# ---- design 1 ----
Design 1, met1 routing:
Scale bar: 20 µm.
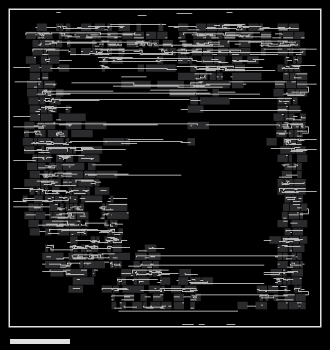

===== src/rtl/dram_port_arbiter.sv =====
// Two-way arbiter for the shared synchronous-read DRAM: the CPU MEM stage has fixed priority.
// The debug/loader port is guaranteed a slot by a starvation counter and can lock the DRAM for exclusive use.
module dram_port_arbiter #(
  parameter int ADDR_W     = 16,
  parameter int STARVE_MAX = 8
) (
  input  logic              clk,
  input  logic              rst_n,
  input  logic              cpu_req,
  input  logic [3:0]        cpu_we,
  input  logic [ADDR_W-1:0] cpu_addr,
  input  logic [31:0]       cpu_wdata,
  output logic [31:0]       cpu_rdata,
  output logic              cpu_stall,
  input  logic              dbg_valid,
  output logic              dbg_ready,
  input  logic [3:0]        dbg_we,
  input  logic [ADDR_W-1:0] dbg_addr,
  input  logic [31:0]       dbg_wdata,
  input  logic              dbg_lock,
  output logic              dbg_rvalid,
  output logic [31:0]       dbg_rdata,
  output logic [ADDR_W-1:0] mem_a,
  output logic [3:0]        mem_we,
  output logic [31:0]       mem_din,
  input  logic [31:0]       mem_spo
);

  typedef enum logic [1:0] {CPU_PRI, DBG_SLOT, LOCKED} state_t;

  localparam logic [7:0] STARVE_LAST = 8'(STARVE_MAX - 1);

  state_t     state, state_next, grant_state;
  logic [7:0] starve_cnt, starve_cnt_next;
  logic       cpu_gnt, dbg_gnt, dbg_denied, dbg_rd_q;

  always_ff @(posedge clk) begin
    if (!rst_n) begin
      state      <= CPU_PRI;
      starve_cnt <= 8'd0;
      dbg_rd_q   <= 1'b0;
    end else begin
      state      <= state_next;
      starve_cnt <= starve_cnt_next;
      dbg_rd_q   <= dbg_gnt && (dbg_we == 4'b0000);
    end
  end

  assign dbg_denied = (state == CPU_PRI) && cpu_req && dbg_valid;

  // The counter only survives a cycle in which CPU_PRI is kept and debug is denied again.
  always_comb begin
    state_next      = state;
    starve_cnt_next = 8'd0;
    if (dbg_lock) begin
      state_next = LOCKED;
    end else begin
      unique case (state)
        LOCKED:   state_next = CPU_PRI;
        DBG_SLOT: state_next = CPU_PRI;
        default: begin
          if (dbg_denied) begin
            if (starve_cnt == STARVE_LAST) state_next = DBG_SLOT;
            else                           starve_cnt_next = starve_cnt + 8'd1;
          end
        end
      endcase
    end
  end

  // While reset is held, grants follow CPU_PRI rules so that a write issued in that cycle still commits.
  assign grant_state = rst_n ? state : CPU_PRI;

  always_comb begin
    cpu_gnt = 1'b0;
    dbg_gnt = 1'b0;
    unique case (grant_state)
      LOCKED: dbg_gnt = dbg_valid;
      DBG_SLOT: begin
        dbg_gnt = dbg_valid;
        cpu_gnt = cpu_req && !dbg_valid;
      end
      default: begin
        cpu_gnt = cpu_req;
        dbg_gnt = dbg_valid && !cpu_req;
      end
    endcase

    mem_a   = cpu_addr;
    mem_we  = 4'b0000;
    mem_din = cpu_wdata;
    if (dbg_gnt) begin
      mem_a   = dbg_addr;
      mem_we  = dbg_we;
      mem_din = dbg_wdata;
    end else if (cpu_gnt) begin
      mem_we  = cpu_we;
    end
  end

  assign cpu_stall  = cpu_req && !cpu_gnt;
  assign dbg_ready  = dbg_gnt;
  assign dbg_rvalid = dbg_rd_q;
  assign cpu_rdata  = mem_spo;
  assign dbg_rdata  = mem_spo;

endmodule


===== config.mk =====
export PLATFORM = sky130hd
export DESIGN_NAME = dram_port_arbiter
export DESIGN_NICKNAME = d
export VERILOG_FILES = /design/src/rtl/dram_port_arbiter.sv
export SDC_FILE = /design/constraint.sdc
export NUM_CORES = 1
export LEC_CHECK = 0
export ABC_AREA = 1
export CAP_MARGIN = 0
export CORE_AREA = 4 4 99 101
export CTS_CLUSTER_SIZE = 8
export DETAILED_ROUTE_END_ITERATION = 7
export DIE_AREA = 0 0 103 105
export GPL_TIMING_DRIVEN = 1
export PLACE_DENSITY = 0.78
export SYNTH_ARGS = -nofsm -noshare
export SYNTH_HDL_FRONTEND = slang
export SYNTH_SLANG_ARGS = --single-unit

===== constraint.sdc =====
create_clock -name clk -period 2.5 [get_ports clk]
set_input_delay 0.75 -clock clk [delete_from_list [all_inputs] [get_ports clk]]
set_output_delay 0.75 -clock clk [all_outputs]
set_load 0.005 [all_outputs]

# ---- design 2 ----
`src/rtl/spi_seq_pkg.sv`:
```
// Shared types and defaults for the SPI transaction sequencer.
// Holds the FSM state encoding, byte width and default sizing.
package spi_seq_pkg;

    localparam int BYTE_W      = 8;
    localparam int SEQ_DEPTH   = 4;
    localparam int SEQ_TIMEOUT = 1024;

    typedef enum logic [1:0] {
        IDLE,
        LOAD,
        WAIT_DONE,
        STORE
    } seq_state_t;

endpackage

```
`src/rtl/spi_txn_sequencer_if.sv`:
```
// Host-side and SPI-master-side signal bundle of the sequencer.
// The slave modport is the sequencer's view; master is the environment's.
interface spi_txn_sequencer_if;
    import spi_seq_pkg::*;

    logic              wr_valid;
    logic [BYTE_W-1:0] wr_data;
    logic              wr_ready;
    logic              rd_valid;
    logic [BYTE_W-1:0] rd_data;
    logic              rd_ready;
    logic              spi_start;
    logic [BYTE_W-1:0] spi_tx_data;
    logic              spi_done;
    logic [BYTE_W-1:0] spi_rx_data;
    logic              busy;
    logic              timeout_err;

    modport slave (
        input  wr_valid, wr_data, rd_ready, spi_done, spi_rx_data,
        output wr_ready, rd_valid, rd_data, spi_start, spi_tx_data,
        output busy, timeout_err
    );

    modport master (
        output wr_valid, wr_data, rd_ready, spi_done, spi_rx_data,
        input  wr_ready, rd_valid, rd_data, spi_start, spi_tx_data,
        input  busy, timeout_err
    );

endinterface

```
`src/rtl/spi_seq_fifo.sv`:
```
// Byte FIFO with wrap-around pointers; the extra pointer MSB separates full from empty.
// Head is read combinationally from storage; push/pop are ignored when full/empty.
module spi_seq_fifo
    import spi_seq_pkg::*;
#(
    parameter int DEPTH = SEQ_DEPTH
) (
    input  logic              clk,
    input  logic              reset,
    input  logic              i_push,
    input  logic [BYTE_W-1:0] i_data,
    input  logic              i_pop,
    output logic [BYTE_W-1:0] o_data,
    output logic              o_full,
    output logic              o_empty
);
    localparam int AW = $clog2(DEPTH);

    logic [BYTE_W-1:0] r_mem [DEPTH];
    logic [AW:0]       r_wp;
    logic [AW:0]       r_rp;
    logic              w_push;
    logic              w_pop;

    assign o_empty = (r_wp == r_rp);
    assign o_full  = (r_wp[AW] != r_rp[AW]) &&
                     (r_wp[AW-1:0] == r_rp[AW-1:0]);
    assign w_push  = i_push & ~o_full;
    assign w_pop   = i_pop & ~o_empty;
    assign o_data  = r_mem[r_rp[AW-1:0]];

    always_ff @(posedge clk) begin
        if (w_push) r_mem[r_wp[AW-1:0]] <= i_data;
    end

    always_ff @(posedge clk or negedge reset) begin
        if (!reset) begin
            r_wp <= '0;
            r_rp <= '0;
        end else begin
            if (w_push) r_wp <= r_wp + 1'b1;
            if (w_pop)  r_rp <= r_rp + 1'b1;
        end
    end

endmodule

```
`src/rtl/spi_txn_sequencer.sv`:
```
// Moves host bytes through an SPI master one at a time, queueing replies.
// Define SPI_SEQ_TIMEOUT_EN to enable the WAIT_DONE watchdog.
module spi_txn_sequencer
    import spi_seq_pkg::*;
#(
    parameter int DEPTH          = SEQ_DEPTH,
    parameter int TIMEOUT_CYCLES = SEQ_TIMEOUT
) (
    input  logic               clk,
    input  logic               reset,
    spi_txn_sequencer_if.slave bus
);
`ifdef SPI_SEQ_TIMEOUT_EN
    localparam bit TO_EN = 1'b1;
`else
    localparam bit TO_EN = 1'b0;
`endif
    localparam int            TW      = $clog2(TIMEOUT_CYCLES + 1);
    localparam logic [TW-1:0] TO_LAST = TW'(TIMEOUT_CYCLES - 1);

    seq_state_t        r_state;
    seq_state_t        w_state_nx;
    logic [BYTE_W-1:0] r_tx_data;
    logic              r_start;
    logic [BYTE_W-1:0] r_rx_byte;
    logic [TW-1:0]     r_to_cnt;
    logic              r_to_err;

    logic              w_tx_push;
    logic              w_tx_pop;
    logic [BYTE_W-1:0] w_tx_head;
    logic              w_tx_full;
    logic              w_tx_empty;
    logic              w_rx_push;
    logic              w_rx_pop;
    logic              w_rx_full;
    logic              w_rx_empty;
    logic              w_to_hit;

    assign w_tx_push       = bus.wr_valid & ~w_tx_full;
    assign w_rx_pop        = bus.rd_ready & ~w_rx_empty;
    assign bus.wr_ready    = ~w_tx_full;
    assign bus.rd_valid    = ~w_rx_empty;
    assign bus.spi_start   = r_start;
    assign bus.spi_tx_data = r_tx_data;
    assign bus.busy        = (r_state != IDLE);
    assign bus.timeout_err = TO_EN & r_to_err;

    spi_seq_fifo #(.DEPTH(DEPTH)) u_tx_fifo (
        .clk     (clk),
        .reset   (reset),
        .i_push  (w_tx_push),
        .i_data  (bus.wr_data),
        .i_pop   (w_tx_pop),
        .o_data  (w_tx_head),
        .o_full  (w_tx_full),
        .o_empty (w_tx_empty)
    );

    spi_seq_fifo #(.DEPTH(DEPTH)) u_rx_fifo (
        .clk     (clk),
        .reset   (reset),
        .i_push  (w_rx_push),
        .i_data  (r_rx_byte),
        .i_pop   (w_rx_pop),
        .o_data  (bus.rd_data),
        .o_full  (w_rx_full),
        .o_empty (w_rx_empty)
    );

    // A transfer only starts when its reply is guaranteed a slot in RX.
    always_comb begin
        w_state_nx = r_state;
        w_tx_pop   = 1'b0;
        w_rx_push  = 1'b0;
        w_to_hit   = 1'b0;
        unique case (r_state)
            IDLE: begin
                if (!w_tx_empty && !w_rx_full) w_state_nx = LOAD;
            end
            LOAD: begin
                w_tx_pop   = 1'b1;
                w_state_nx = WAIT_DONE;
            end
            WAIT_DONE: begin
                if (bus.spi_done) begin
                    w_state_nx = STORE;
                end else if (TO_EN && r_to_cnt == TO_LAST) begin
                    w_to_hit   = 1'b1;
                    w_state_nx = STORE;
                end
            end
            STORE: begin
                w_rx_push  = 1'b1;
                w_state_nx = IDLE;
            end
            default: w_state_nx = IDLE;
        endcase
    end

    always_ff @(posedge clk or negedge reset) begin
        if (!reset) begin
            r_state   <= IDLE;
            r_tx_data <= '0;
            r_start   <= 1'b0;
            r_rx_byte <= '0;
            r_to_cnt  <= '0;
            r_to_err  <= 1'b0;
        end else begin
            r_state <= w_state_nx;
            r_start <= w_tx_pop;
            if (w_tx_pop) r_tx_data <= w_tx_head;
            if (r_state == WAIT_DONE && bus.spi_done)
                r_rx_byte <= bus.spi_rx_data;
            else if (w_to_hit)
                r_rx_byte <= 8'hFF;
            if (r_state == WAIT_DONE) r_to_cnt <= r_to_cnt + TW'(1);
            else                      r_to_cnt <= '0;
            if (w_to_hit) r_to_err <= 1'b1;
        end
    end

endmodule

```
`src/flat_wrapper.sv`:
```
// flat-port wrapper written by rule: the top's interface ports become plain ports
module spi_txn_sequencer_flat import spi_seq_pkg::*;
#(
    parameter int DEPTH          = SEQ_DEPTH,
    parameter int TIMEOUT_CYCLES = SEQ_TIMEOUT
)
  (clk, reset, bus_wr_valid, bus_wr_data, bus_rd_ready, bus_spi_done, bus_spi_rx_data, bus_wr_ready, bus_rd_valid, bus_rd_data, bus_spi_start, bus_spi_tx_data, bus_busy, bus_timeout_err);
  spi_txn_sequencer_if bus_i ();
  input  logic clk;
  input  logic reset;
  input wire logic [$bits(bus_i.wr_valid)-1:0] bus_wr_valid;
  input wire logic [$bits(bus_i.wr_data)-1:0] bus_wr_data;
  input wire logic [$bits(bus_i.rd_ready)-1:0] bus_rd_ready;
  input wire logic [$bits(bus_i.spi_done)-1:0] bus_spi_done;
  input wire logic [$bits(bus_i.spi_rx_data)-1:0] bus_spi_rx_data;
  output wire logic [$bits(bus_i.wr_ready)-1:0] bus_wr_ready;
  output wire logic [$bits(bus_i.rd_valid)-1:0] bus_rd_valid;
  output wire logic [$bits(bus_i.rd_data)-1:0] bus_rd_data;
  output wire logic [$bits(bus_i.spi_start)-1:0] bus_spi_start;
  output wire logic [$bits(bus_i.spi_tx_data)-1:0] bus_spi_tx_data;
  output wire logic [$bits(bus_i.busy)-1:0] bus_busy;
  output wire logic [$bits(bus_i.timeout_err)-1:0] bus_timeout_err;
  assign bus_i.wr_valid = bus_wr_valid;
  assign bus_i.wr_data = bus_wr_data;
  assign bus_i.rd_ready = bus_rd_ready;
  assign bus_i.spi_done = bus_spi_done;
  assign bus_i.spi_rx_data = bus_spi_rx_data;
  assign bus_wr_ready = bus_i.wr_ready;
  assign bus_rd_valid = bus_i.rd_valid;
  assign bus_rd_data = bus_i.rd_data;
  assign bus_spi_start = bus_i.spi_start;
  assign bus_spi_tx_data = bus_i.spi_tx_data;
  assign bus_busy = bus_i.busy;
  assign bus_timeout_err = bus_i.timeout_err;
  spi_txn_sequencer #(.DEPTH(DEPTH), .TIMEOUT_CYCLES(TIMEOUT_CYCLES)) u_core (.clk(clk), .reset(reset), .bus(bus_i));
endmodule
```
`config.mk`:
```
export PLATFORM = sky130hd
export DESIGN_NAME = spi_txn_sequencer_flat
export DESIGN_NICKNAME = d
export VERILOG_FILES = /design/src/rtl/spi_seq_pkg.sv /design/src/rtl/spi_txn_sequencer_if.sv /design/src/rtl/spi_seq_fifo.sv /design/src/rtl/spi_txn_sequencer.sv /design/src/flat_wrapper.sv
export SDC_FILE = /design/constraint.sdc
export NUM_CORES = 1
export LEC_CHECK = 0
export ABC_AREA = 1
export CAP_MARGIN = 10
export CORE_MARGIN = 10
export CORE_UTILIZATION = 46
export DETAILED_ROUTE_END_ITERATION = 8
export PLACE_DENSITY = 0.67
export SYNTH_ARGS = -nofsm -noshare
export SYNTH_HDL_FRONTEND = slang
export SYNTH_SLANG_ARGS = --single-unit
```
`constraint.sdc`:
```
create_clock -name clk -period 2.3 [get_ports clk]
set_clock_uncertainty 0.15 [all_clocks]
set_input_delay 0.575 -clock clk [delete_from_list [all_inputs] [get_ports clk]]
set_output_delay 0.575 -clock clk [all_outputs]
set_load 0.01 [all_outputs]
```
Design 1, sequential cells coloured by netlist name:
Other sequential cells in the stronger grey, the rest of the logic in the fainter grey.
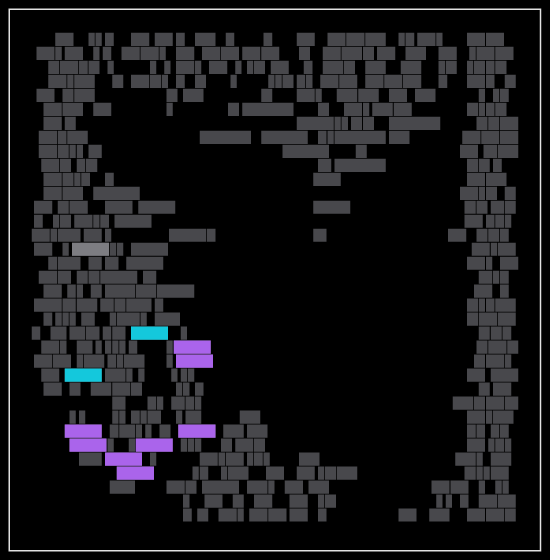
colour	signal	flops
cyan	`state`	2
purple	`starve_cnt`	8

Notes on 'met1 routing' of design 1 above:
wire length on this layer	3,070 µm
share of all routed wire	35%
nets with wire on the layer	469

==> results.txt, design 1 <==
fresh numbers from the pnr run: status finished with violations, failing checks setup timing, H-tree depth 1, Residual DRC 0, final setup fails 54, Storage cell area 220 µm², top cell type by total area after synthesis nand2_1, Setup WS post-layout -0.368 ns, met3 routed WL 1220 µm, TAP cells 111, Clock Power Share 18.1%, Max stage delay cell, worst path ha_4, hold slack 0.444 ns, critical path class primary input to output port, P_int 683 µW, post-synth top area share 36.3%, WL final 8650 µm, worst slew pin tran 0.207 ns, r2r startpoint state[0]$_SDFFE_PP0P_, nets 586, metal2 WL 4240 µm, GRT met2 Usage 23.6%, dominant kind of cell buffers, mapped cell area 0.00167 mm², Synth Area in Simple Gates 43.9%, cell mode on critical path nand2_4, XOR/XNOR Area Share 1.05%, sequential power 178 µW, ys cells 306, layout cells sized above 1 44.7%, clock-cell share of area 1.24%, yosys aoi share 3.89%, multi-input gates 203, Via-to-Cell Ratio 4.23, seq_cells 11, final core occ 41.5%, Port Buffer Count 163, drt initial violations 33, RSZ-0062 raised after global routing yes, Worst Hold Endpoint starve_cnt[0]$_SDFF_PP0_, OpenROAD warning count 28, Post-CTS Hold Fix Bufs 0, fmax 349 MHz, post-cts sizing count 288, Non-clk bufs 205
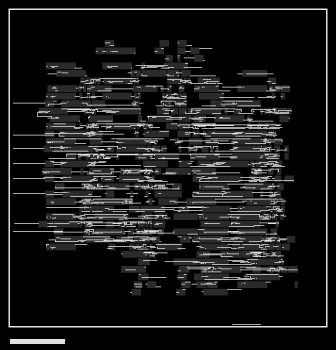
Design 2: met1 routing
Scale bar: 20 µm.
main direction	horizontal
wire length on this layer	3,250 µm
share of all routed wire	43%

==> results.txt, design 2 <==
fresh numbers from the pnr run: IO Count 42, antenna viol nets, final 0, WHS Path Cells 2, non-clock inverter total of the final layout 25, period utilisation layout 96.9%, gr usage total 11.9%, Placed Area 0.00461 mm², yosys aoi share 7.33%, Pwr Total 6.35 mW, dominant kind of cell registers, crit path launch u_core.u_rx_fifo.r_rp[0]$_DFFE_PN0P_, Comb area share 24.5%, Worst Path Max Fanout 6, routability cong. 0.782, crit path cell chain buf_4, o21ai_0, o22ai_1, dlygate4sd2_1, post-synth top area share 47.3%, fmax 448 MHz, net switching power 2.39 mW, post-cts sizing count 29, slowest stage delay, CP 0.45 ns, hold slack 0.367 ns, wire per inst 15.1 µm, leading power group sequential cells, initial antenna violation count 0, Clk. pwr 994 µW, Syn Inst Count 328, Core ar. 0.00868 mm², met1 GRT Util 14.1%, Via-to-Cell Ratio 5.01, CTS sink count 95, XOR/XNOR Area Share 1.75%, GRT met2 Usage 20.2%, layout cells sized above 1 19.2%, r2r startpoint u_core.u_rx_fifo.r_rp[0]$_DFFE_PN0P_, Clock Power Share 15.6%, yosys synthesis chip area 0.00407 mm², setup_tns 0 ns, Max Buffers Root-to-Sink 2, die width 114 µm, Storage cell area 0.00270 mm², drt initial violations 99, Post-synth EDFFs 64, Fillers 741, Syn Nets 364, GRT busiest layer met2, status complete, no violations, Via Count 2,497, Logic pwr share 40.3%, clock-cell share of area 3.73%, Synth top cells by count edfxtp_1, nor2_1, o21ai_0, dfrtp_1, nand2_1, P_int 3.96 mW, Synth flops 95, sequential cell fraction of total power 44.0%, Non-clock buffering overhead 10.3%, Seq/Total Area, Yosys 66.4%, Top Layer Used met4, dominant logic cell type in the layout edfxtp_1

==> screenshots <==
The metal 3 layer.
Scale bar: 20 µm.
shot_01.png
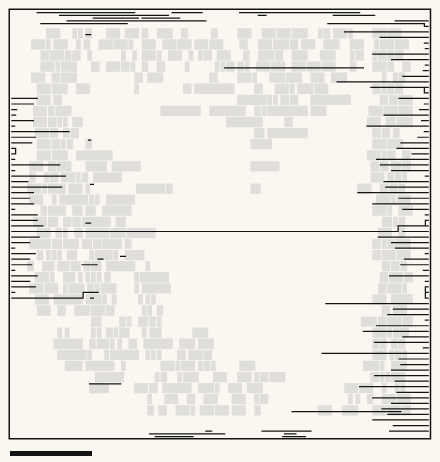
shot_02.png
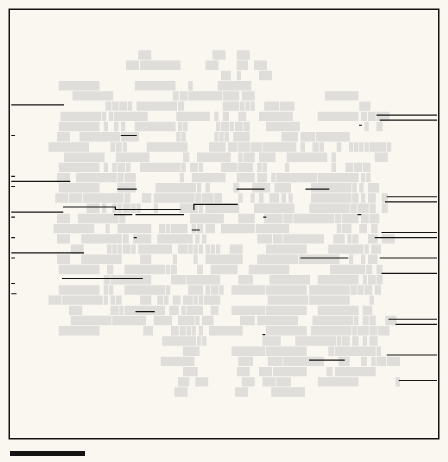
shot_02.png is design 2.
shot_01.png is design 1.
- largest die: shot_02.png

Key to shot_02.png:
main direction	horizontal
longest straight run	21.2 µm


# ---- design 3 ----
Design 3, metal 2:
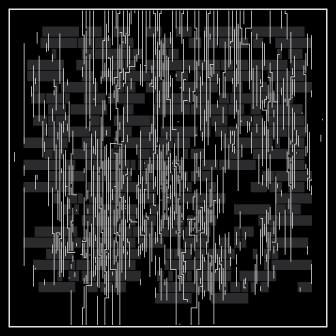

<file path="src/rtl/calc_pkg.sv">
// Shared definitions for the calculator key-entry block: key codes, FSM states,
// operand width and key classification helpers.
package calc_pkg;

  localparam int BCD_W = 16;

  localparam logic [3:0] KEY_ADD = 4'hA;
  localparam logic [3:0] KEY_SUB = 4'hB;
  localparam logic [3:0] KEY_MUL = 4'hC;
  localparam logic [3:0] KEY_DIV = 4'hD;
  localparam logic [3:0] KEY_CLR = 4'hE;
  localparam logic [3:0] KEY_EQ  = 4'hF;

  typedef enum logic [2:0] {
    S_NUM1,
    S_OP,
    S_NUM2,
    S_WAIT,
    S_RESULT
  } state_t;

  function automatic logic is_digit(input logic [3:0] k);
    return k <= 4'h9;
  endfunction

  function automatic logic is_op(input logic [3:0] k);
    return (k >= KEY_ADD) && (k <= KEY_DIV);
  endfunction

endpackage

</file>
<file path="src/rtl/calc_key_entry_if.sv">
// Keypad strobe, ALU handshake and display bus of the key-entry block.
// master = key-entry block side, slave = keypad/ALU/display environment side.
interface calc_key_entry_if
  import calc_pkg::*;
  ();
  logic [3:0]       key_code;
  logic             key_valid;
  logic [BCD_W-1:0] alu_num1;
  logic [BCD_W-1:0] alu_num2;
  logic [3:0]       alu_op;
  logic             alu_start;
  logic [BCD_W-1:0] alu_res;
  logic             alu_done;
  logic [BCD_W-1:0] display;
  logic             error;

  modport master (
    input  key_code, key_valid, alu_res, alu_done,
    output alu_num1, alu_num2, alu_op, alu_start, display, error
  );

  modport slave (
    output key_code, key_valid, alu_res, alu_done,
    input  alu_num1, alu_num2, alu_op, alu_start, display, error
  );
endinterface

</file>
<file path="src/rtl/bcd_operand_reg.sv">
// One BCD operand: left-shifting digit register with a digit counter that skips
// leading zeros and stops accepting digits once MAX_DIGITS are held.
module bcd_operand_reg
  import calc_pkg::*;
#(
  parameter int MAX_DIGITS = 4,
  localparam int CW = $clog2(MAX_DIGITS + 1)
) (
  input  logic             clk,
  input  logic             resetn,
  input  logic             clr,
  input  logic             load,
  input  logic [BCD_W-1:0] load_val,
  input  logic [CW-1:0]    load_cnt,
  input  logic             digit_en,
  input  logic [3:0]       digit,
  output logic [BCD_W-1:0] value,
  output logic [CW-1:0]    cnt
);

  always_ff @(posedge clk or negedge resetn) begin
    if (!resetn) begin
      value <= '0;
      cnt   <= '0;
    end else if (clr) begin
      value <= '0;
      cnt   <= '0;
    end else if (load) begin
      value <= load_val;
      cnt   <= load_cnt;
    end else if (digit_en && (cnt != CW'(MAX_DIGITS))) begin
      value <= {value[BCD_W-5:0], digit};
      // A zero typed into an empty operand does not use up a digit slot
      if (!((cnt == '0) && (digit == 4'h0)))
        cnt <= cnt + CW'(1);
    end
  end

endmodule

</file>
<file path="src/rtl/calc_key_entry.sv">
// Calculator key-entry FSM: assembles two BCD operands and an operator from key
// strobes, runs a start/done transaction with the ALU and selects the display value.
module calc_key_entry
  import calc_pkg::*;
#(
  parameter int MAX_DIGITS  = 4,
  parameter int ALU_TIMEOUT = 255
) (
  input  logic              clk,
  input  logic              resetn,
  calc_key_entry_if.master  bus
);

  localparam int CW = $clog2(MAX_DIGITS + 1);
  localparam int TW = $clog2(ALU_TIMEOUT + 1);

  state_t        state, state_nxt;
  logic [3:0]    op, op_nxt;
  logic          start, start_nxt;
  logic          err, err_nxt;
  logic          show2, show2_nxt;
  logic [TW-1:0] tcnt, tcnt_nxt;

  logic             n1_clr, n1_load, n1_dig, n2_clr, n2_load, n2_dig;
  logic [BCD_W-1:0] n1_val, n2_val, num1, num2;
  logic [CW-1:0]    n1_cnt, n2_cnt, cnt1, cnt2;

  logic       kv;
  logic [3:0] key;
  assign kv  = bus.key_valid;
  assign key = bus.key_code;

  bcd_operand_reg #(.MAX_DIGITS(MAX_DIGITS)) u_num1 (
    .clk(clk), .resetn(resetn), .clr(n1_clr), .load(n1_load), .load_val(n1_val),
    .load_cnt(n1_cnt), .digit_en(n1_dig), .digit(key), .value(num1), .cnt(cnt1)
  );

  bcd_operand_reg #(.MAX_DIGITS(MAX_DIGITS)) u_num2 (
    .clk(clk), .resetn(resetn), .clr(n2_clr), .load(n2_load), .load_val(n2_val),
    .load_cnt(n2_cnt), .digit_en(n2_dig), .digit(key), .value(num2), .cnt(cnt2)
  );

  always_ff @(posedge clk or negedge resetn) begin
    if (!resetn) begin
      state <= S_NUM1;
      op    <= '0;
      start <= 1'b0;
      err   <= 1'b0;
      show2 <= 1'b0;
      tcnt  <= '0;
    end else begin
      state <= state_nxt;
      op    <= op_nxt;
      start <= start_nxt;
      err   <= err_nxt;
      show2 <= show2_nxt;
      tcnt  <= tcnt_nxt;
    end
  end

  always_comb begin
    state_nxt = state;
    op_nxt    = op;
    start_nxt = 1'b0;
    err_nxt   = err;
    show2_nxt = show2;
    tcnt_nxt  = tcnt;
    n1_clr = 1'b0; n1_load = 1'b0; n1_dig = 1'b0; n1_val = '0; n1_cnt = '0;
    n2_clr = 1'b0; n2_load = 1'b0; n2_dig = 1'b0; n2_val = '0; n2_cnt = '0;

    // Clear outranks everything, including an ALU completion in the same cycle
    if (kv && (key == KEY_CLR)) begin
      n1_clr    = 1'b1;
      n2_clr    = 1'b1;
      op_nxt    = '0;
      err_nxt   = 1'b0;
      show2_nxt = 1'b0;
      tcnt_nxt  = '0;
      state_nxt = S_NUM1;
    end else begin
      unique case (state)
        S_NUM1: begin
          if (kv && is_digit(key)) begin
            n1_dig    = 1'b1;
            show2_nxt = 1'b0;
          end else if (kv && is_op(key)) begin
            op_nxt    = key;
            state_nxt = S_OP;
          end
        end
        S_OP: begin
          if (kv && is_op(key)) begin
            op_nxt = key;
          end else if (kv && is_digit(key)) begin
            n2_load   = 1'b1;
            n2_val    = {{(BCD_W-4){1'b0}}, key};
            n2_cnt    = (key == 4'h0) ? CW'(0) : CW'(1);
            show2_nxt = 1'b1;
            state_nxt = S_NUM2;
          end
        end
        S_NUM2: begin
          if (kv && is_digit(key)) begin
            n2_dig = 1'b1;
          end else if (kv && (key == KEY_EQ)) begin
            start_nxt = 1'b1;
            tcnt_nxt  = '0;
            state_nxt = S_WAIT;
          end
        end
        S_WAIT: begin
          if (bus.alu_done) begin
            n1_load   = 1'b1;
            n1_val    = bus.alu_res;
            n1_cnt    = CW'(MAX_DIGITS);
            show2_nxt = 1'b0;
            state_nxt = S_RESULT;
          end else if (tcnt == TW'(ALU_TIMEOUT)) begin
            n1_load   = 1'b1;
            err_nxt   = 1'b1;
            show2_nxt = 1'b0;
            state_nxt = S_RESULT;
          end else begin
            tcnt_nxt = tcnt + TW'(1);
          end
        end
        S_RESULT: begin
          if (kv && is_digit(key)) begin
            n1_load   = 1'b1;
            n1_val    = {{(BCD_W-4){1'b0}}, key};
            n1_cnt    = (key == 4'h0) ? CW'(0) : CW'(1);
            n2_clr    = 1'b1;
            err_nxt   = 1'b0;
            show2_nxt = 1'b0;
            state_nxt = S_NUM1;
          end else if (kv && is_op(key)) begin
            op_nxt    = key;
            state_nxt = S_OP;
          end
        end
        default: state_nxt = S_NUM1;
      endcase
    end
  end

  assign bus.alu_num1  = num1;
  assign bus.alu_num2  = num2;
  assign bus.alu_op    = op;
  assign bus.alu_start = start;
  assign bus.error     = err;
  assign bus.display   = show2 ? num2 : num1;

endmodule

</file>
<file path="src/flat_wrapper.sv">
// flat-port wrapper written by rule: the top's interface ports become plain ports
module calc_key_entry_flat import calc_pkg::*;
#(
  parameter int MAX_DIGITS  = 4,
  parameter int ALU_TIMEOUT = 255
)
  (clk, resetn, bus_key_code, bus_key_valid, bus_alu_res, bus_alu_done, bus_alu_num1, bus_alu_num2, bus_alu_op, bus_alu_start, bus_display, bus_error);
  calc_key_entry_if bus_i ();
  input  logic clk;
  input  logic resetn;
  input wire logic [$bits(bus_i.key_code)-1:0] bus_key_code;
  input wire logic [$bits(bus_i.key_valid)-1:0] bus_key_valid;
  input wire logic [$bits(bus_i.alu_res)-1:0] bus_alu_res;
  input wire logic [$bits(bus_i.alu_done)-1:0] bus_alu_done;
  output wire logic [$bits(bus_i.alu_num1)-1:0] bus_alu_num1;
  output wire logic [$bits(bus_i.alu_num2)-1:0] bus_alu_num2;
  output wire logic [$bits(bus_i.alu_op)-1:0] bus_alu_op;
  output wire logic [$bits(bus_i.alu_start)-1:0] bus_alu_start;
  output wire logic [$bits(bus_i.display)-1:0] bus_display;
  output wire logic [$bits(bus_i.error)-1:0] bus_error;
  assign bus_i.key_code = bus_key_code;
  assign bus_i.key_valid = bus_key_valid;
  assign bus_i.alu_res = bus_alu_res;
  assign bus_i.alu_done = bus_alu_done;
  assign bus_alu_num1 = bus_i.alu_num1;
  assign bus_alu_num2 = bus_i.alu_num2;
  assign bus_alu_op = bus_i.alu_op;
  assign bus_alu_start = bus_i.alu_start;
  assign bus_display = bus_i.display;
  assign bus_error = bus_i.error;
  calc_key_entry #(.MAX_DIGITS(MAX_DIGITS), .ALU_TIMEOUT(ALU_TIMEOUT)) u_core (.clk(clk), .resetn(resetn), .bus(bus_i));
endmodule
</file>
<file path="config.mk">
export PLATFORM = sky130hd
export DESIGN_NAME = calc_key_entry_flat
export DESIGN_NICKNAME = d
export VERILOG_FILES = /design/src/rtl/calc_pkg.sv /design/src/rtl/calc_key_entry_if.sv /design/src/rtl/bcd_operand_reg.sv /design/src/rtl/calc_key_entry.sv /design/src/flat_wrapper.sv
export SDC_FILE = /design/constraint.sdc
export NUM_CORES = 1
export LEC_CHECK = 0
export CORE_MARGIN = 3
export CORE_UTILIZATION = 61
export CTS_BUF_LIST = sky130_fd_sc_hd__clkbuf_4
export CTS_CLUSTER_SIZE = 30
export DETAILED_ROUTE_END_ITERATION = 8
export DONT_BUFFER_PORTS = 1
export GPL_TIMING_DRIVEN = 1
export HOLD_SLACK_MARGIN = 0.1
export MAX_ROUTING_LAYER = met4
export PLACE_DENSITY_LB_ADDON = 0.1
export SKIP_LAST_GASP = 1
export SYNTH_ARGS = -nofsm -noshare
export SYNTH_HDL_FRONTEND = slang
export SYNTH_SLANG_ARGS = --single-unit
</file>
<file path="constraint.sdc">
create_clock -name clk -period 2.4 [get_ports clk]
set_input_delay 0.36 -clock clk [delete_from_list [all_inputs] [get_ports clk]]
set_output_delay 0.36 -clock clk [all_outputs]
set_load 0.01 [all_outputs]
</file>
# ---- design 4 ----
### src/rtl/strobe_mode_ctrl_pkg.sv
// Shared definitions for the LED strobe mode sequencer: state encoding,
// mode count and the index-to-one-hot helper used for the select output.
package strobe_pkg;

  localparam int NUM_MODES = 4;

  typedef enum logic [1:0] {
    ST_OFF    = 2'd0,
    ST_MANUAL = 2'd1,
    ST_AUTO   = 2'd2
  } state_t;

  function automatic logic [3:0] idx_to_onehot(input logic [1:0] idx);
    return 4'b0001 << idx;
  endfunction

endpackage

### src/rtl/strobe_mode_ctrl_dwell_timer.sv
// Dwell timer for the auto-cycle mode. Counts while enabled, flags the
// cycle on which the count reaches DWELL_CYCLES-1 and restarts from 0.
// Held at 0 while disabled; clr forces a restart from 0.
module dwell_timer #(
  parameter int CNT_W        = 24,
  parameter int DWELL_CYCLES = 12_000_000
) (
  input  logic clk,
  input  logic reset,
  input  logic en,
  input  logic clr,
  output logic expire
);

  localparam logic [CNT_W-1:0] LAST = CNT_W'(DWELL_CYCLES - 1);

  logic [CNT_W-1:0] cnt;

  assign expire = en && (cnt == LAST);

  // Count up while enabled; restart on clear, on expiry, or when disabled.
  always_ff @(posedge clk or negedge reset) begin
    if (!reset) begin
      cnt <= '0;
    end else if (!en || clr || expire) begin
      cnt <= '0;
    end else begin
      cnt <= cnt + CNT_W'(1);
    end
  end

endmodule

### src/rtl/strobe_mode_ctrl.sv
// Mode sequencer for the LED strobe generator. Takes debounced one-cycle
// button pulses and drives a registered one-hot mode select, with manual
// stepping and a timed auto-cycle mode.
// Optional build macro STROBE_CTRL_BOUNCE_EN: auto-cycle ping-pongs
// 0,1,2,3,2,1,0,... instead of wrapping 3->0.
//
// Button handshake: each btn_* input is a single-cycle pulse sampled on the
// rising clock edge; there is no ready/backpressure, every pulse is consumed
// the cycle it is seen and its effect is visible on the outputs after that
// same edge. Priority: btn_off > btn_run > btn_next/btn_prev; next and prev
// together cancel each other.
module strobe_mode_ctrl
  import strobe_pkg::*;
#(
  parameter int DWELL_CYCLES = 12_000_000,
  parameter int CNT_W        = 24
) (
  input  logic       clk,
  input  logic       reset,
  input  logic       btn_next,
  input  logic       btn_prev,
  input  logic       btn_run,
  input  logic       btn_off,
  output logic [3:0] select,
  output logic [1:0] mode_idx,
  output logic       auto_active
);

  state_t     state, nxt_state;
  logic [1:0] idx, nxt_idx;
  logic       step;
  logic       expire;
  logic       timer_en;
  logic       timer_clr;

  assign step      = btn_next ^ btn_prev;
  assign timer_en  = (state == ST_AUTO);
  assign timer_clr = btn_off | btn_run | step;

  dwell_timer #(
    .CNT_W        (CNT_W),
    .DWELL_CYCLES (DWELL_CYCLES)
  ) u_dwell (
    .clk    (clk),
    .reset  (reset),
    .en     (timer_en),
    .clr    (timer_clr),
    .expire (expire)
  );

`ifdef STROBE_CTRL_BOUNCE_EN
  logic dir_up, nxt_dir_up;
`endif

  // Next-state and next-index decision, in button priority order.
  always_comb begin
    nxt_state = state;
    nxt_idx   = idx;
`ifdef STROBE_CTRL_BOUNCE_EN
    nxt_dir_up = dir_up;
`endif
    if (btn_off) begin
      nxt_state = ST_OFF;
    end else if (btn_run) begin
      if (state == ST_AUTO) begin
        nxt_state = ST_MANUAL;
      end else begin
        nxt_state = ST_AUTO;
        if (state == ST_OFF) nxt_idx = 2'd0;
`ifdef STROBE_CTRL_BOUNCE_EN
        nxt_dir_up = 1'b1;
`endif
      end
    end else if (step) begin
      if (state == ST_OFF) begin
        nxt_state = ST_MANUAL;
        nxt_idx   = btn_next ? 2'd0 : 2'd3;
      end else begin
        nxt_idx = btn_next ? idx + 2'd1 : idx - 2'd1;
      end
    end else if (expire) begin
`ifdef STROBE_CTRL_BOUNCE_EN
      // Reversal is decided at advance time, so a manual landing on an
      // end point turns around on the next timed advance.
      if (dir_up) begin
        if (idx == 2'd3) begin
          nxt_idx    = 2'd2;
          nxt_dir_up = 1'b0;
        end else begin
          nxt_idx = idx + 2'd1;
        end
      end else begin
        if (idx == 2'd0) begin
          nxt_idx    = 2'd1;
          nxt_dir_up = 1'b1;
        end else begin
          nxt_idx = idx - 2'd1;
        end
      end
`else
      nxt_idx = idx + 2'd1;
`endif
    end
  end

  // State, index and registered outputs; index is kept in OFF but masked.
  always_ff @(posedge clk or negedge reset) begin
    if (!reset) begin
      state       <= ST_OFF;
      idx         <= 2'd0;
      select      <= 4'b0000;
      mode_idx    <= 2'd0;
      auto_active <= 1'b0;
    end else begin
      state       <= nxt_state;
      idx         <= nxt_idx;
      select      <= (nxt_state == ST_OFF) ? 4'b0000 : idx_to_onehot(nxt_idx);
      mode_idx    <= (nxt_state == ST_OFF) ? 2'd0 : nxt_idx;
      auto_active <= (nxt_state == ST_AUTO);
    end
  end

`ifdef STROBE_CTRL_BOUNCE_EN
  // Auto-cycle direction flag.
  always_ff @(posedge clk or negedge reset) begin
    if (!reset) begin
      dir_up <= 1'b1;
    end else begin
      dir_up <= nxt_dir_up;
    end
  end
`endif

endmodule

### config.mk
export PLATFORM = sky130hd
export DESIGN_NAME = strobe_mode_ctrl
export DESIGN_NICKNAME = d
export VERILOG_FILES = /design/src/rtl/strobe_mode_ctrl_pkg.sv /design/src/rtl/strobe_mode_ctrl_dwell_timer.sv /design/src/rtl/strobe_mode_ctrl.sv
export SDC_FILE = /design/constraint.sdc
export NUM_CORES = 1
export LEC_CHECK = 0
export CELL_PAD_IN_SITES_DETAIL_PLACEMENT = 1
export CELL_PAD_IN_SITES_GLOBAL_PLACEMENT = 1
export CORE_ASPECT_RATIO = 1.4
export CORE_MARGIN = 10
export CORE_UTILIZATION = 49
export DETAILED_ROUTE_END_ITERATION = 8
export GPL_TIMING_DRIVEN = 1
export MAX_ROUTING_LAYER = met4
export PLACE_DENSITY = 0.92
export SYNTH_ARGS = -nofsm -noshare
export SYNTH_HDL_FRONTEND = slang
export SYNTH_SLANG_ARGS = --single-unit
### constraint.sdc
create_clock -name clk -period 5.3 [get_ports clk]
set_input_delay 1.59 -clock clk [delete_from_list [all_inputs] [get_ports clk]]
set_output_delay 1.59 -clock clk [all_outputs]
set_load 0.01 [all_outputs]

## Gallery

Sequential cells coloured by netlist name.
Other sequential cells in the stronger grey, the rest of the logic in the fainter grey.
panel A
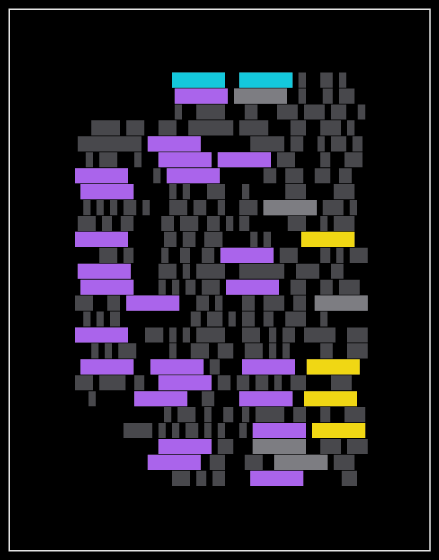
panel B
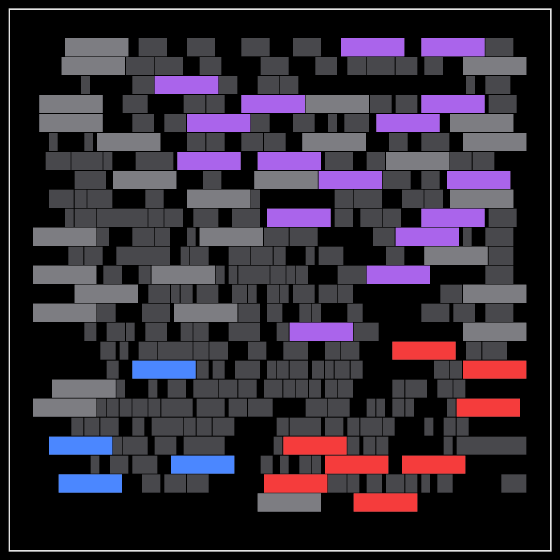
| picture | from |
|---|---|
| panel A | design 4 |
| panel B | design 3 |
The one with the most cells is panel B.
The one with the most sequential cells is panel B.

Key to panel B:
colour	signal	flops
purple	`u_core.u_num1.value`	16
blue	`u_core.bus.alu_op`	4
red	`u_core.tcnt`	8

Design 3, met1 routing:
Scale bar: 20 µm.
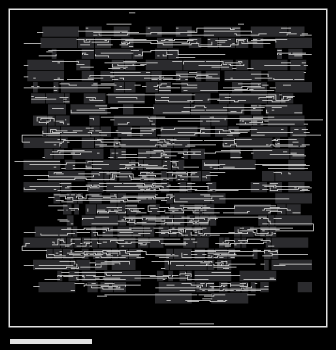
longest straight run	28.1 µm
wire length on this layer	3,170 µm
nets with wire on the layer	292
main direction	horizontal
share of all routed wire	44%

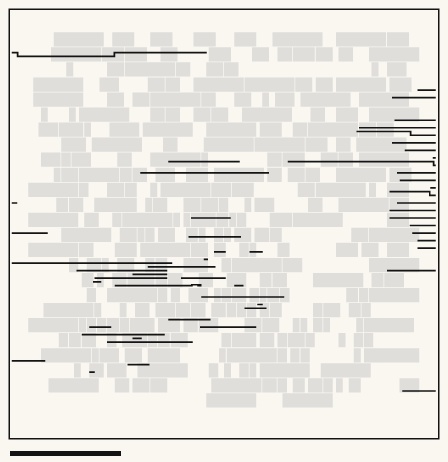
Design 3: the metal 3 layer
Scale bar: 20 µm.
longest straight run	28.8 µm
nets with wire on the layer	47

Notes on 'metal 2' of design 3 above:
nets with wire on the layer	274
longest straight run	36.0 µm

==> results.txt, design 3 <==
fresh numbers from the pnr run: TAP cells 67, drt initial violations 142, gr usage total 25.3%, Clock Skew 0.0287 ns, Critical Path Sink Type register, WL final 7270 µm, power density cells 1030 mW/mm², Syn Nets 321, antenna viol nets, final 0, Synth flops 56, layout cells sized above 1 17.7%, vias in the first global route 2,143, TritonCTS clock tree yes, leakage power 1.54 nW, post-synth top area share 45.1%, sequential cell fraction of total power 52.5%, DP HPWL 5100 µm, comb area leader AND-OR/OR-AND gates, ys cells 292, crit path cell chain inv_1, ha_1, a2111oi_0, nand3_1, a21oi_1, nor2_1, a211o_1, net switching power 1.40 mW, yosys synthesis chip area 0.00311 mm², Post-synth EDFFs 0, mapped cell area 0.00311 mm², clock slew at reported path FFs 0.15 ns, grt ovf 0, RR Endpoint u_core.u_num1.cnt[0]$_DFFE_PN0P_, Port Buffer Count 0, clock latency (worst-skew pair) 0.40 ns, dominant kind of cell logic gates, Syn Inst Count 292, Placed Area 0.00315 mm², Comb area share 48.1%, first-pass GRT wire length 11,600 µm, adder share 2.01%, Logic pwr share 34.4%, IO Count 78, logic area 0.00158 mm², Hold Crit Class primary input to register, pre-CTS setup slack 0.237 ns, Storage cell area 0.00140 mm², WP data required 2.68 ns, max-slew violation count 0, mux frac, synth 12.0%, die width 77.4 µm, critical path class register to register, Synth top cells by count dfrtp_1, mux2_2, a22o_1, nor2_1, a21o_1, Synth Area in Simple Gates 14.0%, Via Count 2,351, Clk. pwr 440 µW, Num CTS Buffers 5, status complete, no violations, Largest regs u_core.u_num1.value (16), u_core.u_num2.value (16), u_core.tcnt (8), fmax 454 MHz, path depth of the worst reg2reg path 7, Rel. slew slack 49.2%
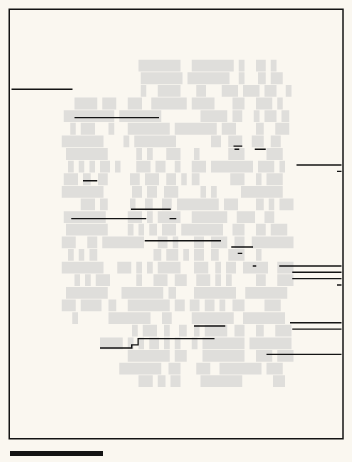
Design 4: the metal 3 layer
Scale bar: 20 µm.
share of all routed wire	4.2%
wire length on this layer	199 µm
main direction	horizontal

==> results.txt, design 4 <==
fresh numbers from the pnr run: status complete, no violations, antenna viol nets, final 0, Die Height 92.2 µm, P_comb 63.5 µW, TAP cells 42, die width 71.6 µm, Max IR drop VDD 0.000264 V, Core Rows 26, met1 GRT Util 15.8%, Port Buffer Count 12, Placed Area 0.00200 mm², max-cap viol count 0, slowest stage delay, CP 0.89 ns, crit path launch btn_run, Worst path depth 4, logic area 927 µm², Largest regs u_dwell.cnt (24), select (4), clock-cell share of area 5.56%, endpoints failing hold 0, Non-clock buffering overhead 6.03%, Max Buffers Root-to-Sink 2, Synth async-reset ratio 100%, most flop-heavy register u_dwell.cnt, placed insts 237, clock slew at reported path FFs 0.07 ns, r2r startpoint u_dwell.cnt[13]$_DFF_PN0_, CTS sink count 35, dominant logic cell type in the layout dfrtp_1, TritonCTS clock tree yes, adder share 0.685%, Distinct cells, synth 42, multi-input gates 143, final setup fails 0, Synth top cells by count dfrtp_1, nor2_1, nand2_1, xnor2_1, nand3_1, XOR/XNOR Area Share 10.6%, largest net degree at the start of global routing 36, CP delay by family, top simple AND/OR/NAND/NOR gates, Top Layer Used met4, IO Count 13, Max stage delay cell, worst path nand4_1, Hold Crit Class register to register, routability cong. 0.921, Fillers 411, Rel. slew slack 32.1%, fmax 271 MHz, sequential power 284 µW, setup_tns 0 ns, Clk. pwr 249 µW, gr usage total 15.8%

# ---- design 5 ----
Design 5, met1 routing:
Scale bar: 50 µm.
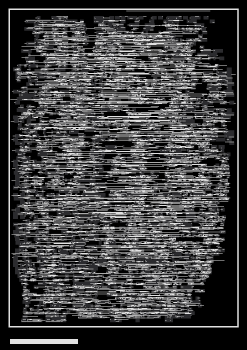

File: src/rtl/muldiv_unit.sv
`default_nettype none
// ============================================================================
// Module : muldiv_unit
// Brief  : Iterative RV32M multiply/divide, one bit per cycle, fixed latency.
// Rev    : 1.0  initial release
// ============================================================================
module muldiv_unit #(
    parameter int XLEN = 32
) (
    input  logic            clk,
    input  logic            rst,
    input  logic            start,
    input  logic [2:0]      op,
    input  logic [XLEN-1:0] opA,
    input  logic [XLEN-1:0] opB,
    input  logic            flush,
    output logic            busy,
    output logic            done,
    output logic [XLEN-1:0] res
);
    localparam int            CW     = $clog2(XLEN);
    localparam logic [CW-1:0] C_LAST = CW'(XLEN - 1);

    localparam logic [2:0] C_MUL    = 3'b000;
    localparam logic [2:0] C_MULH   = 3'b001;
    localparam logic [2:0] C_MULHSU = 3'b010;
    localparam logic [2:0] C_MULHU  = 3'b011;
    localparam logic [2:0] C_DIV    = 3'b100;
    localparam logic [2:0] C_DIVU   = 3'b101;
    localparam logic [2:0] C_REM    = 3'b110;
    localparam logic [2:0] C_REMU   = 3'b111;

    typedef enum logic [1:0] {
        S_IDLE   = 2'd0,
        S_CALC   = 2'd1,
        S_FINISH = 2'd2
    } state_t;

    state_t          r_state;
    logic [CW-1:0]   r_cnt;
    logic [2:0]      r_op;
    logic [XLEN-1:0] r_a;
    logic [XLEN-1:0] r_b;
    logic [XLEN-1:0] r_hi;
    logic [XLEN-1:0] r_lo;
    logic            r_neg;
    logic            r_div0;
    logic            r_busy;
    logic            r_done;
    logic [XLEN-1:0] r_res;

    logic              w_sgn_a;
    logic              w_sgn_b;
    logic [XLEN-1:0]   w_mag_a;
    logic [XLEN-1:0]   w_mag_b;
    logic              w_neg_in;
    logic [XLEN:0]     w_mul_sum;
    logic [XLEN:0]     w_div_shift;
    logic              w_div_ge;
    logic [XLEN-1:0]   w_div_diff;
    logic [2*XLEN-1:0] w_prod;
    logic [2*XLEN-1:0] w_prod_fix;
    logic [XLEN-1:0]   w_quot;
    logic [XLEN-1:0]   w_rem;
    logic [XLEN-1:0]   w_result;

    always_comb begin
        w_sgn_a  = opA[XLEN-1] & ((op == C_MULH) || (op == C_MULHSU) ||
                                  (op == C_DIV)  || (op == C_REM));
        w_sgn_b  = opB[XLEN-1] & ((op == C_MULH) || (op == C_DIV) || (op == C_REM));
        w_mag_a  = w_sgn_a ? (~opA + 1'b1) : opA;
        w_mag_b  = w_sgn_b ? (~opB + 1'b1) : opB;
        // Remainder follows the dividend's sign; everything else follows the product rule
        w_neg_in = (op == C_REM) ? w_sgn_a : (w_sgn_a ^ w_sgn_b);

        // Shift-add step: r_lo holds the multiplier, low product bits shift in from the top
        w_mul_sum   = {1'b0, r_hi} + {1'b0, (r_lo[0] ? r_a : {XLEN{1'b0}})};

        // Restoring step: r_hi is the partial remainder, r_lo shifts dividend out / quotient in
        w_div_shift = {r_hi, r_lo[XLEN-1]};
        w_div_ge    = (w_div_shift >= {1'b0, r_b});
        w_div_diff  = w_div_shift[XLEN-1:0] - r_b;

        w_prod     = {r_hi, r_lo};
        w_prod_fix = r_neg ? (~w_prod + 1'b1) : w_prod;
        // Divide-by-zero quotient must stay all-ones regardless of dividend sign
        w_quot     = r_div0 ? {XLEN{1'b1}} : (r_neg ? (~r_lo + 1'b1) : r_lo);
        w_rem      = r_neg ? (~r_hi + 1'b1) : r_hi;

        case (r_op)
            C_MUL:                      w_result = w_prod_fix[XLEN-1:0];
            C_MULH, C_MULHSU, C_MULHU:  w_result = w_prod_fix[2*XLEN-1:XLEN];
            C_DIV, C_DIVU:              w_result = w_quot;
            default:                    w_result = w_rem;
        endcase
    end

    always_ff @(posedge clk) begin
        if (rst) begin
            r_state <= S_IDLE;
            r_cnt   <= '0;
            r_op    <= '0;
            r_a     <= '0;
            r_b     <= '0;
            r_hi    <= '0;
            r_lo    <= '0;
            r_neg   <= 1'b0;
            r_div0  <= 1'b0;
            r_busy  <= 1'b0;
            r_done  <= 1'b0;
            r_res   <= '0;
        end else begin
            r_done <= 1'b0;
            case (r_state)
                S_IDLE: begin
                    if (start && !flush) begin
                        r_op    <= op;
                        r_a     <= w_mag_a;
                        r_b     <= w_mag_b;
                        r_neg   <= w_neg_in;
                        r_div0  <= (opB == '0);
                        r_hi    <= '0;
                        r_lo    <= op[2] ? w_mag_a : w_mag_b;
                        r_cnt   <= '0;
                        r_busy  <= 1'b1;
                        r_state <= S_CALC;
                    end
                end
                S_CALC: begin
                    if (flush) begin
                        r_busy  <= 1'b0;
                        r_state <= S_IDLE;
                    end else begin
                        if (r_op[2]) begin
                            r_hi <= w_div_ge ? w_div_diff : w_div_shift[XLEN-1:0];
                            r_lo <= {r_lo[XLEN-2:0], w_div_ge};
                        end else begin
                            r_hi <= w_mul_sum[XLEN:1];
                            r_lo <= {w_mul_sum[0], r_lo[XLEN-1:1]};
                        end
                        r_cnt <= r_cnt + 1'b1;
                        if (r_cnt == C_LAST) begin
                            r_state <= S_FINISH;
                        end
                    end
                end
                S_FINISH: begin
                    r_busy  <= 1'b0;
                    r_state <= S_IDLE;
                    if (!flush) begin
                        r_res  <= w_result;
                        r_done <= 1'b1;
                    end
                end
                default: begin
                    r_busy  <= 1'b0;
                    r_state <= S_IDLE;
                end
            endcase
        end
    end

    assign busy = r_busy;
    assign done = r_done;
    assign res  = r_res;

endmodule
`default_nettype wire

File: config.mk
export PLATFORM = sky130hd
export DESIGN_NAME = muldiv_unit
export DESIGN_NICKNAME = d
export VERILOG_FILES = /design/src/rtl/muldiv_unit.sv
export SDC_FILE = /design/constraint.sdc
export NUM_CORES = 1
export LEC_CHECK = 0
export CAP_MARGIN = 20
export CORE_ASPECT_RATIO = 1.4
export CORE_MARGIN = 2
export CORE_UTILIZATION = 40
export CTS_BUF_LIST = sky130_fd_sc_hd__clkbuf_4 sky130_fd_sc_hd__clkbuf_8 sky130_fd_sc_hd__clkbuf_16
export DETAILED_ROUTE_END_ITERATION = 12
export PLACE_DENSITY = 0.58
export SLEW_MARGIN = 20
export SYNTH_ARGS = -nofsm -noshare
export SYNTH_HDL_FRONTEND = slang
export SYNTH_SLANG_ARGS = --single-unit
File: constraint.sdc
create_clock -name clk -period 3.1 [get_ports clk]
set_input_delay 0.62 -clock clk [delete_from_list [all_inputs] [get_ports clk]]
set_output_delay 0.62 -clock clk [all_outputs]
set_load 0.02 [all_outputs]
# ---- design 6 ----
==> config.mk <==
export PLATFORM = sky130hd
export DESIGN_NAME = cat_trap_ctrl
export DESIGN_NICKNAME = d
export VERILOG_FILES = /design/src/rtl/cat_trap_pkg.sv /design/src/rtl/cat_trap_ctrl_cat_move_sel.sv /design/src/rtl/cat_trap_ctrl.sv
export SDC_FILE = /design/constraint.sdc
export NUM_CORES = 1
export LEC_CHECK = 0
export CORE_MARGIN = 4
export CORE_UTILIZATION = 35
export DETAILED_ROUTE_END_ITERATION = 7
export HOLD_SLACK_MARGIN = 0.06
export PLACE_DENSITY_LB_ADDON = 0.1
export SYNTH_ARGS = -nofsm -noshare
export SYNTH_HDL_FRONTEND = slang
export SYNTH_SLANG_ARGS = --single-unit
==> constraint.sdc <==
create_clock -name clk -period 24.7 [get_ports clk]
set_input_delay 2.47 -clock clk [delete_from_list [all_inputs] [get_ports clk]]
set_output_delay 2.47 -clock clk [all_outputs]
set_load 0.01 [all_outputs]
==> src/rtl/cat_trap_pkg.sv <==
// -----------------------------------------------------------------------------
// cat_trap_pkg
// Items shared by the Cat Trap game sequencer and the VGA renderer:
//   - game_state_t : one-hot game FSM encodings
//   - GRID_N       : board dimension (8x8)
//   - WHITE/GRAY/ORANGE : RGB332 colours for free cells, blocked cells, the cat
//   - cell_idx()   : flat board index row*8+col
//   - edge_dist()  : distance from a cell to the nearest board edge
// -----------------------------------------------------------------------------
package cat_trap_pkg;

  localparam int GRID_N = 8;

  typedef enum logic [4:0] {
    S_START    = 5'b00001,
    S_PLAY     = 5'b00010,
    S_GAMEOVER = 5'b00100,
    S_GAMEWIN  = 5'b01000,
    S_CAT_MOVE = 5'b10000
  } game_state_t;

  localparam logic [7:0] WHITE  = 8'hFF;
  localparam logic [7:0] GRAY   = 8'h92;
  localparam logic [7:0] ORANGE = 8'hF0;

  // With an 8-wide board, row*8+col is simply the row bits above the col bits.
  function automatic logic [5:0] cell_idx(input logic [2:0] row, input logic [2:0] col);
    return {row, col};
  endfunction

  // min(r, c, 7-r, 7-c); 0 means the cell lies on the outer ring.
  function automatic logic [2:0] edge_dist(input logic [2:0] row, input logic [2:0] col);
    logic [2:0] d;
    logic [2:0] rInv;
    logic [2:0] cInv;
    rInv = 3'd7 - row;
    cInv = 3'd7 - col;
    d = row;
    if (col < d)  d = col;
    if (rInv < d) d = rInv;
    if (cInv < d) d = cInv;
    return d;
  endfunction

endpackage

==> src/rtl/cat_trap_ctrl_cat_move_sel.sv <==
// -----------------------------------------------------------------------------
// cat_move_sel
// Purely combinational choice of the cat's next step.
// Ports:
//   blocked  in  64  board mask, bit row*8+col set = blocked
//   cat_row  in  3   current cat row
//   cat_col  in  3   current cat column
//   trapped  out 1   cat is off the edge and every neighbour is blocked
//   escaped  out 1   cat already sits on the outer ring
//   next_row out 3   row of the chosen neighbour (cat_row if no move)
//   next_col out 3   column of the chosen neighbour (cat_col if no move)
// -----------------------------------------------------------------------------
module cat_move_sel
  import cat_trap_pkg::*;
(
  input  logic [63:0] blocked,
  input  logic [2:0]  cat_row,
  input  logic [2:0]  cat_col,
  output logic        trapped,
  output logic        escaped,
  output logic [2:0]  next_row,
  output logic [2:0]  next_col
);

  localparam logic [2:0] MAX_POS = 3'(GRID_N - 1);

  logic [3:0][2:0] w_nr;
  logic [3:0][2:0] w_nc;
  logic            w_found;
  logic [2:0]      w_best_d;
  logic [2:0]      w_d;

  // Neighbours are scanned Up, Right, Down, Left. A strict "<" keeps the
  // earliest candidate on a distance tie. When the cat is on the edge the
  // neighbour indices may wrap, but the result is discarded in that case.
  always_comb begin
    w_nr[0] = cat_row - 3'd1; w_nc[0] = cat_col;
    w_nr[1] = cat_row;        w_nc[1] = cat_col + 3'd1;
    w_nr[2] = cat_row + 3'd1; w_nc[2] = cat_col;
    w_nr[3] = cat_row;        w_nc[3] = cat_col - 3'd1;

    escaped  = (cat_row == 3'd0) || (cat_row == MAX_POS) ||
               (cat_col == 3'd0) || (cat_col == MAX_POS);
    w_found  = 1'b0;
    w_best_d = 3'd7;
    w_d      = 3'd0;
    next_row = cat_row;
    next_col = cat_col;

    for (int k = 0; k < 4; k++) begin
      w_d = edge_dist(w_nr[k], w_nc[k]);
      if (!blocked[cell_idx(w_nr[k], w_nc[k])] && (!w_found || (w_d < w_best_d))) begin
        w_found  = 1'b1;
        w_best_d = w_d;
        next_row = w_nr[k];
        next_col = w_nc[k];
      end
    end

    if (escaped) begin
      next_row = cat_row;
      next_col = cat_col;
    end
    trapped = !escaped && !w_found;
  end

endmodule

==> src/rtl/cat_trap_ctrl.sv <==
// -----------------------------------------------------------------------------
// cat_trap_ctrl
// Game sequencer for the 8x8 Cat Trap board: board mask, cat, cursor, move
// counter and the game FSM. All outputs come straight from registers.
// Parameters:
//   INIT_BLOCKED  cells blocked at game start (bit row*8+col)
//   CAT_R0/CAT_C0 cat start position
// Ports:
//   clk        in  1   system clock
//   reset      in  1   asynchronous active-high reset
//   BtnC       in  1   select/confirm pulse
//   BtnU/D/L/R in  1   cursor movement pulses
//   blocked    out 64  board mask
//   cat_row    out 3   cat row
//   cat_col    out 3   cat column
//   cur_row    out 3   cursor row
//   cur_col    out 3   cursor column
//   game_state out 5   one-hot FSM state
//   move_count out 8   cells blocked by the player this game
// -----------------------------------------------------------------------------
module cat_trap_ctrl
  import cat_trap_pkg::*;
#(
  parameter logic [63:0] INIT_BLOCKED = 64'h0,
  parameter logic [2:0]  CAT_R0       = 3'd3,
  parameter logic [2:0]  CAT_C0       = 3'd3
) (
  input  logic        clk,
  input  logic        reset,
  input  logic        BtnC,
  input  logic        BtnU,
  input  logic        BtnD,
  input  logic        BtnL,
  input  logic        BtnR,
  output logic [63:0] blocked,
  output logic [2:0]  cat_row,
  output logic [2:0]  cat_col,
  output logic [2:0]  cur_row,
  output logic [2:0]  cur_col,
  output logic [4:0]  game_state,
  output logic [7:0]  move_count
);

  localparam logic [2:0] MAX_POS = 3'(GRID_N - 1);

  game_state_t r_state;
  logic [63:0] r_blocked;
  logic [2:0]  r_cat_row;
  logic [2:0]  r_cat_col;
  logic [2:0]  r_cur_row;
  logic [2:0]  r_cur_col;
  logic [7:0]  r_move_count;

  game_state_t w_state_next;
  logic [63:0] w_blocked_next;
  logic [2:0]  w_cat_row_next;
  logic [2:0]  w_cat_col_next;
  logic [2:0]  w_cur_row_next;
  logic [2:0]  w_cur_col_next;
  logic [7:0]  w_move_count_next;

  logic        w_trapped;
  logic        w_escaped;
  logic [2:0]  w_sel_row;
  logic [2:0]  w_sel_col;
  logic [5:0]  w_cur_idx;
  logic        w_cur_on_cat;

  cat_move_sel u_cat_move_sel (
    .blocked  (r_blocked),
    .cat_row  (r_cat_row),
    .cat_col  (r_cat_col),
    .trapped  (w_trapped),
    .escaped  (w_escaped),
    .next_row (w_sel_row),
    .next_col (w_sel_col)
  );

  assign w_cur_idx    = cell_idx(r_cur_row, r_cur_col);
  assign w_cur_on_cat = (r_cur_row == r_cat_row) && (r_cur_col == r_cat_col);

  // State and datapath registers; reset also clears any half-done cat move.
  always_ff @(posedge clk or posedge reset) begin
    if (reset) begin
      r_state      <= S_START;
      r_blocked    <= INIT_BLOCKED;
      r_cat_row    <= CAT_R0;
      r_cat_col    <= CAT_C0;
      r_cur_row    <= 3'd0;
      r_cur_col    <= 3'd0;
      r_move_count <= 8'd0;
    end else begin
      r_state      <= w_state_next;
      r_blocked    <= w_blocked_next;
      r_cat_row    <= w_cat_row_next;
      r_cat_col    <= w_cat_col_next;
      r_cur_row    <= w_cur_row_next;
      r_cur_col    <= w_cur_col_next;
      r_move_count <= w_move_count_next;
    end
  end

  // Next-state and datapath updates. The if/else chain on the buttons gives
  // the C > U > D > L > R priority, so only one action happens per cycle.
  always_comb begin
    w_state_next      = r_state;
    w_blocked_next    = r_blocked;
    w_cat_row_next    = r_cat_row;
    w_cat_col_next    = r_cat_col;
    w_cur_row_next    = r_cur_row;
    w_cur_col_next    = r_cur_col;
    w_move_count_next = r_move_count;

    case (r_state)
      S_START: begin
        if (BtnC) w_state_next = S_PLAY;
      end

      S_PLAY: begin
        if (BtnC) begin
          if (!r_blocked[w_cur_idx] && !w_cur_on_cat) begin
            w_blocked_next[w_cur_idx] = 1'b1;
            if (r_move_count != 8'hFF) w_move_count_next = r_move_count + 8'd1;
            w_state_next = S_CAT_MOVE;
          end
        end else if (BtnU) begin
          if (r_cur_row != 3'd0) w_cur_row_next = r_cur_row - 3'd1;
        end else if (BtnD) begin
          if (r_cur_row != MAX_POS) w_cur_row_next = r_cur_row + 3'd1;
        end else if (BtnL) begin
          if (r_cur_col != 3'd0) w_cur_col_next = r_cur_col - 3'd1;
        end else if (BtnR) begin
          if (r_cur_col != MAX_POS) w_cur_col_next = r_cur_col + 3'd1;
        end
      end

      S_CAT_MOVE: begin
        if (w_escaped) begin
          w_state_next = S_GAMEOVER;
        end else if (w_trapped) begin
          w_state_next = S_GAMEWIN;
        end else begin
          w_cat_row_next = w_sel_row;
          w_cat_col_next = w_sel_col;
          w_state_next   = (edge_dist(w_sel_row, w_sel_col) == 3'd0) ? S_GAMEOVER : S_PLAY;
        end
      end

      S_GAMEOVER, S_GAMEWIN: begin
        if (BtnC) begin
          w_state_next      = S_START;
          w_blocked_next    = INIT_BLOCKED;
          w_cat_row_next    = CAT_R0;
          w_cat_col_next    = CAT_C0;
          w_cur_row_next    = 3'd0;
          w_cur_col_next    = 3'd0;
          w_move_count_next = 8'd0;
        end
      end

      default: begin
        w_state_next = S_START;
      end
    endcase
  end

  assign blocked    = r_blocked;
  assign cat_row    = r_cat_row;
  assign cat_col    = r_cat_col;
  assign cur_row    = r_cur_row;
  assign cur_col    = r_cur_col;
  assign game_state = r_state;
  assign move_count = r_move_count;

endmodule

# ---- design 7 ----
--- config.mk ---
export PLATFORM = sky130hd
export DESIGN_NAME = fetch_pc_unit_flat
export DESIGN_NICKNAME = d
export VERILOG_FILES = /design/src/rtl/fetch_pc_unit_pkg.sv /design/src/rtl/fetch_pc_unit_if.sv /design/src/rtl/fetch_pc_unit_next_pc.sv /design/src/rtl/fetch_pc_unit.sv /design/src/flat_wrapper.sv
export SDC_FILE = /design/constraint.sdc
export NUM_CORES = 1
export LEC_CHECK = 0
export CAP_MARGIN = 10
export CORE_ASPECT_RATIO = 0.7
export CORE_UTILIZATION = 30
export CTS_CLUSTER_DIAMETER = 150
export DETAILED_ROUTE_END_ITERATION = 10
export HOLD_SLACK_MARGIN = 0.05
export PLACE_DENSITY = 0.57
export SETUP_SLACK_MARGIN = 0.05
export SLEW_MARGIN = 20
export SYNTH_ARGS = -nofsm -noshare
export SYNTH_HDL_FRONTEND = slang
export SYNTH_HIERARCHICAL = 1
export SYNTH_SLANG_ARGS = --single-unit
--- constraint.sdc ---
create_clock -name clk -period 2.9 [get_ports clk]
set_clock_uncertainty 0.15 [all_clocks]
set_input_delay 0.58 -clock clk [delete_from_list [all_inputs] [get_ports clk]]
set_output_delay 0.58 -clock clk [all_outputs]
set_load 0.03 [all_outputs]
--- src/rtl/fetch_pc_unit_pkg.sv ---
// fetch_pc_unit_pkg: shared state, PC_sel and instruction-field definitions for the fetch stage
package fetch_pc_unit_pkg;
    typedef enum logic [1:0] {FETCH, EXEC, HALT} state_t;
    localparam logic [1:0] PCSEL_SEQ = 2'b00;
    localparam logic [1:0] PCSEL_JR  = 2'b01;
    localparam logic [1:0] PCSEL_BR  = 2'b10;
    localparam logic [1:0] PCSEL_J   = 2'b11;
    localparam int OPC_MSB   = 15;
    localparam int OPC_LSB   = 13;
    localparam int FUNC_MSB  = 3;
    localparam int FUNC_LSB  = 0;
    localparam int IMM7_MSB  = 6;
    localparam int IMM7_LSB  = 0;
    localparam int JADDR_MSB = 12;
    localparam int JADDR_LSB = 0;
    localparam logic [15:0] RESET_PC_DEF = 16'h0000;
endpackage

--- src/rtl/fetch_pc_unit_if.sv ---
// fetch_pc_unit_if: instruction-memory req/ack fetch port
interface fetch_pc_unit_if #(parameter int ADDR_W = 16);
    logic              imem_req;
    logic [ADDR_W-1:0] imem_addr;
    logic [15:0]       imem_rdata;
    logic              imem_ack;
    modport master (output imem_req, imem_addr, input imem_rdata, imem_ack);
    modport slave  (input imem_req, imem_addr, output imem_rdata, imem_ack);
endinterface

--- src/rtl/fetch_pc_unit_next_pc.sv ---
// next_pc_calc: combinational next-PC selection from PC_sel, wrapping modulo 2^ADDR_W
module next_pc_calc
    import fetch_pc_unit_pkg::*;
#(
    parameter int ADDR_W = 16
) (
    input  logic [ADDR_W-1:0]  pc,
    input  logic [JADDR_MSB:0] instr,
    input  logic [15:0]        rs_data,
    input  logic [1:0]         PC_sel,
    output logic [ADDR_W-1:0]  next_pc,
    output logic [ADDR_W-1:0]  pc_plus1
);
    logic [ADDR_W-1:0] imm;
    always_comb begin
        pc_plus1 = pc + ADDR_W'(1);
        imm      = {{(ADDR_W-7){instr[IMM7_MSB]}}, instr[IMM7_MSB:IMM7_LSB]};
        // X/Z on PC_sel falls through to the sequential default
        case (PC_sel)
            PCSEL_JR: next_pc = rs_data[ADDR_W-1:0];
            PCSEL_BR: next_pc = pc_plus1 + imm;
            PCSEL_J:  next_pc = {pc_plus1[ADDR_W-1:JADDR_MSB+1], instr[JADDR_MSB:JADDR_LSB]};
            default:  next_pc = pc_plus1;
        endcase
    end
endmodule

--- src/rtl/fetch_pc_unit.sv ---
// fetch_pc_unit: PC register and req/ack instruction fetch FSM feeding the control unit
module fetch_pc_unit
    import fetch_pc_unit_pkg::*;
#(
    parameter int                ADDR_W   = 16,
    parameter logic [ADDR_W-1:0] RESET_PC = ADDR_W'(RESET_PC_DEF)
) (
    input  logic                clk,
    input  logic                rst_n,
    fetch_pc_unit_if.master     imem,
    output logic [15:0]         instr,
    output logic                instr_valid,
    output logic [2:0]          opcode,
    output logic [3:0]          function_extend,
    input  logic [1:0]          PC_sel,
    input  logic                HLT_RST,
    input  logic                ex_stall,
    input  logic [15:0]         rs_data,
    output logic [ADDR_W-1:0]   pc,
    output logic [ADDR_W-1:0]   pc_plus1,
    output logic                halted
);
    state_t            state_q, state_d;
    logic [ADDR_W-1:0] pc_q, pc_d, next_pc;
    logic [15:0]       instr_q, instr_d;
    logic              valid_q, valid_d, halted_q, halted_d;

    next_pc_calc #(.ADDR_W(ADDR_W)) u_next_pc (
        .pc       (pc_q),
        .instr    (instr_q[JADDR_MSB:0]),
        .rs_data  (rs_data),
        .PC_sel   (PC_sel),
        .next_pc  (next_pc),
        .pc_plus1 (pc_plus1)
    );

    always_ff @(posedge clk or negedge rst_n) begin
        if (!rst_n) begin
            state_q  <= FETCH;
            pc_q     <= RESET_PC;
            instr_q  <= 16'h0000;
            valid_q  <= 1'b0;
            halted_q <= 1'b0;
        end else begin
            state_q  <= state_d;
            pc_q     <= pc_d;
            instr_q  <= instr_d;
            valid_q  <= valid_d;
            halted_q <= halted_d;
        end
    end

    always_comb begin
        state_d  = state_q;
        pc_d     = pc_q;
        instr_d  = instr_q;
        valid_d  = valid_q;
        halted_d = halted_q;
        case (state_q)
            FETCH: if (imem.imem_ack) begin
                instr_d = imem.imem_rdata;
                valid_d = 1'b1;
                state_d = EXEC;
            end
            EXEC: if (!HLT_RST) begin
                valid_d  = 1'b0;
                halted_d = 1'b1;
                state_d  = HALT;
            end else if (!ex_stall) begin
                pc_d    = next_pc;
                valid_d = 1'b0;
                state_d = FETCH;
            end
            default: ;
        endcase
    end

    // request is gated by rst_n so it drops the instant reset asserts
    always_comb begin
        imem.imem_req   = rst_n && (state_q == FETCH);
        imem.imem_addr  = pc_q;
        instr           = instr_q;
        instr_valid     = valid_q;
        opcode          = instr_q[OPC_MSB:OPC_LSB];
        function_extend = instr_q[FUNC_MSB:FUNC_LSB];
        pc              = pc_q;
        halted          = halted_q;
    end
endmodule
--- src/flat_wrapper.sv ---
// flat-port wrapper written by rule: the top's interface ports become plain ports
module fetch_pc_unit_flat import fetch_pc_unit_pkg::*;
#(
    parameter int                ADDR_W   = 16,
    parameter logic [ADDR_W-1:0] RESET_PC = ADDR_W'(RESET_PC_DEF)
)
  (clk, rst_n, instr, instr_valid, opcode, function_extend, PC_sel, HLT_RST, ex_stall, rs_data, pc, pc_plus1, halted, imem_imem_req, imem_imem_addr, imem_imem_rdata, imem_imem_ack);
  fetch_pc_unit_if #(.ADDR_W(ADDR_W)) imem_i ();
  input  logic clk;
  input  logic rst_n;
  output logic [15:0] instr;
  output logic instr_valid;
  output logic [2:0] opcode;
  output logic [3:0] function_extend;
  input  logic [1:0] PC_sel;
  input  logic HLT_RST;
  input  logic ex_stall;
  input  logic [15:0] rs_data;
  output logic [ADDR_W-1:0] pc;
  output logic [ADDR_W-1:0] pc_plus1;
  output logic halted;
  output wire logic [$bits(imem_i.imem_req)-1:0] imem_imem_req;
  output wire logic [$bits(imem_i.imem_addr)-1:0] imem_imem_addr;
  input wire logic [$bits(imem_i.imem_rdata)-1:0] imem_imem_rdata;
  input wire logic [$bits(imem_i.imem_ack)-1:0] imem_imem_ack;
  assign imem_imem_req = imem_i.imem_req;
  assign imem_imem_addr = imem_i.imem_addr;
  assign imem_i.imem_rdata = imem_imem_rdata;
  assign imem_i.imem_ack = imem_imem_ack;
  fetch_pc_unit #(.ADDR_W(ADDR_W), .RESET_PC(RESET_PC)) u_core (.clk(clk), .rst_n(rst_n), .imem(imem_i), .instr(instr), .instr_valid(instr_valid), .opcode(opcode), .function_extend(function_extend), .PC_sel(PC_sel), .HLT_RST(HLT_RST), .ex_stall(ex_stall), .rs_data(rs_data), .pc(pc), .pc_plus1(pc_plus1), .halted(halted));
endmodule
# ---- design 8 ----
## src/rtl/parking_exit_controller_pkg.sv

```systemverilog
// Shared definitions for the parking exit/entrance controllers:
// FSM state encoding, status lamp codes and default lot constants.
package parking_exit_controller_pkg;

  localparam int unsigned OCC_W    = 4;
  localparam int unsigned TICKET_W = 3;
  localparam int unsigned LED_W    = 3;

  localparam int unsigned         DEFAULT_CAPACITY  = 7;
  localparam logic [TICKET_W-1:0] DEFAULT_EXIT_CODE = 3'b110;

  typedef enum logic [2:0] {
    ST_IDLE        = 3'd0,
    ST_WAIT_TICKET = 3'd1,
    ST_WRONG       = 3'd2,
    ST_OPEN        = 3'd3,
    ST_ALARM       = 3'd4
  } exit_state_e;

  localparam logic [LED_W-1:0] LED_IDLE        = 3'b000;
  localparam logic [LED_W-1:0] LED_WAIT_TICKET = 3'b001;
  localparam logic [LED_W-1:0] LED_WRONG       = 3'b010;
  localparam logic [LED_W-1:0] LED_OPEN        = 3'b100;
  localparam logic [LED_W-1:0] LED_ALARM       = 3'b111;

  // Status lamp code shown for a given controller state.
  function automatic logic [LED_W-1:0] led_for_state(input exit_state_e s);
    logic [LED_W-1:0] led;
    led = LED_IDLE;
    case (s)
      ST_WAIT_TICKET: led = LED_WAIT_TICKET;
      ST_WRONG:       led = LED_WRONG;
      ST_OPEN:        led = LED_OPEN;
      ST_ALARM:       led = LED_ALARM;
      default:        led = LED_IDLE;
    endcase
    return led;
  endfunction

endpackage

```

## src/rtl/parking_exit_controller_occupancy_counter.sv

```systemverilog
// Saturating lot occupancy counter with registered count and full flag.
// Simultaneous increment and decrement cancel out.
module occupancy_counter
  import parking_exit_controller_pkg::*;
#(
  parameter int unsigned CAPACITY = DEFAULT_CAPACITY
) (
  input  logic             clk,
  input  logic             reset,
  input  logic             inc,
  input  logic             dec,
  output logic [OCC_W-1:0] count,
  output logic             full
);

  logic [OCC_W-1:0] r_count;
  logic [OCC_W-1:0] w_count_nxt;
  logic             r_full;

  always_comb begin
    w_count_nxt = r_count;
    if (inc && !dec) begin
      if (r_count != OCC_W'(CAPACITY)) w_count_nxt = r_count + OCC_W'(1);
    end else if (dec && !inc) begin
      if (r_count != '0) w_count_nxt = r_count - OCC_W'(1);
    end
  end

  // Full flag is computed from the next count so it lands with the count.
  always_ff @(posedge clk or posedge reset) begin
    if (reset) begin
      r_count <= '0;
      r_full  <= 1'b0;
    end else begin
      r_count <= w_count_nxt;
      r_full  <= (w_count_nxt == OCC_W'(CAPACITY));
    end
  end

  assign count = r_count;
  assign full  = r_full;

endmodule

```

## src/rtl/parking_exit_controller.sv

```systemverilog
// Exit gate controller: validates exit tickets, times the open gate,
// raises an alarm after repeated wrong codes and tracks lot occupancy.
module parking_exit_controller
  import parking_exit_controller_pkg::*;
#(
  parameter int unsigned         CAPACITY     = DEFAULT_CAPACITY,
  parameter logic [TICKET_W-1:0] EXIT_CODE    = DEFAULT_EXIT_CODE,
  parameter int unsigned         GATE_TIMEOUT = 16,
  parameter int unsigned         MAX_TRIES    = 3
) (
  input  logic                clk,
  input  logic                reset,
  input  logic                sensor_exit,
  input  logic                sensor_clear,
  input  logic [TICKET_W-1:0] ticket,
  input  logic                ticket_valid,
  input  logic                car_entered,
  output logic                gate_state,
  output logic [LED_W-1:0]    led_state,
  output logic [OCC_W-1:0]    occupancy,
  output logic                lot_full,
  output logic                exit_pulse
);

  localparam int unsigned TMR_W = $clog2(GATE_TIMEOUT + 1);
  localparam int unsigned TRY_W = $clog2(MAX_TRIES + 1);

  exit_state_e      r_state;
  exit_state_e      w_state_nxt;
  logic [TMR_W-1:0] r_timer;
  logic [TMR_W-1:0] w_timer_nxt;
  logic [TRY_W-1:0] r_tries;
  logic [TRY_W-1:0] w_tries_nxt;
  logic [TRY_W-1:0] w_tries_inc;
  logic             r_clear_q;
  logic             w_clear_rise;
  logic             w_exit_dec;
  logic             r_gate;
  logic [LED_W-1:0] r_led;
  logic             r_exit_pulse;

  assign w_clear_rise = sensor_clear & ~r_clear_q;
  assign w_tries_inc  = r_tries + TRY_W'(1);

  // State, counters and registered outputs.
  always_ff @(posedge clk or posedge reset) begin
    if (reset) begin
      r_state      <= ST_IDLE;
      r_timer      <= '0;
      r_tries      <= '0;
      r_clear_q    <= 1'b0;
      r_gate       <= 1'b0;
      r_led        <= LED_IDLE;
      r_exit_pulse <= 1'b0;
    end else begin
      r_state      <= w_state_nxt;
      r_timer      <= w_timer_nxt;
      r_tries      <= w_tries_nxt;
      r_clear_q    <= sensor_clear;
      r_gate       <= (w_state_nxt == ST_OPEN);
      r_led        <= led_for_state(w_state_nxt);
      r_exit_pulse <= w_exit_dec;
    end
  end

  // Next-state logic; a ticket strobe outranks the car leaving the loop.
  always_comb begin
    w_state_nxt = r_state;
    w_timer_nxt = r_timer;
    w_tries_nxt = r_tries;
    w_exit_dec  = 1'b0;
    unique case (r_state)
      ST_IDLE: begin
        if (sensor_exit) w_state_nxt = ST_WAIT_TICKET;
      end
      ST_WAIT_TICKET, ST_WRONG: begin
        if (ticket_valid) begin
          if (ticket == EXIT_CODE) begin
            w_state_nxt = ST_OPEN;
            w_tries_nxt = '0;
            w_timer_nxt = TMR_W'(GATE_TIMEOUT);
          end else if (w_tries_inc == TRY_W'(MAX_TRIES)) begin
            w_state_nxt = ST_ALARM;
            w_tries_nxt = w_tries_inc;
          end else begin
            w_state_nxt = ST_WRONG;
            w_tries_nxt = w_tries_inc;
          end
        end else if (!sensor_exit) begin
          w_state_nxt = ST_IDLE;
          w_tries_nxt = '0;
        end
      end
      ST_OPEN: begin
        if (w_clear_rise) begin
          w_state_nxt = ST_IDLE;
          w_timer_nxt = '0;
          w_exit_dec  = 1'b1;
        end else if (r_timer <= TMR_W'(1)) begin
          w_state_nxt = ST_IDLE;
          w_timer_nxt = '0;
        end else begin
          w_timer_nxt = r_timer - TMR_W'(1);
        end
      end
      ST_ALARM: begin
        if (!sensor_exit) begin
          w_state_nxt = ST_IDLE;
          w_tries_nxt = '0;
        end
      end
      default: begin
        w_state_nxt = ST_IDLE;
        w_timer_nxt = '0;
        w_tries_nxt = '0;
      end
    endcase
  end

  occupancy_counter #(
    .CAPACITY(CAPACITY)
  ) u_occupancy (
    .clk  (clk),
    .reset(reset),
    .inc  (car_entered),
    .dec  (w_exit_dec),
    .count(occupancy),
    .full (lot_full)
  );

  assign gate_state = r_gate;
  assign led_state  = r_led;
  assign exit_pulse = r_exit_pulse;

endmodule
```

## config.mk

```make
export PLATFORM = sky130hd
export DESIGN_NAME = parking_exit_controller
export DESIGN_NICKNAME = d
export VERILOG_FILES = /design/src/rtl/parking_exit_controller_pkg.sv /design/src/rtl/parking_exit_controller_occupancy_counter.sv /design/src/rtl/parking_exit_controller.sv
export SDC_FILE = /design/constraint.sdc
export NUM_CORES = 1
export LEC_CHECK = 0
export CAP_MARGIN = 5
export CORE_UTILIZATION = 49
export CTS_CLUSTER_SIZE = 16
export DETAILED_ROUTE_END_ITERATION = 6
export PLACE_DENSITY = 0.81
export SLEW_MARGIN = 20
export SYNTH_ARGS = -nofsm -noshare
export SYNTH_HDL_FRONTEND = slang
export SYNTH_SLANG_ARGS = --single-unit
```

## constraint.sdc

```tcl
create_clock -name clk -period 2.58 [get_ports clk]
set_clock_uncertainty 0.05 [all_clocks]
set_input_delay 0.516 -clock clk [delete_from_list [all_inputs] [get_ports clk]]
set_output_delay 0.516 -clock clk [all_outputs]
set_load 0.05 [all_outputs]
```


==> gallery <==
The metal 3 layer.
image #1
Scale bar: 20 µm.
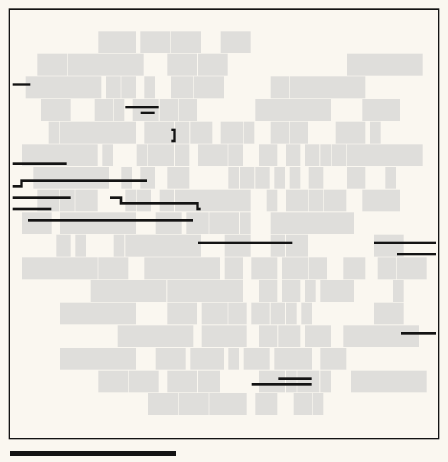
image #2
Scale bar: 50 µm.
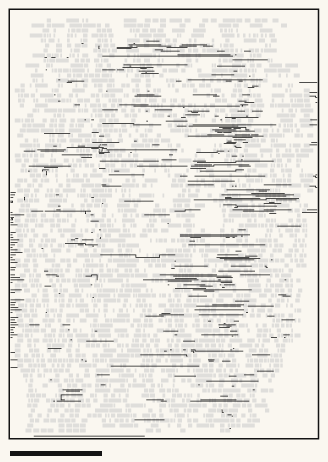
image #3
Scale bar: 20 µm.
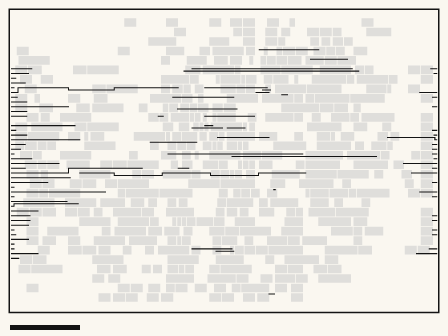
image #4
Scale bar: 50 µm.
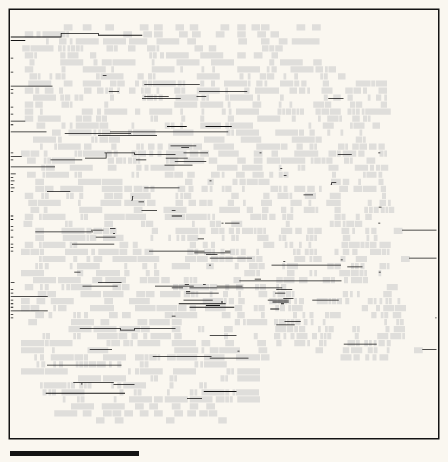
For design 7, see image #3.
For design 8, see image #1.
For design 6, see image #4.
For design 5, see image #2.

Key to image #2:
main direction	horizontal
wire length on this layer	3,330 µm

Design 6, sequential cells coloured by netlist name:
Other sequential cells in the stronger grey, the rest of the logic in the fainter grey.
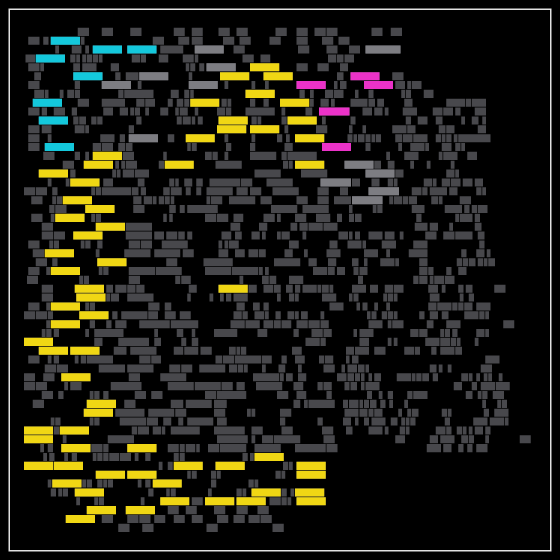
colour	signal	flops
yellow	`blocked`	64
magenta	`game_state`	5
cyan	`move_count`	8
not coloured	12

==> results.txt, design 6 <==
fresh numbers from the pnr run: WL final 29,800 µm, crit path launch cat_row[0]$_DFFE_PP1P_, Setup WS post-layout 11.04 ns, clock-cell share of area 2.74%, Root Buffer clkbuf_16, final setup fails 0, WP data required 24.95 ns, dominant logic cell type in the layout nor2_1, routability cong. 0.868, worst slew pin tran 1.07 ns, clock slew at reported path FFs 0.07 ns, met3 usage 2.69%, Critical Path Sink Type register, status complete, no violations, period utilisation layout 55.3%, placed insts 1,348, slowest stage delay, CP 0.52 ns, Seq/Total Area, Yosys 25.6%, n_diodes 0, Post-CTS Hold Fix Bufs 0, Storage cell area 0.00224 mm², top_reg_cell synth dfrtp_1, die width 166 µm, fraction of area in registers 22.0%, initial antenna violation count 0, Distinct cells, synth 89, Critical Path Sink game_state[2]$_DFFE_PP0P_
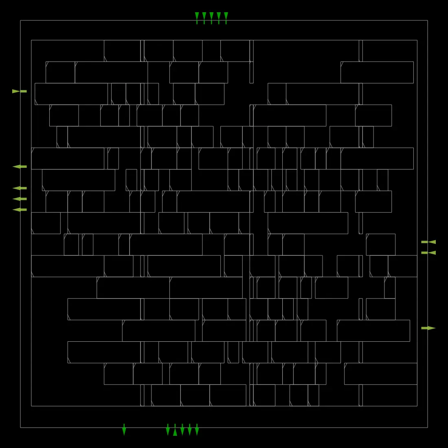
Design 8: cell placement
fraction of area in registers: 36.6%
TAP cells: 28
Core Rows: 17
final core occ: 63.7%
fin cells: 170

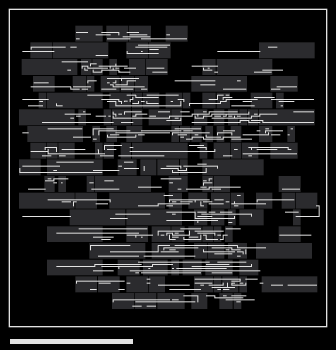
Design 8: met1 routing
Scale bar: 20 µm.
longest straight run	21.2 µm
share of all routed wire	44%
main direction	horizontal
nets with wire on the layer	143
wire length on this layer	1,080 µm

==> results.txt, design 8 <==
fresh numbers from the pnr run: multi-input gates 84, top_reg_cell synth dfrtp_1, Placed Area 0.00141 mm², comb area leader simple AND/OR/NAND/NOR gates, Hold Crit Start r_timer[3]$_DFFE_PP0P_, WL final 2470 µm, setup_tns 0 ns, Root Buffer clkbuf_4, number of flip-flops in the largest register 5, Synth flops 21, Worst Path Max Fanout 8, crit path DAT 1.65 ns, TritonCTS clock tree yes, fmax 451 MHz, Seq/Total Area, Yosys 43.8%, path depth of the worst reg2reg path 7, period utilisation layout 85.9%, Synth Area per Inst 9.83 µm², dominant logic cell type in the layout dfrtp_1, status complete, no violations, Post-CTS Hold Fix Bufs 0, Syn Nets 136
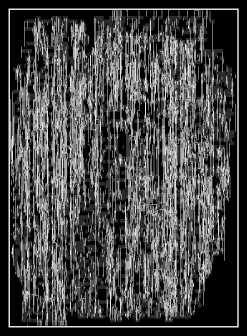
Design 5: metal 2
longest straight run	77.3 µm
main direction	vertical
share of all routed wire	45%
nets with wire on the layer	2,132

## Picture notes: 'met1 routing' of design 5
wire length on this layer	26.9 mm
share of all routed wire	42%
longest straight run	89.2 µm

==> results.txt, design 5 <==
fresh numbers from the pnr run: top_reg_cell synth dfxtp_1, metal2 WL 29,000 µm, antenna viol nets, final 0, failing checks DRC, r2r startpoint r_lo[9]$_SDFFE_PP0P_, routability cong. 0.968, clkbuf count 17, Reg2Reg Setup Slack 0.01 ns, Max stage delay cell, worst path or4_4, fin crit period 3.09 ns, Yosys Warn Count 0, CTS sink count 174, grt ovf 0, met3 routed WL 3330 µm, clock-cell share of area 2.97%, Post-CTS Hold Fix Bufs 0, Clock Skew 0.0134 ns, Main area contributors dfxtp_1, ha_1, xnor2_1, WP buf/inv 1, Non-clock buffering overhead 21.3%, status finished with violations, Storage cell area 0.00350 mm², RSZ-0062 raised after global routing yes, initial antenna violation count 0, Post-Layout Inst Area 0.0207 mm², mux frac, synth 3.76%, Synth flops 174, Root Buffer clkbuf_16, post-synth top area share 23.3%, Top Layer Used met4, Residual DRC 3, pre-CTS setup slack -0.476 ns, path depth of the worst reg2reg path 10, Num CTS Buffers 17, cell mode on critical path or4_4, Setup WS post-layout 0.0146 ns, WL final 63,800 µm, First-pass DRT Iterations 9, Placed Area 0.0193 mm², post-cts sizing count 66, yosys synthesis chip area 0.0150 mm², Worst path depth 10, first-pass GRT wire length 96,600 µm, XOR/XNOR Area Share 10.3%, initial cell density of the core 40.7%, IO Count 105, most instantiated logic cells after routing buf_4, nor2_1, nand2_1, dfxtp_1, a21oi_1, TritonCTS clock tree yes, Port Buffer Count 104
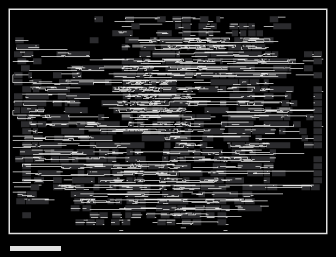
Design 7: met1 routing
Scale bar: 20 µm.
main direction	horizontal
longest straight run	53.4 µm
nets with wire on the layer	430

==> results.txt, design 7 <==
fresh numbers from the pnr run: status finished with violations, CTS sink count 35, yosys aoi share 11.0%, Post-CTS Hold Fix Bufs 0, most instantiated logic cells after routing clkdlybuf4s50_1, buf_4, dfrtp_1, mux2_2, mux4_2, Fillers 815, WL met1 4820 µm, final setup fails 10, hold slack 0.209 ns, die width 123 µm, Max Buffers Root-to-Sink 2, WL final 9700 µm, die area 0.0106 mm², top cell type by total area after synthesis dfrtp_1, number of setup buffers added after CTS 1, GRT busiest layer met1, IO Count 113, clock latency (worst-skew pair) 0.28 ns, multi-input gates 197, crit path DAT 3.11 ns, fmax 323 MHz, grt ovf 0, Main area contributors dfrtp_1, mux4_2, ha_1, clkbuf count 6, logic area 0.00246 mm², failing checks setup timing, ys cells 270, fin crit period 3.09 ns, Reg2Reg Setup Slack -0.19 ns, mux frac, synth 23.2%, vias in the first global route 2,724, yosys synthesis chip area 0.00306 mm², DP HPWL 7560 µm, Placed Area 0.00498 mm², antenna viol nets, final 0, Synth Area in Simple Gates 12.0%, XOR/XNOR Area Share 7.96%, fin cells 568, initial antenna violation count 0, Max stage delay cell, worst path dfrtp_2, max-cap viol count 0, Via-to-Cell Ratio 4.89, max-slew violation count 0, Setup WS post-layout -0.193 ns, Via Count 2,780


==> screenshots <==
Metal 2.
Plate I
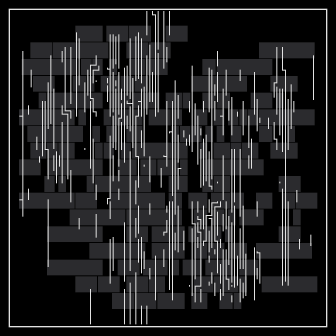
Plate II
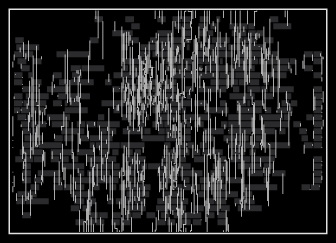
Plate III
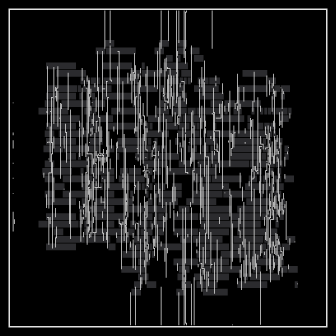
Plate IV
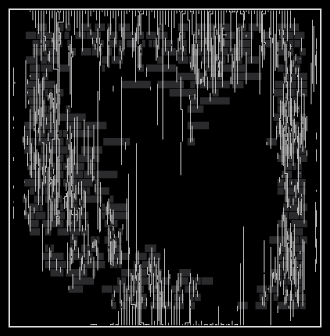
Plate V
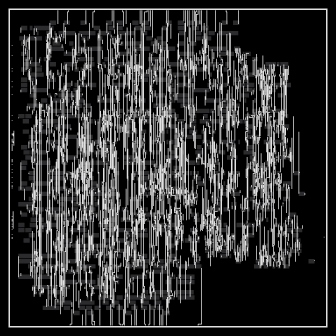
Plate VI
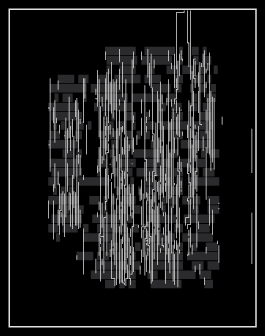
| from | picture |
|---|---|
| design 1 | Plate IV |
| design 6 | Plate V |
| design 4 | Plate VI |
| design 7 | Plate II |
| design 8 | Plate I |
| design 2 | Plate III |


==> notes/layouts.md <==
Pictures saved along the way, in no particular order.

Cell placement.
(a)
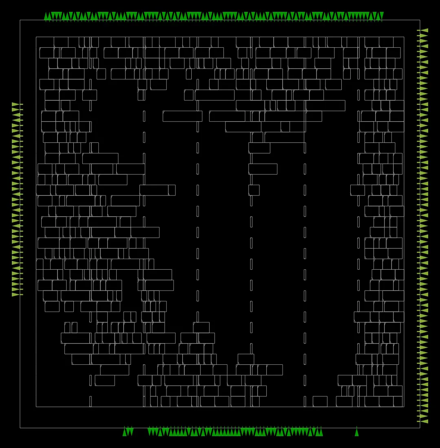
(b)
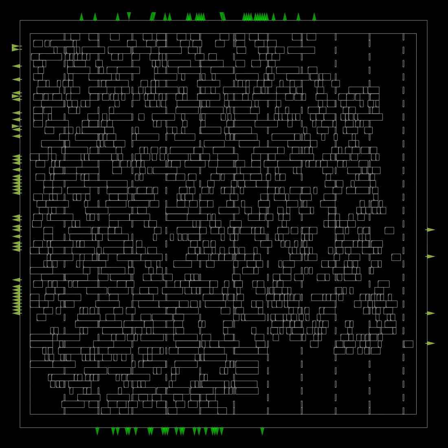
(c)
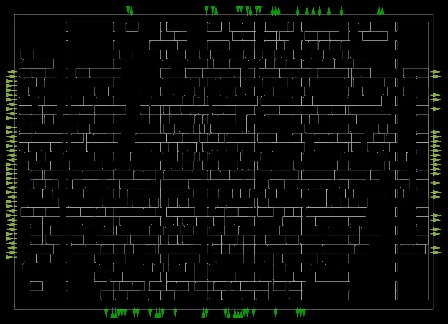
(d)
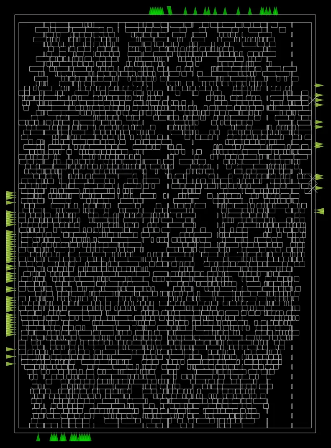
(e)
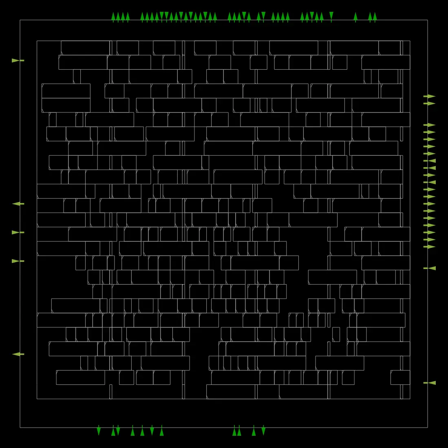
(f)
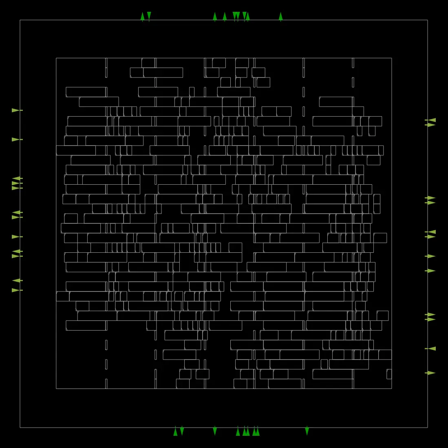
For design 3, see (e).
For design 5, see (d).
For design 6, see (b).
For design 2, see (f).
For design 7, see (c).
For design 1, see (a).
- most cells: (d)

Power is estimated from default activity; no workload was simulated.
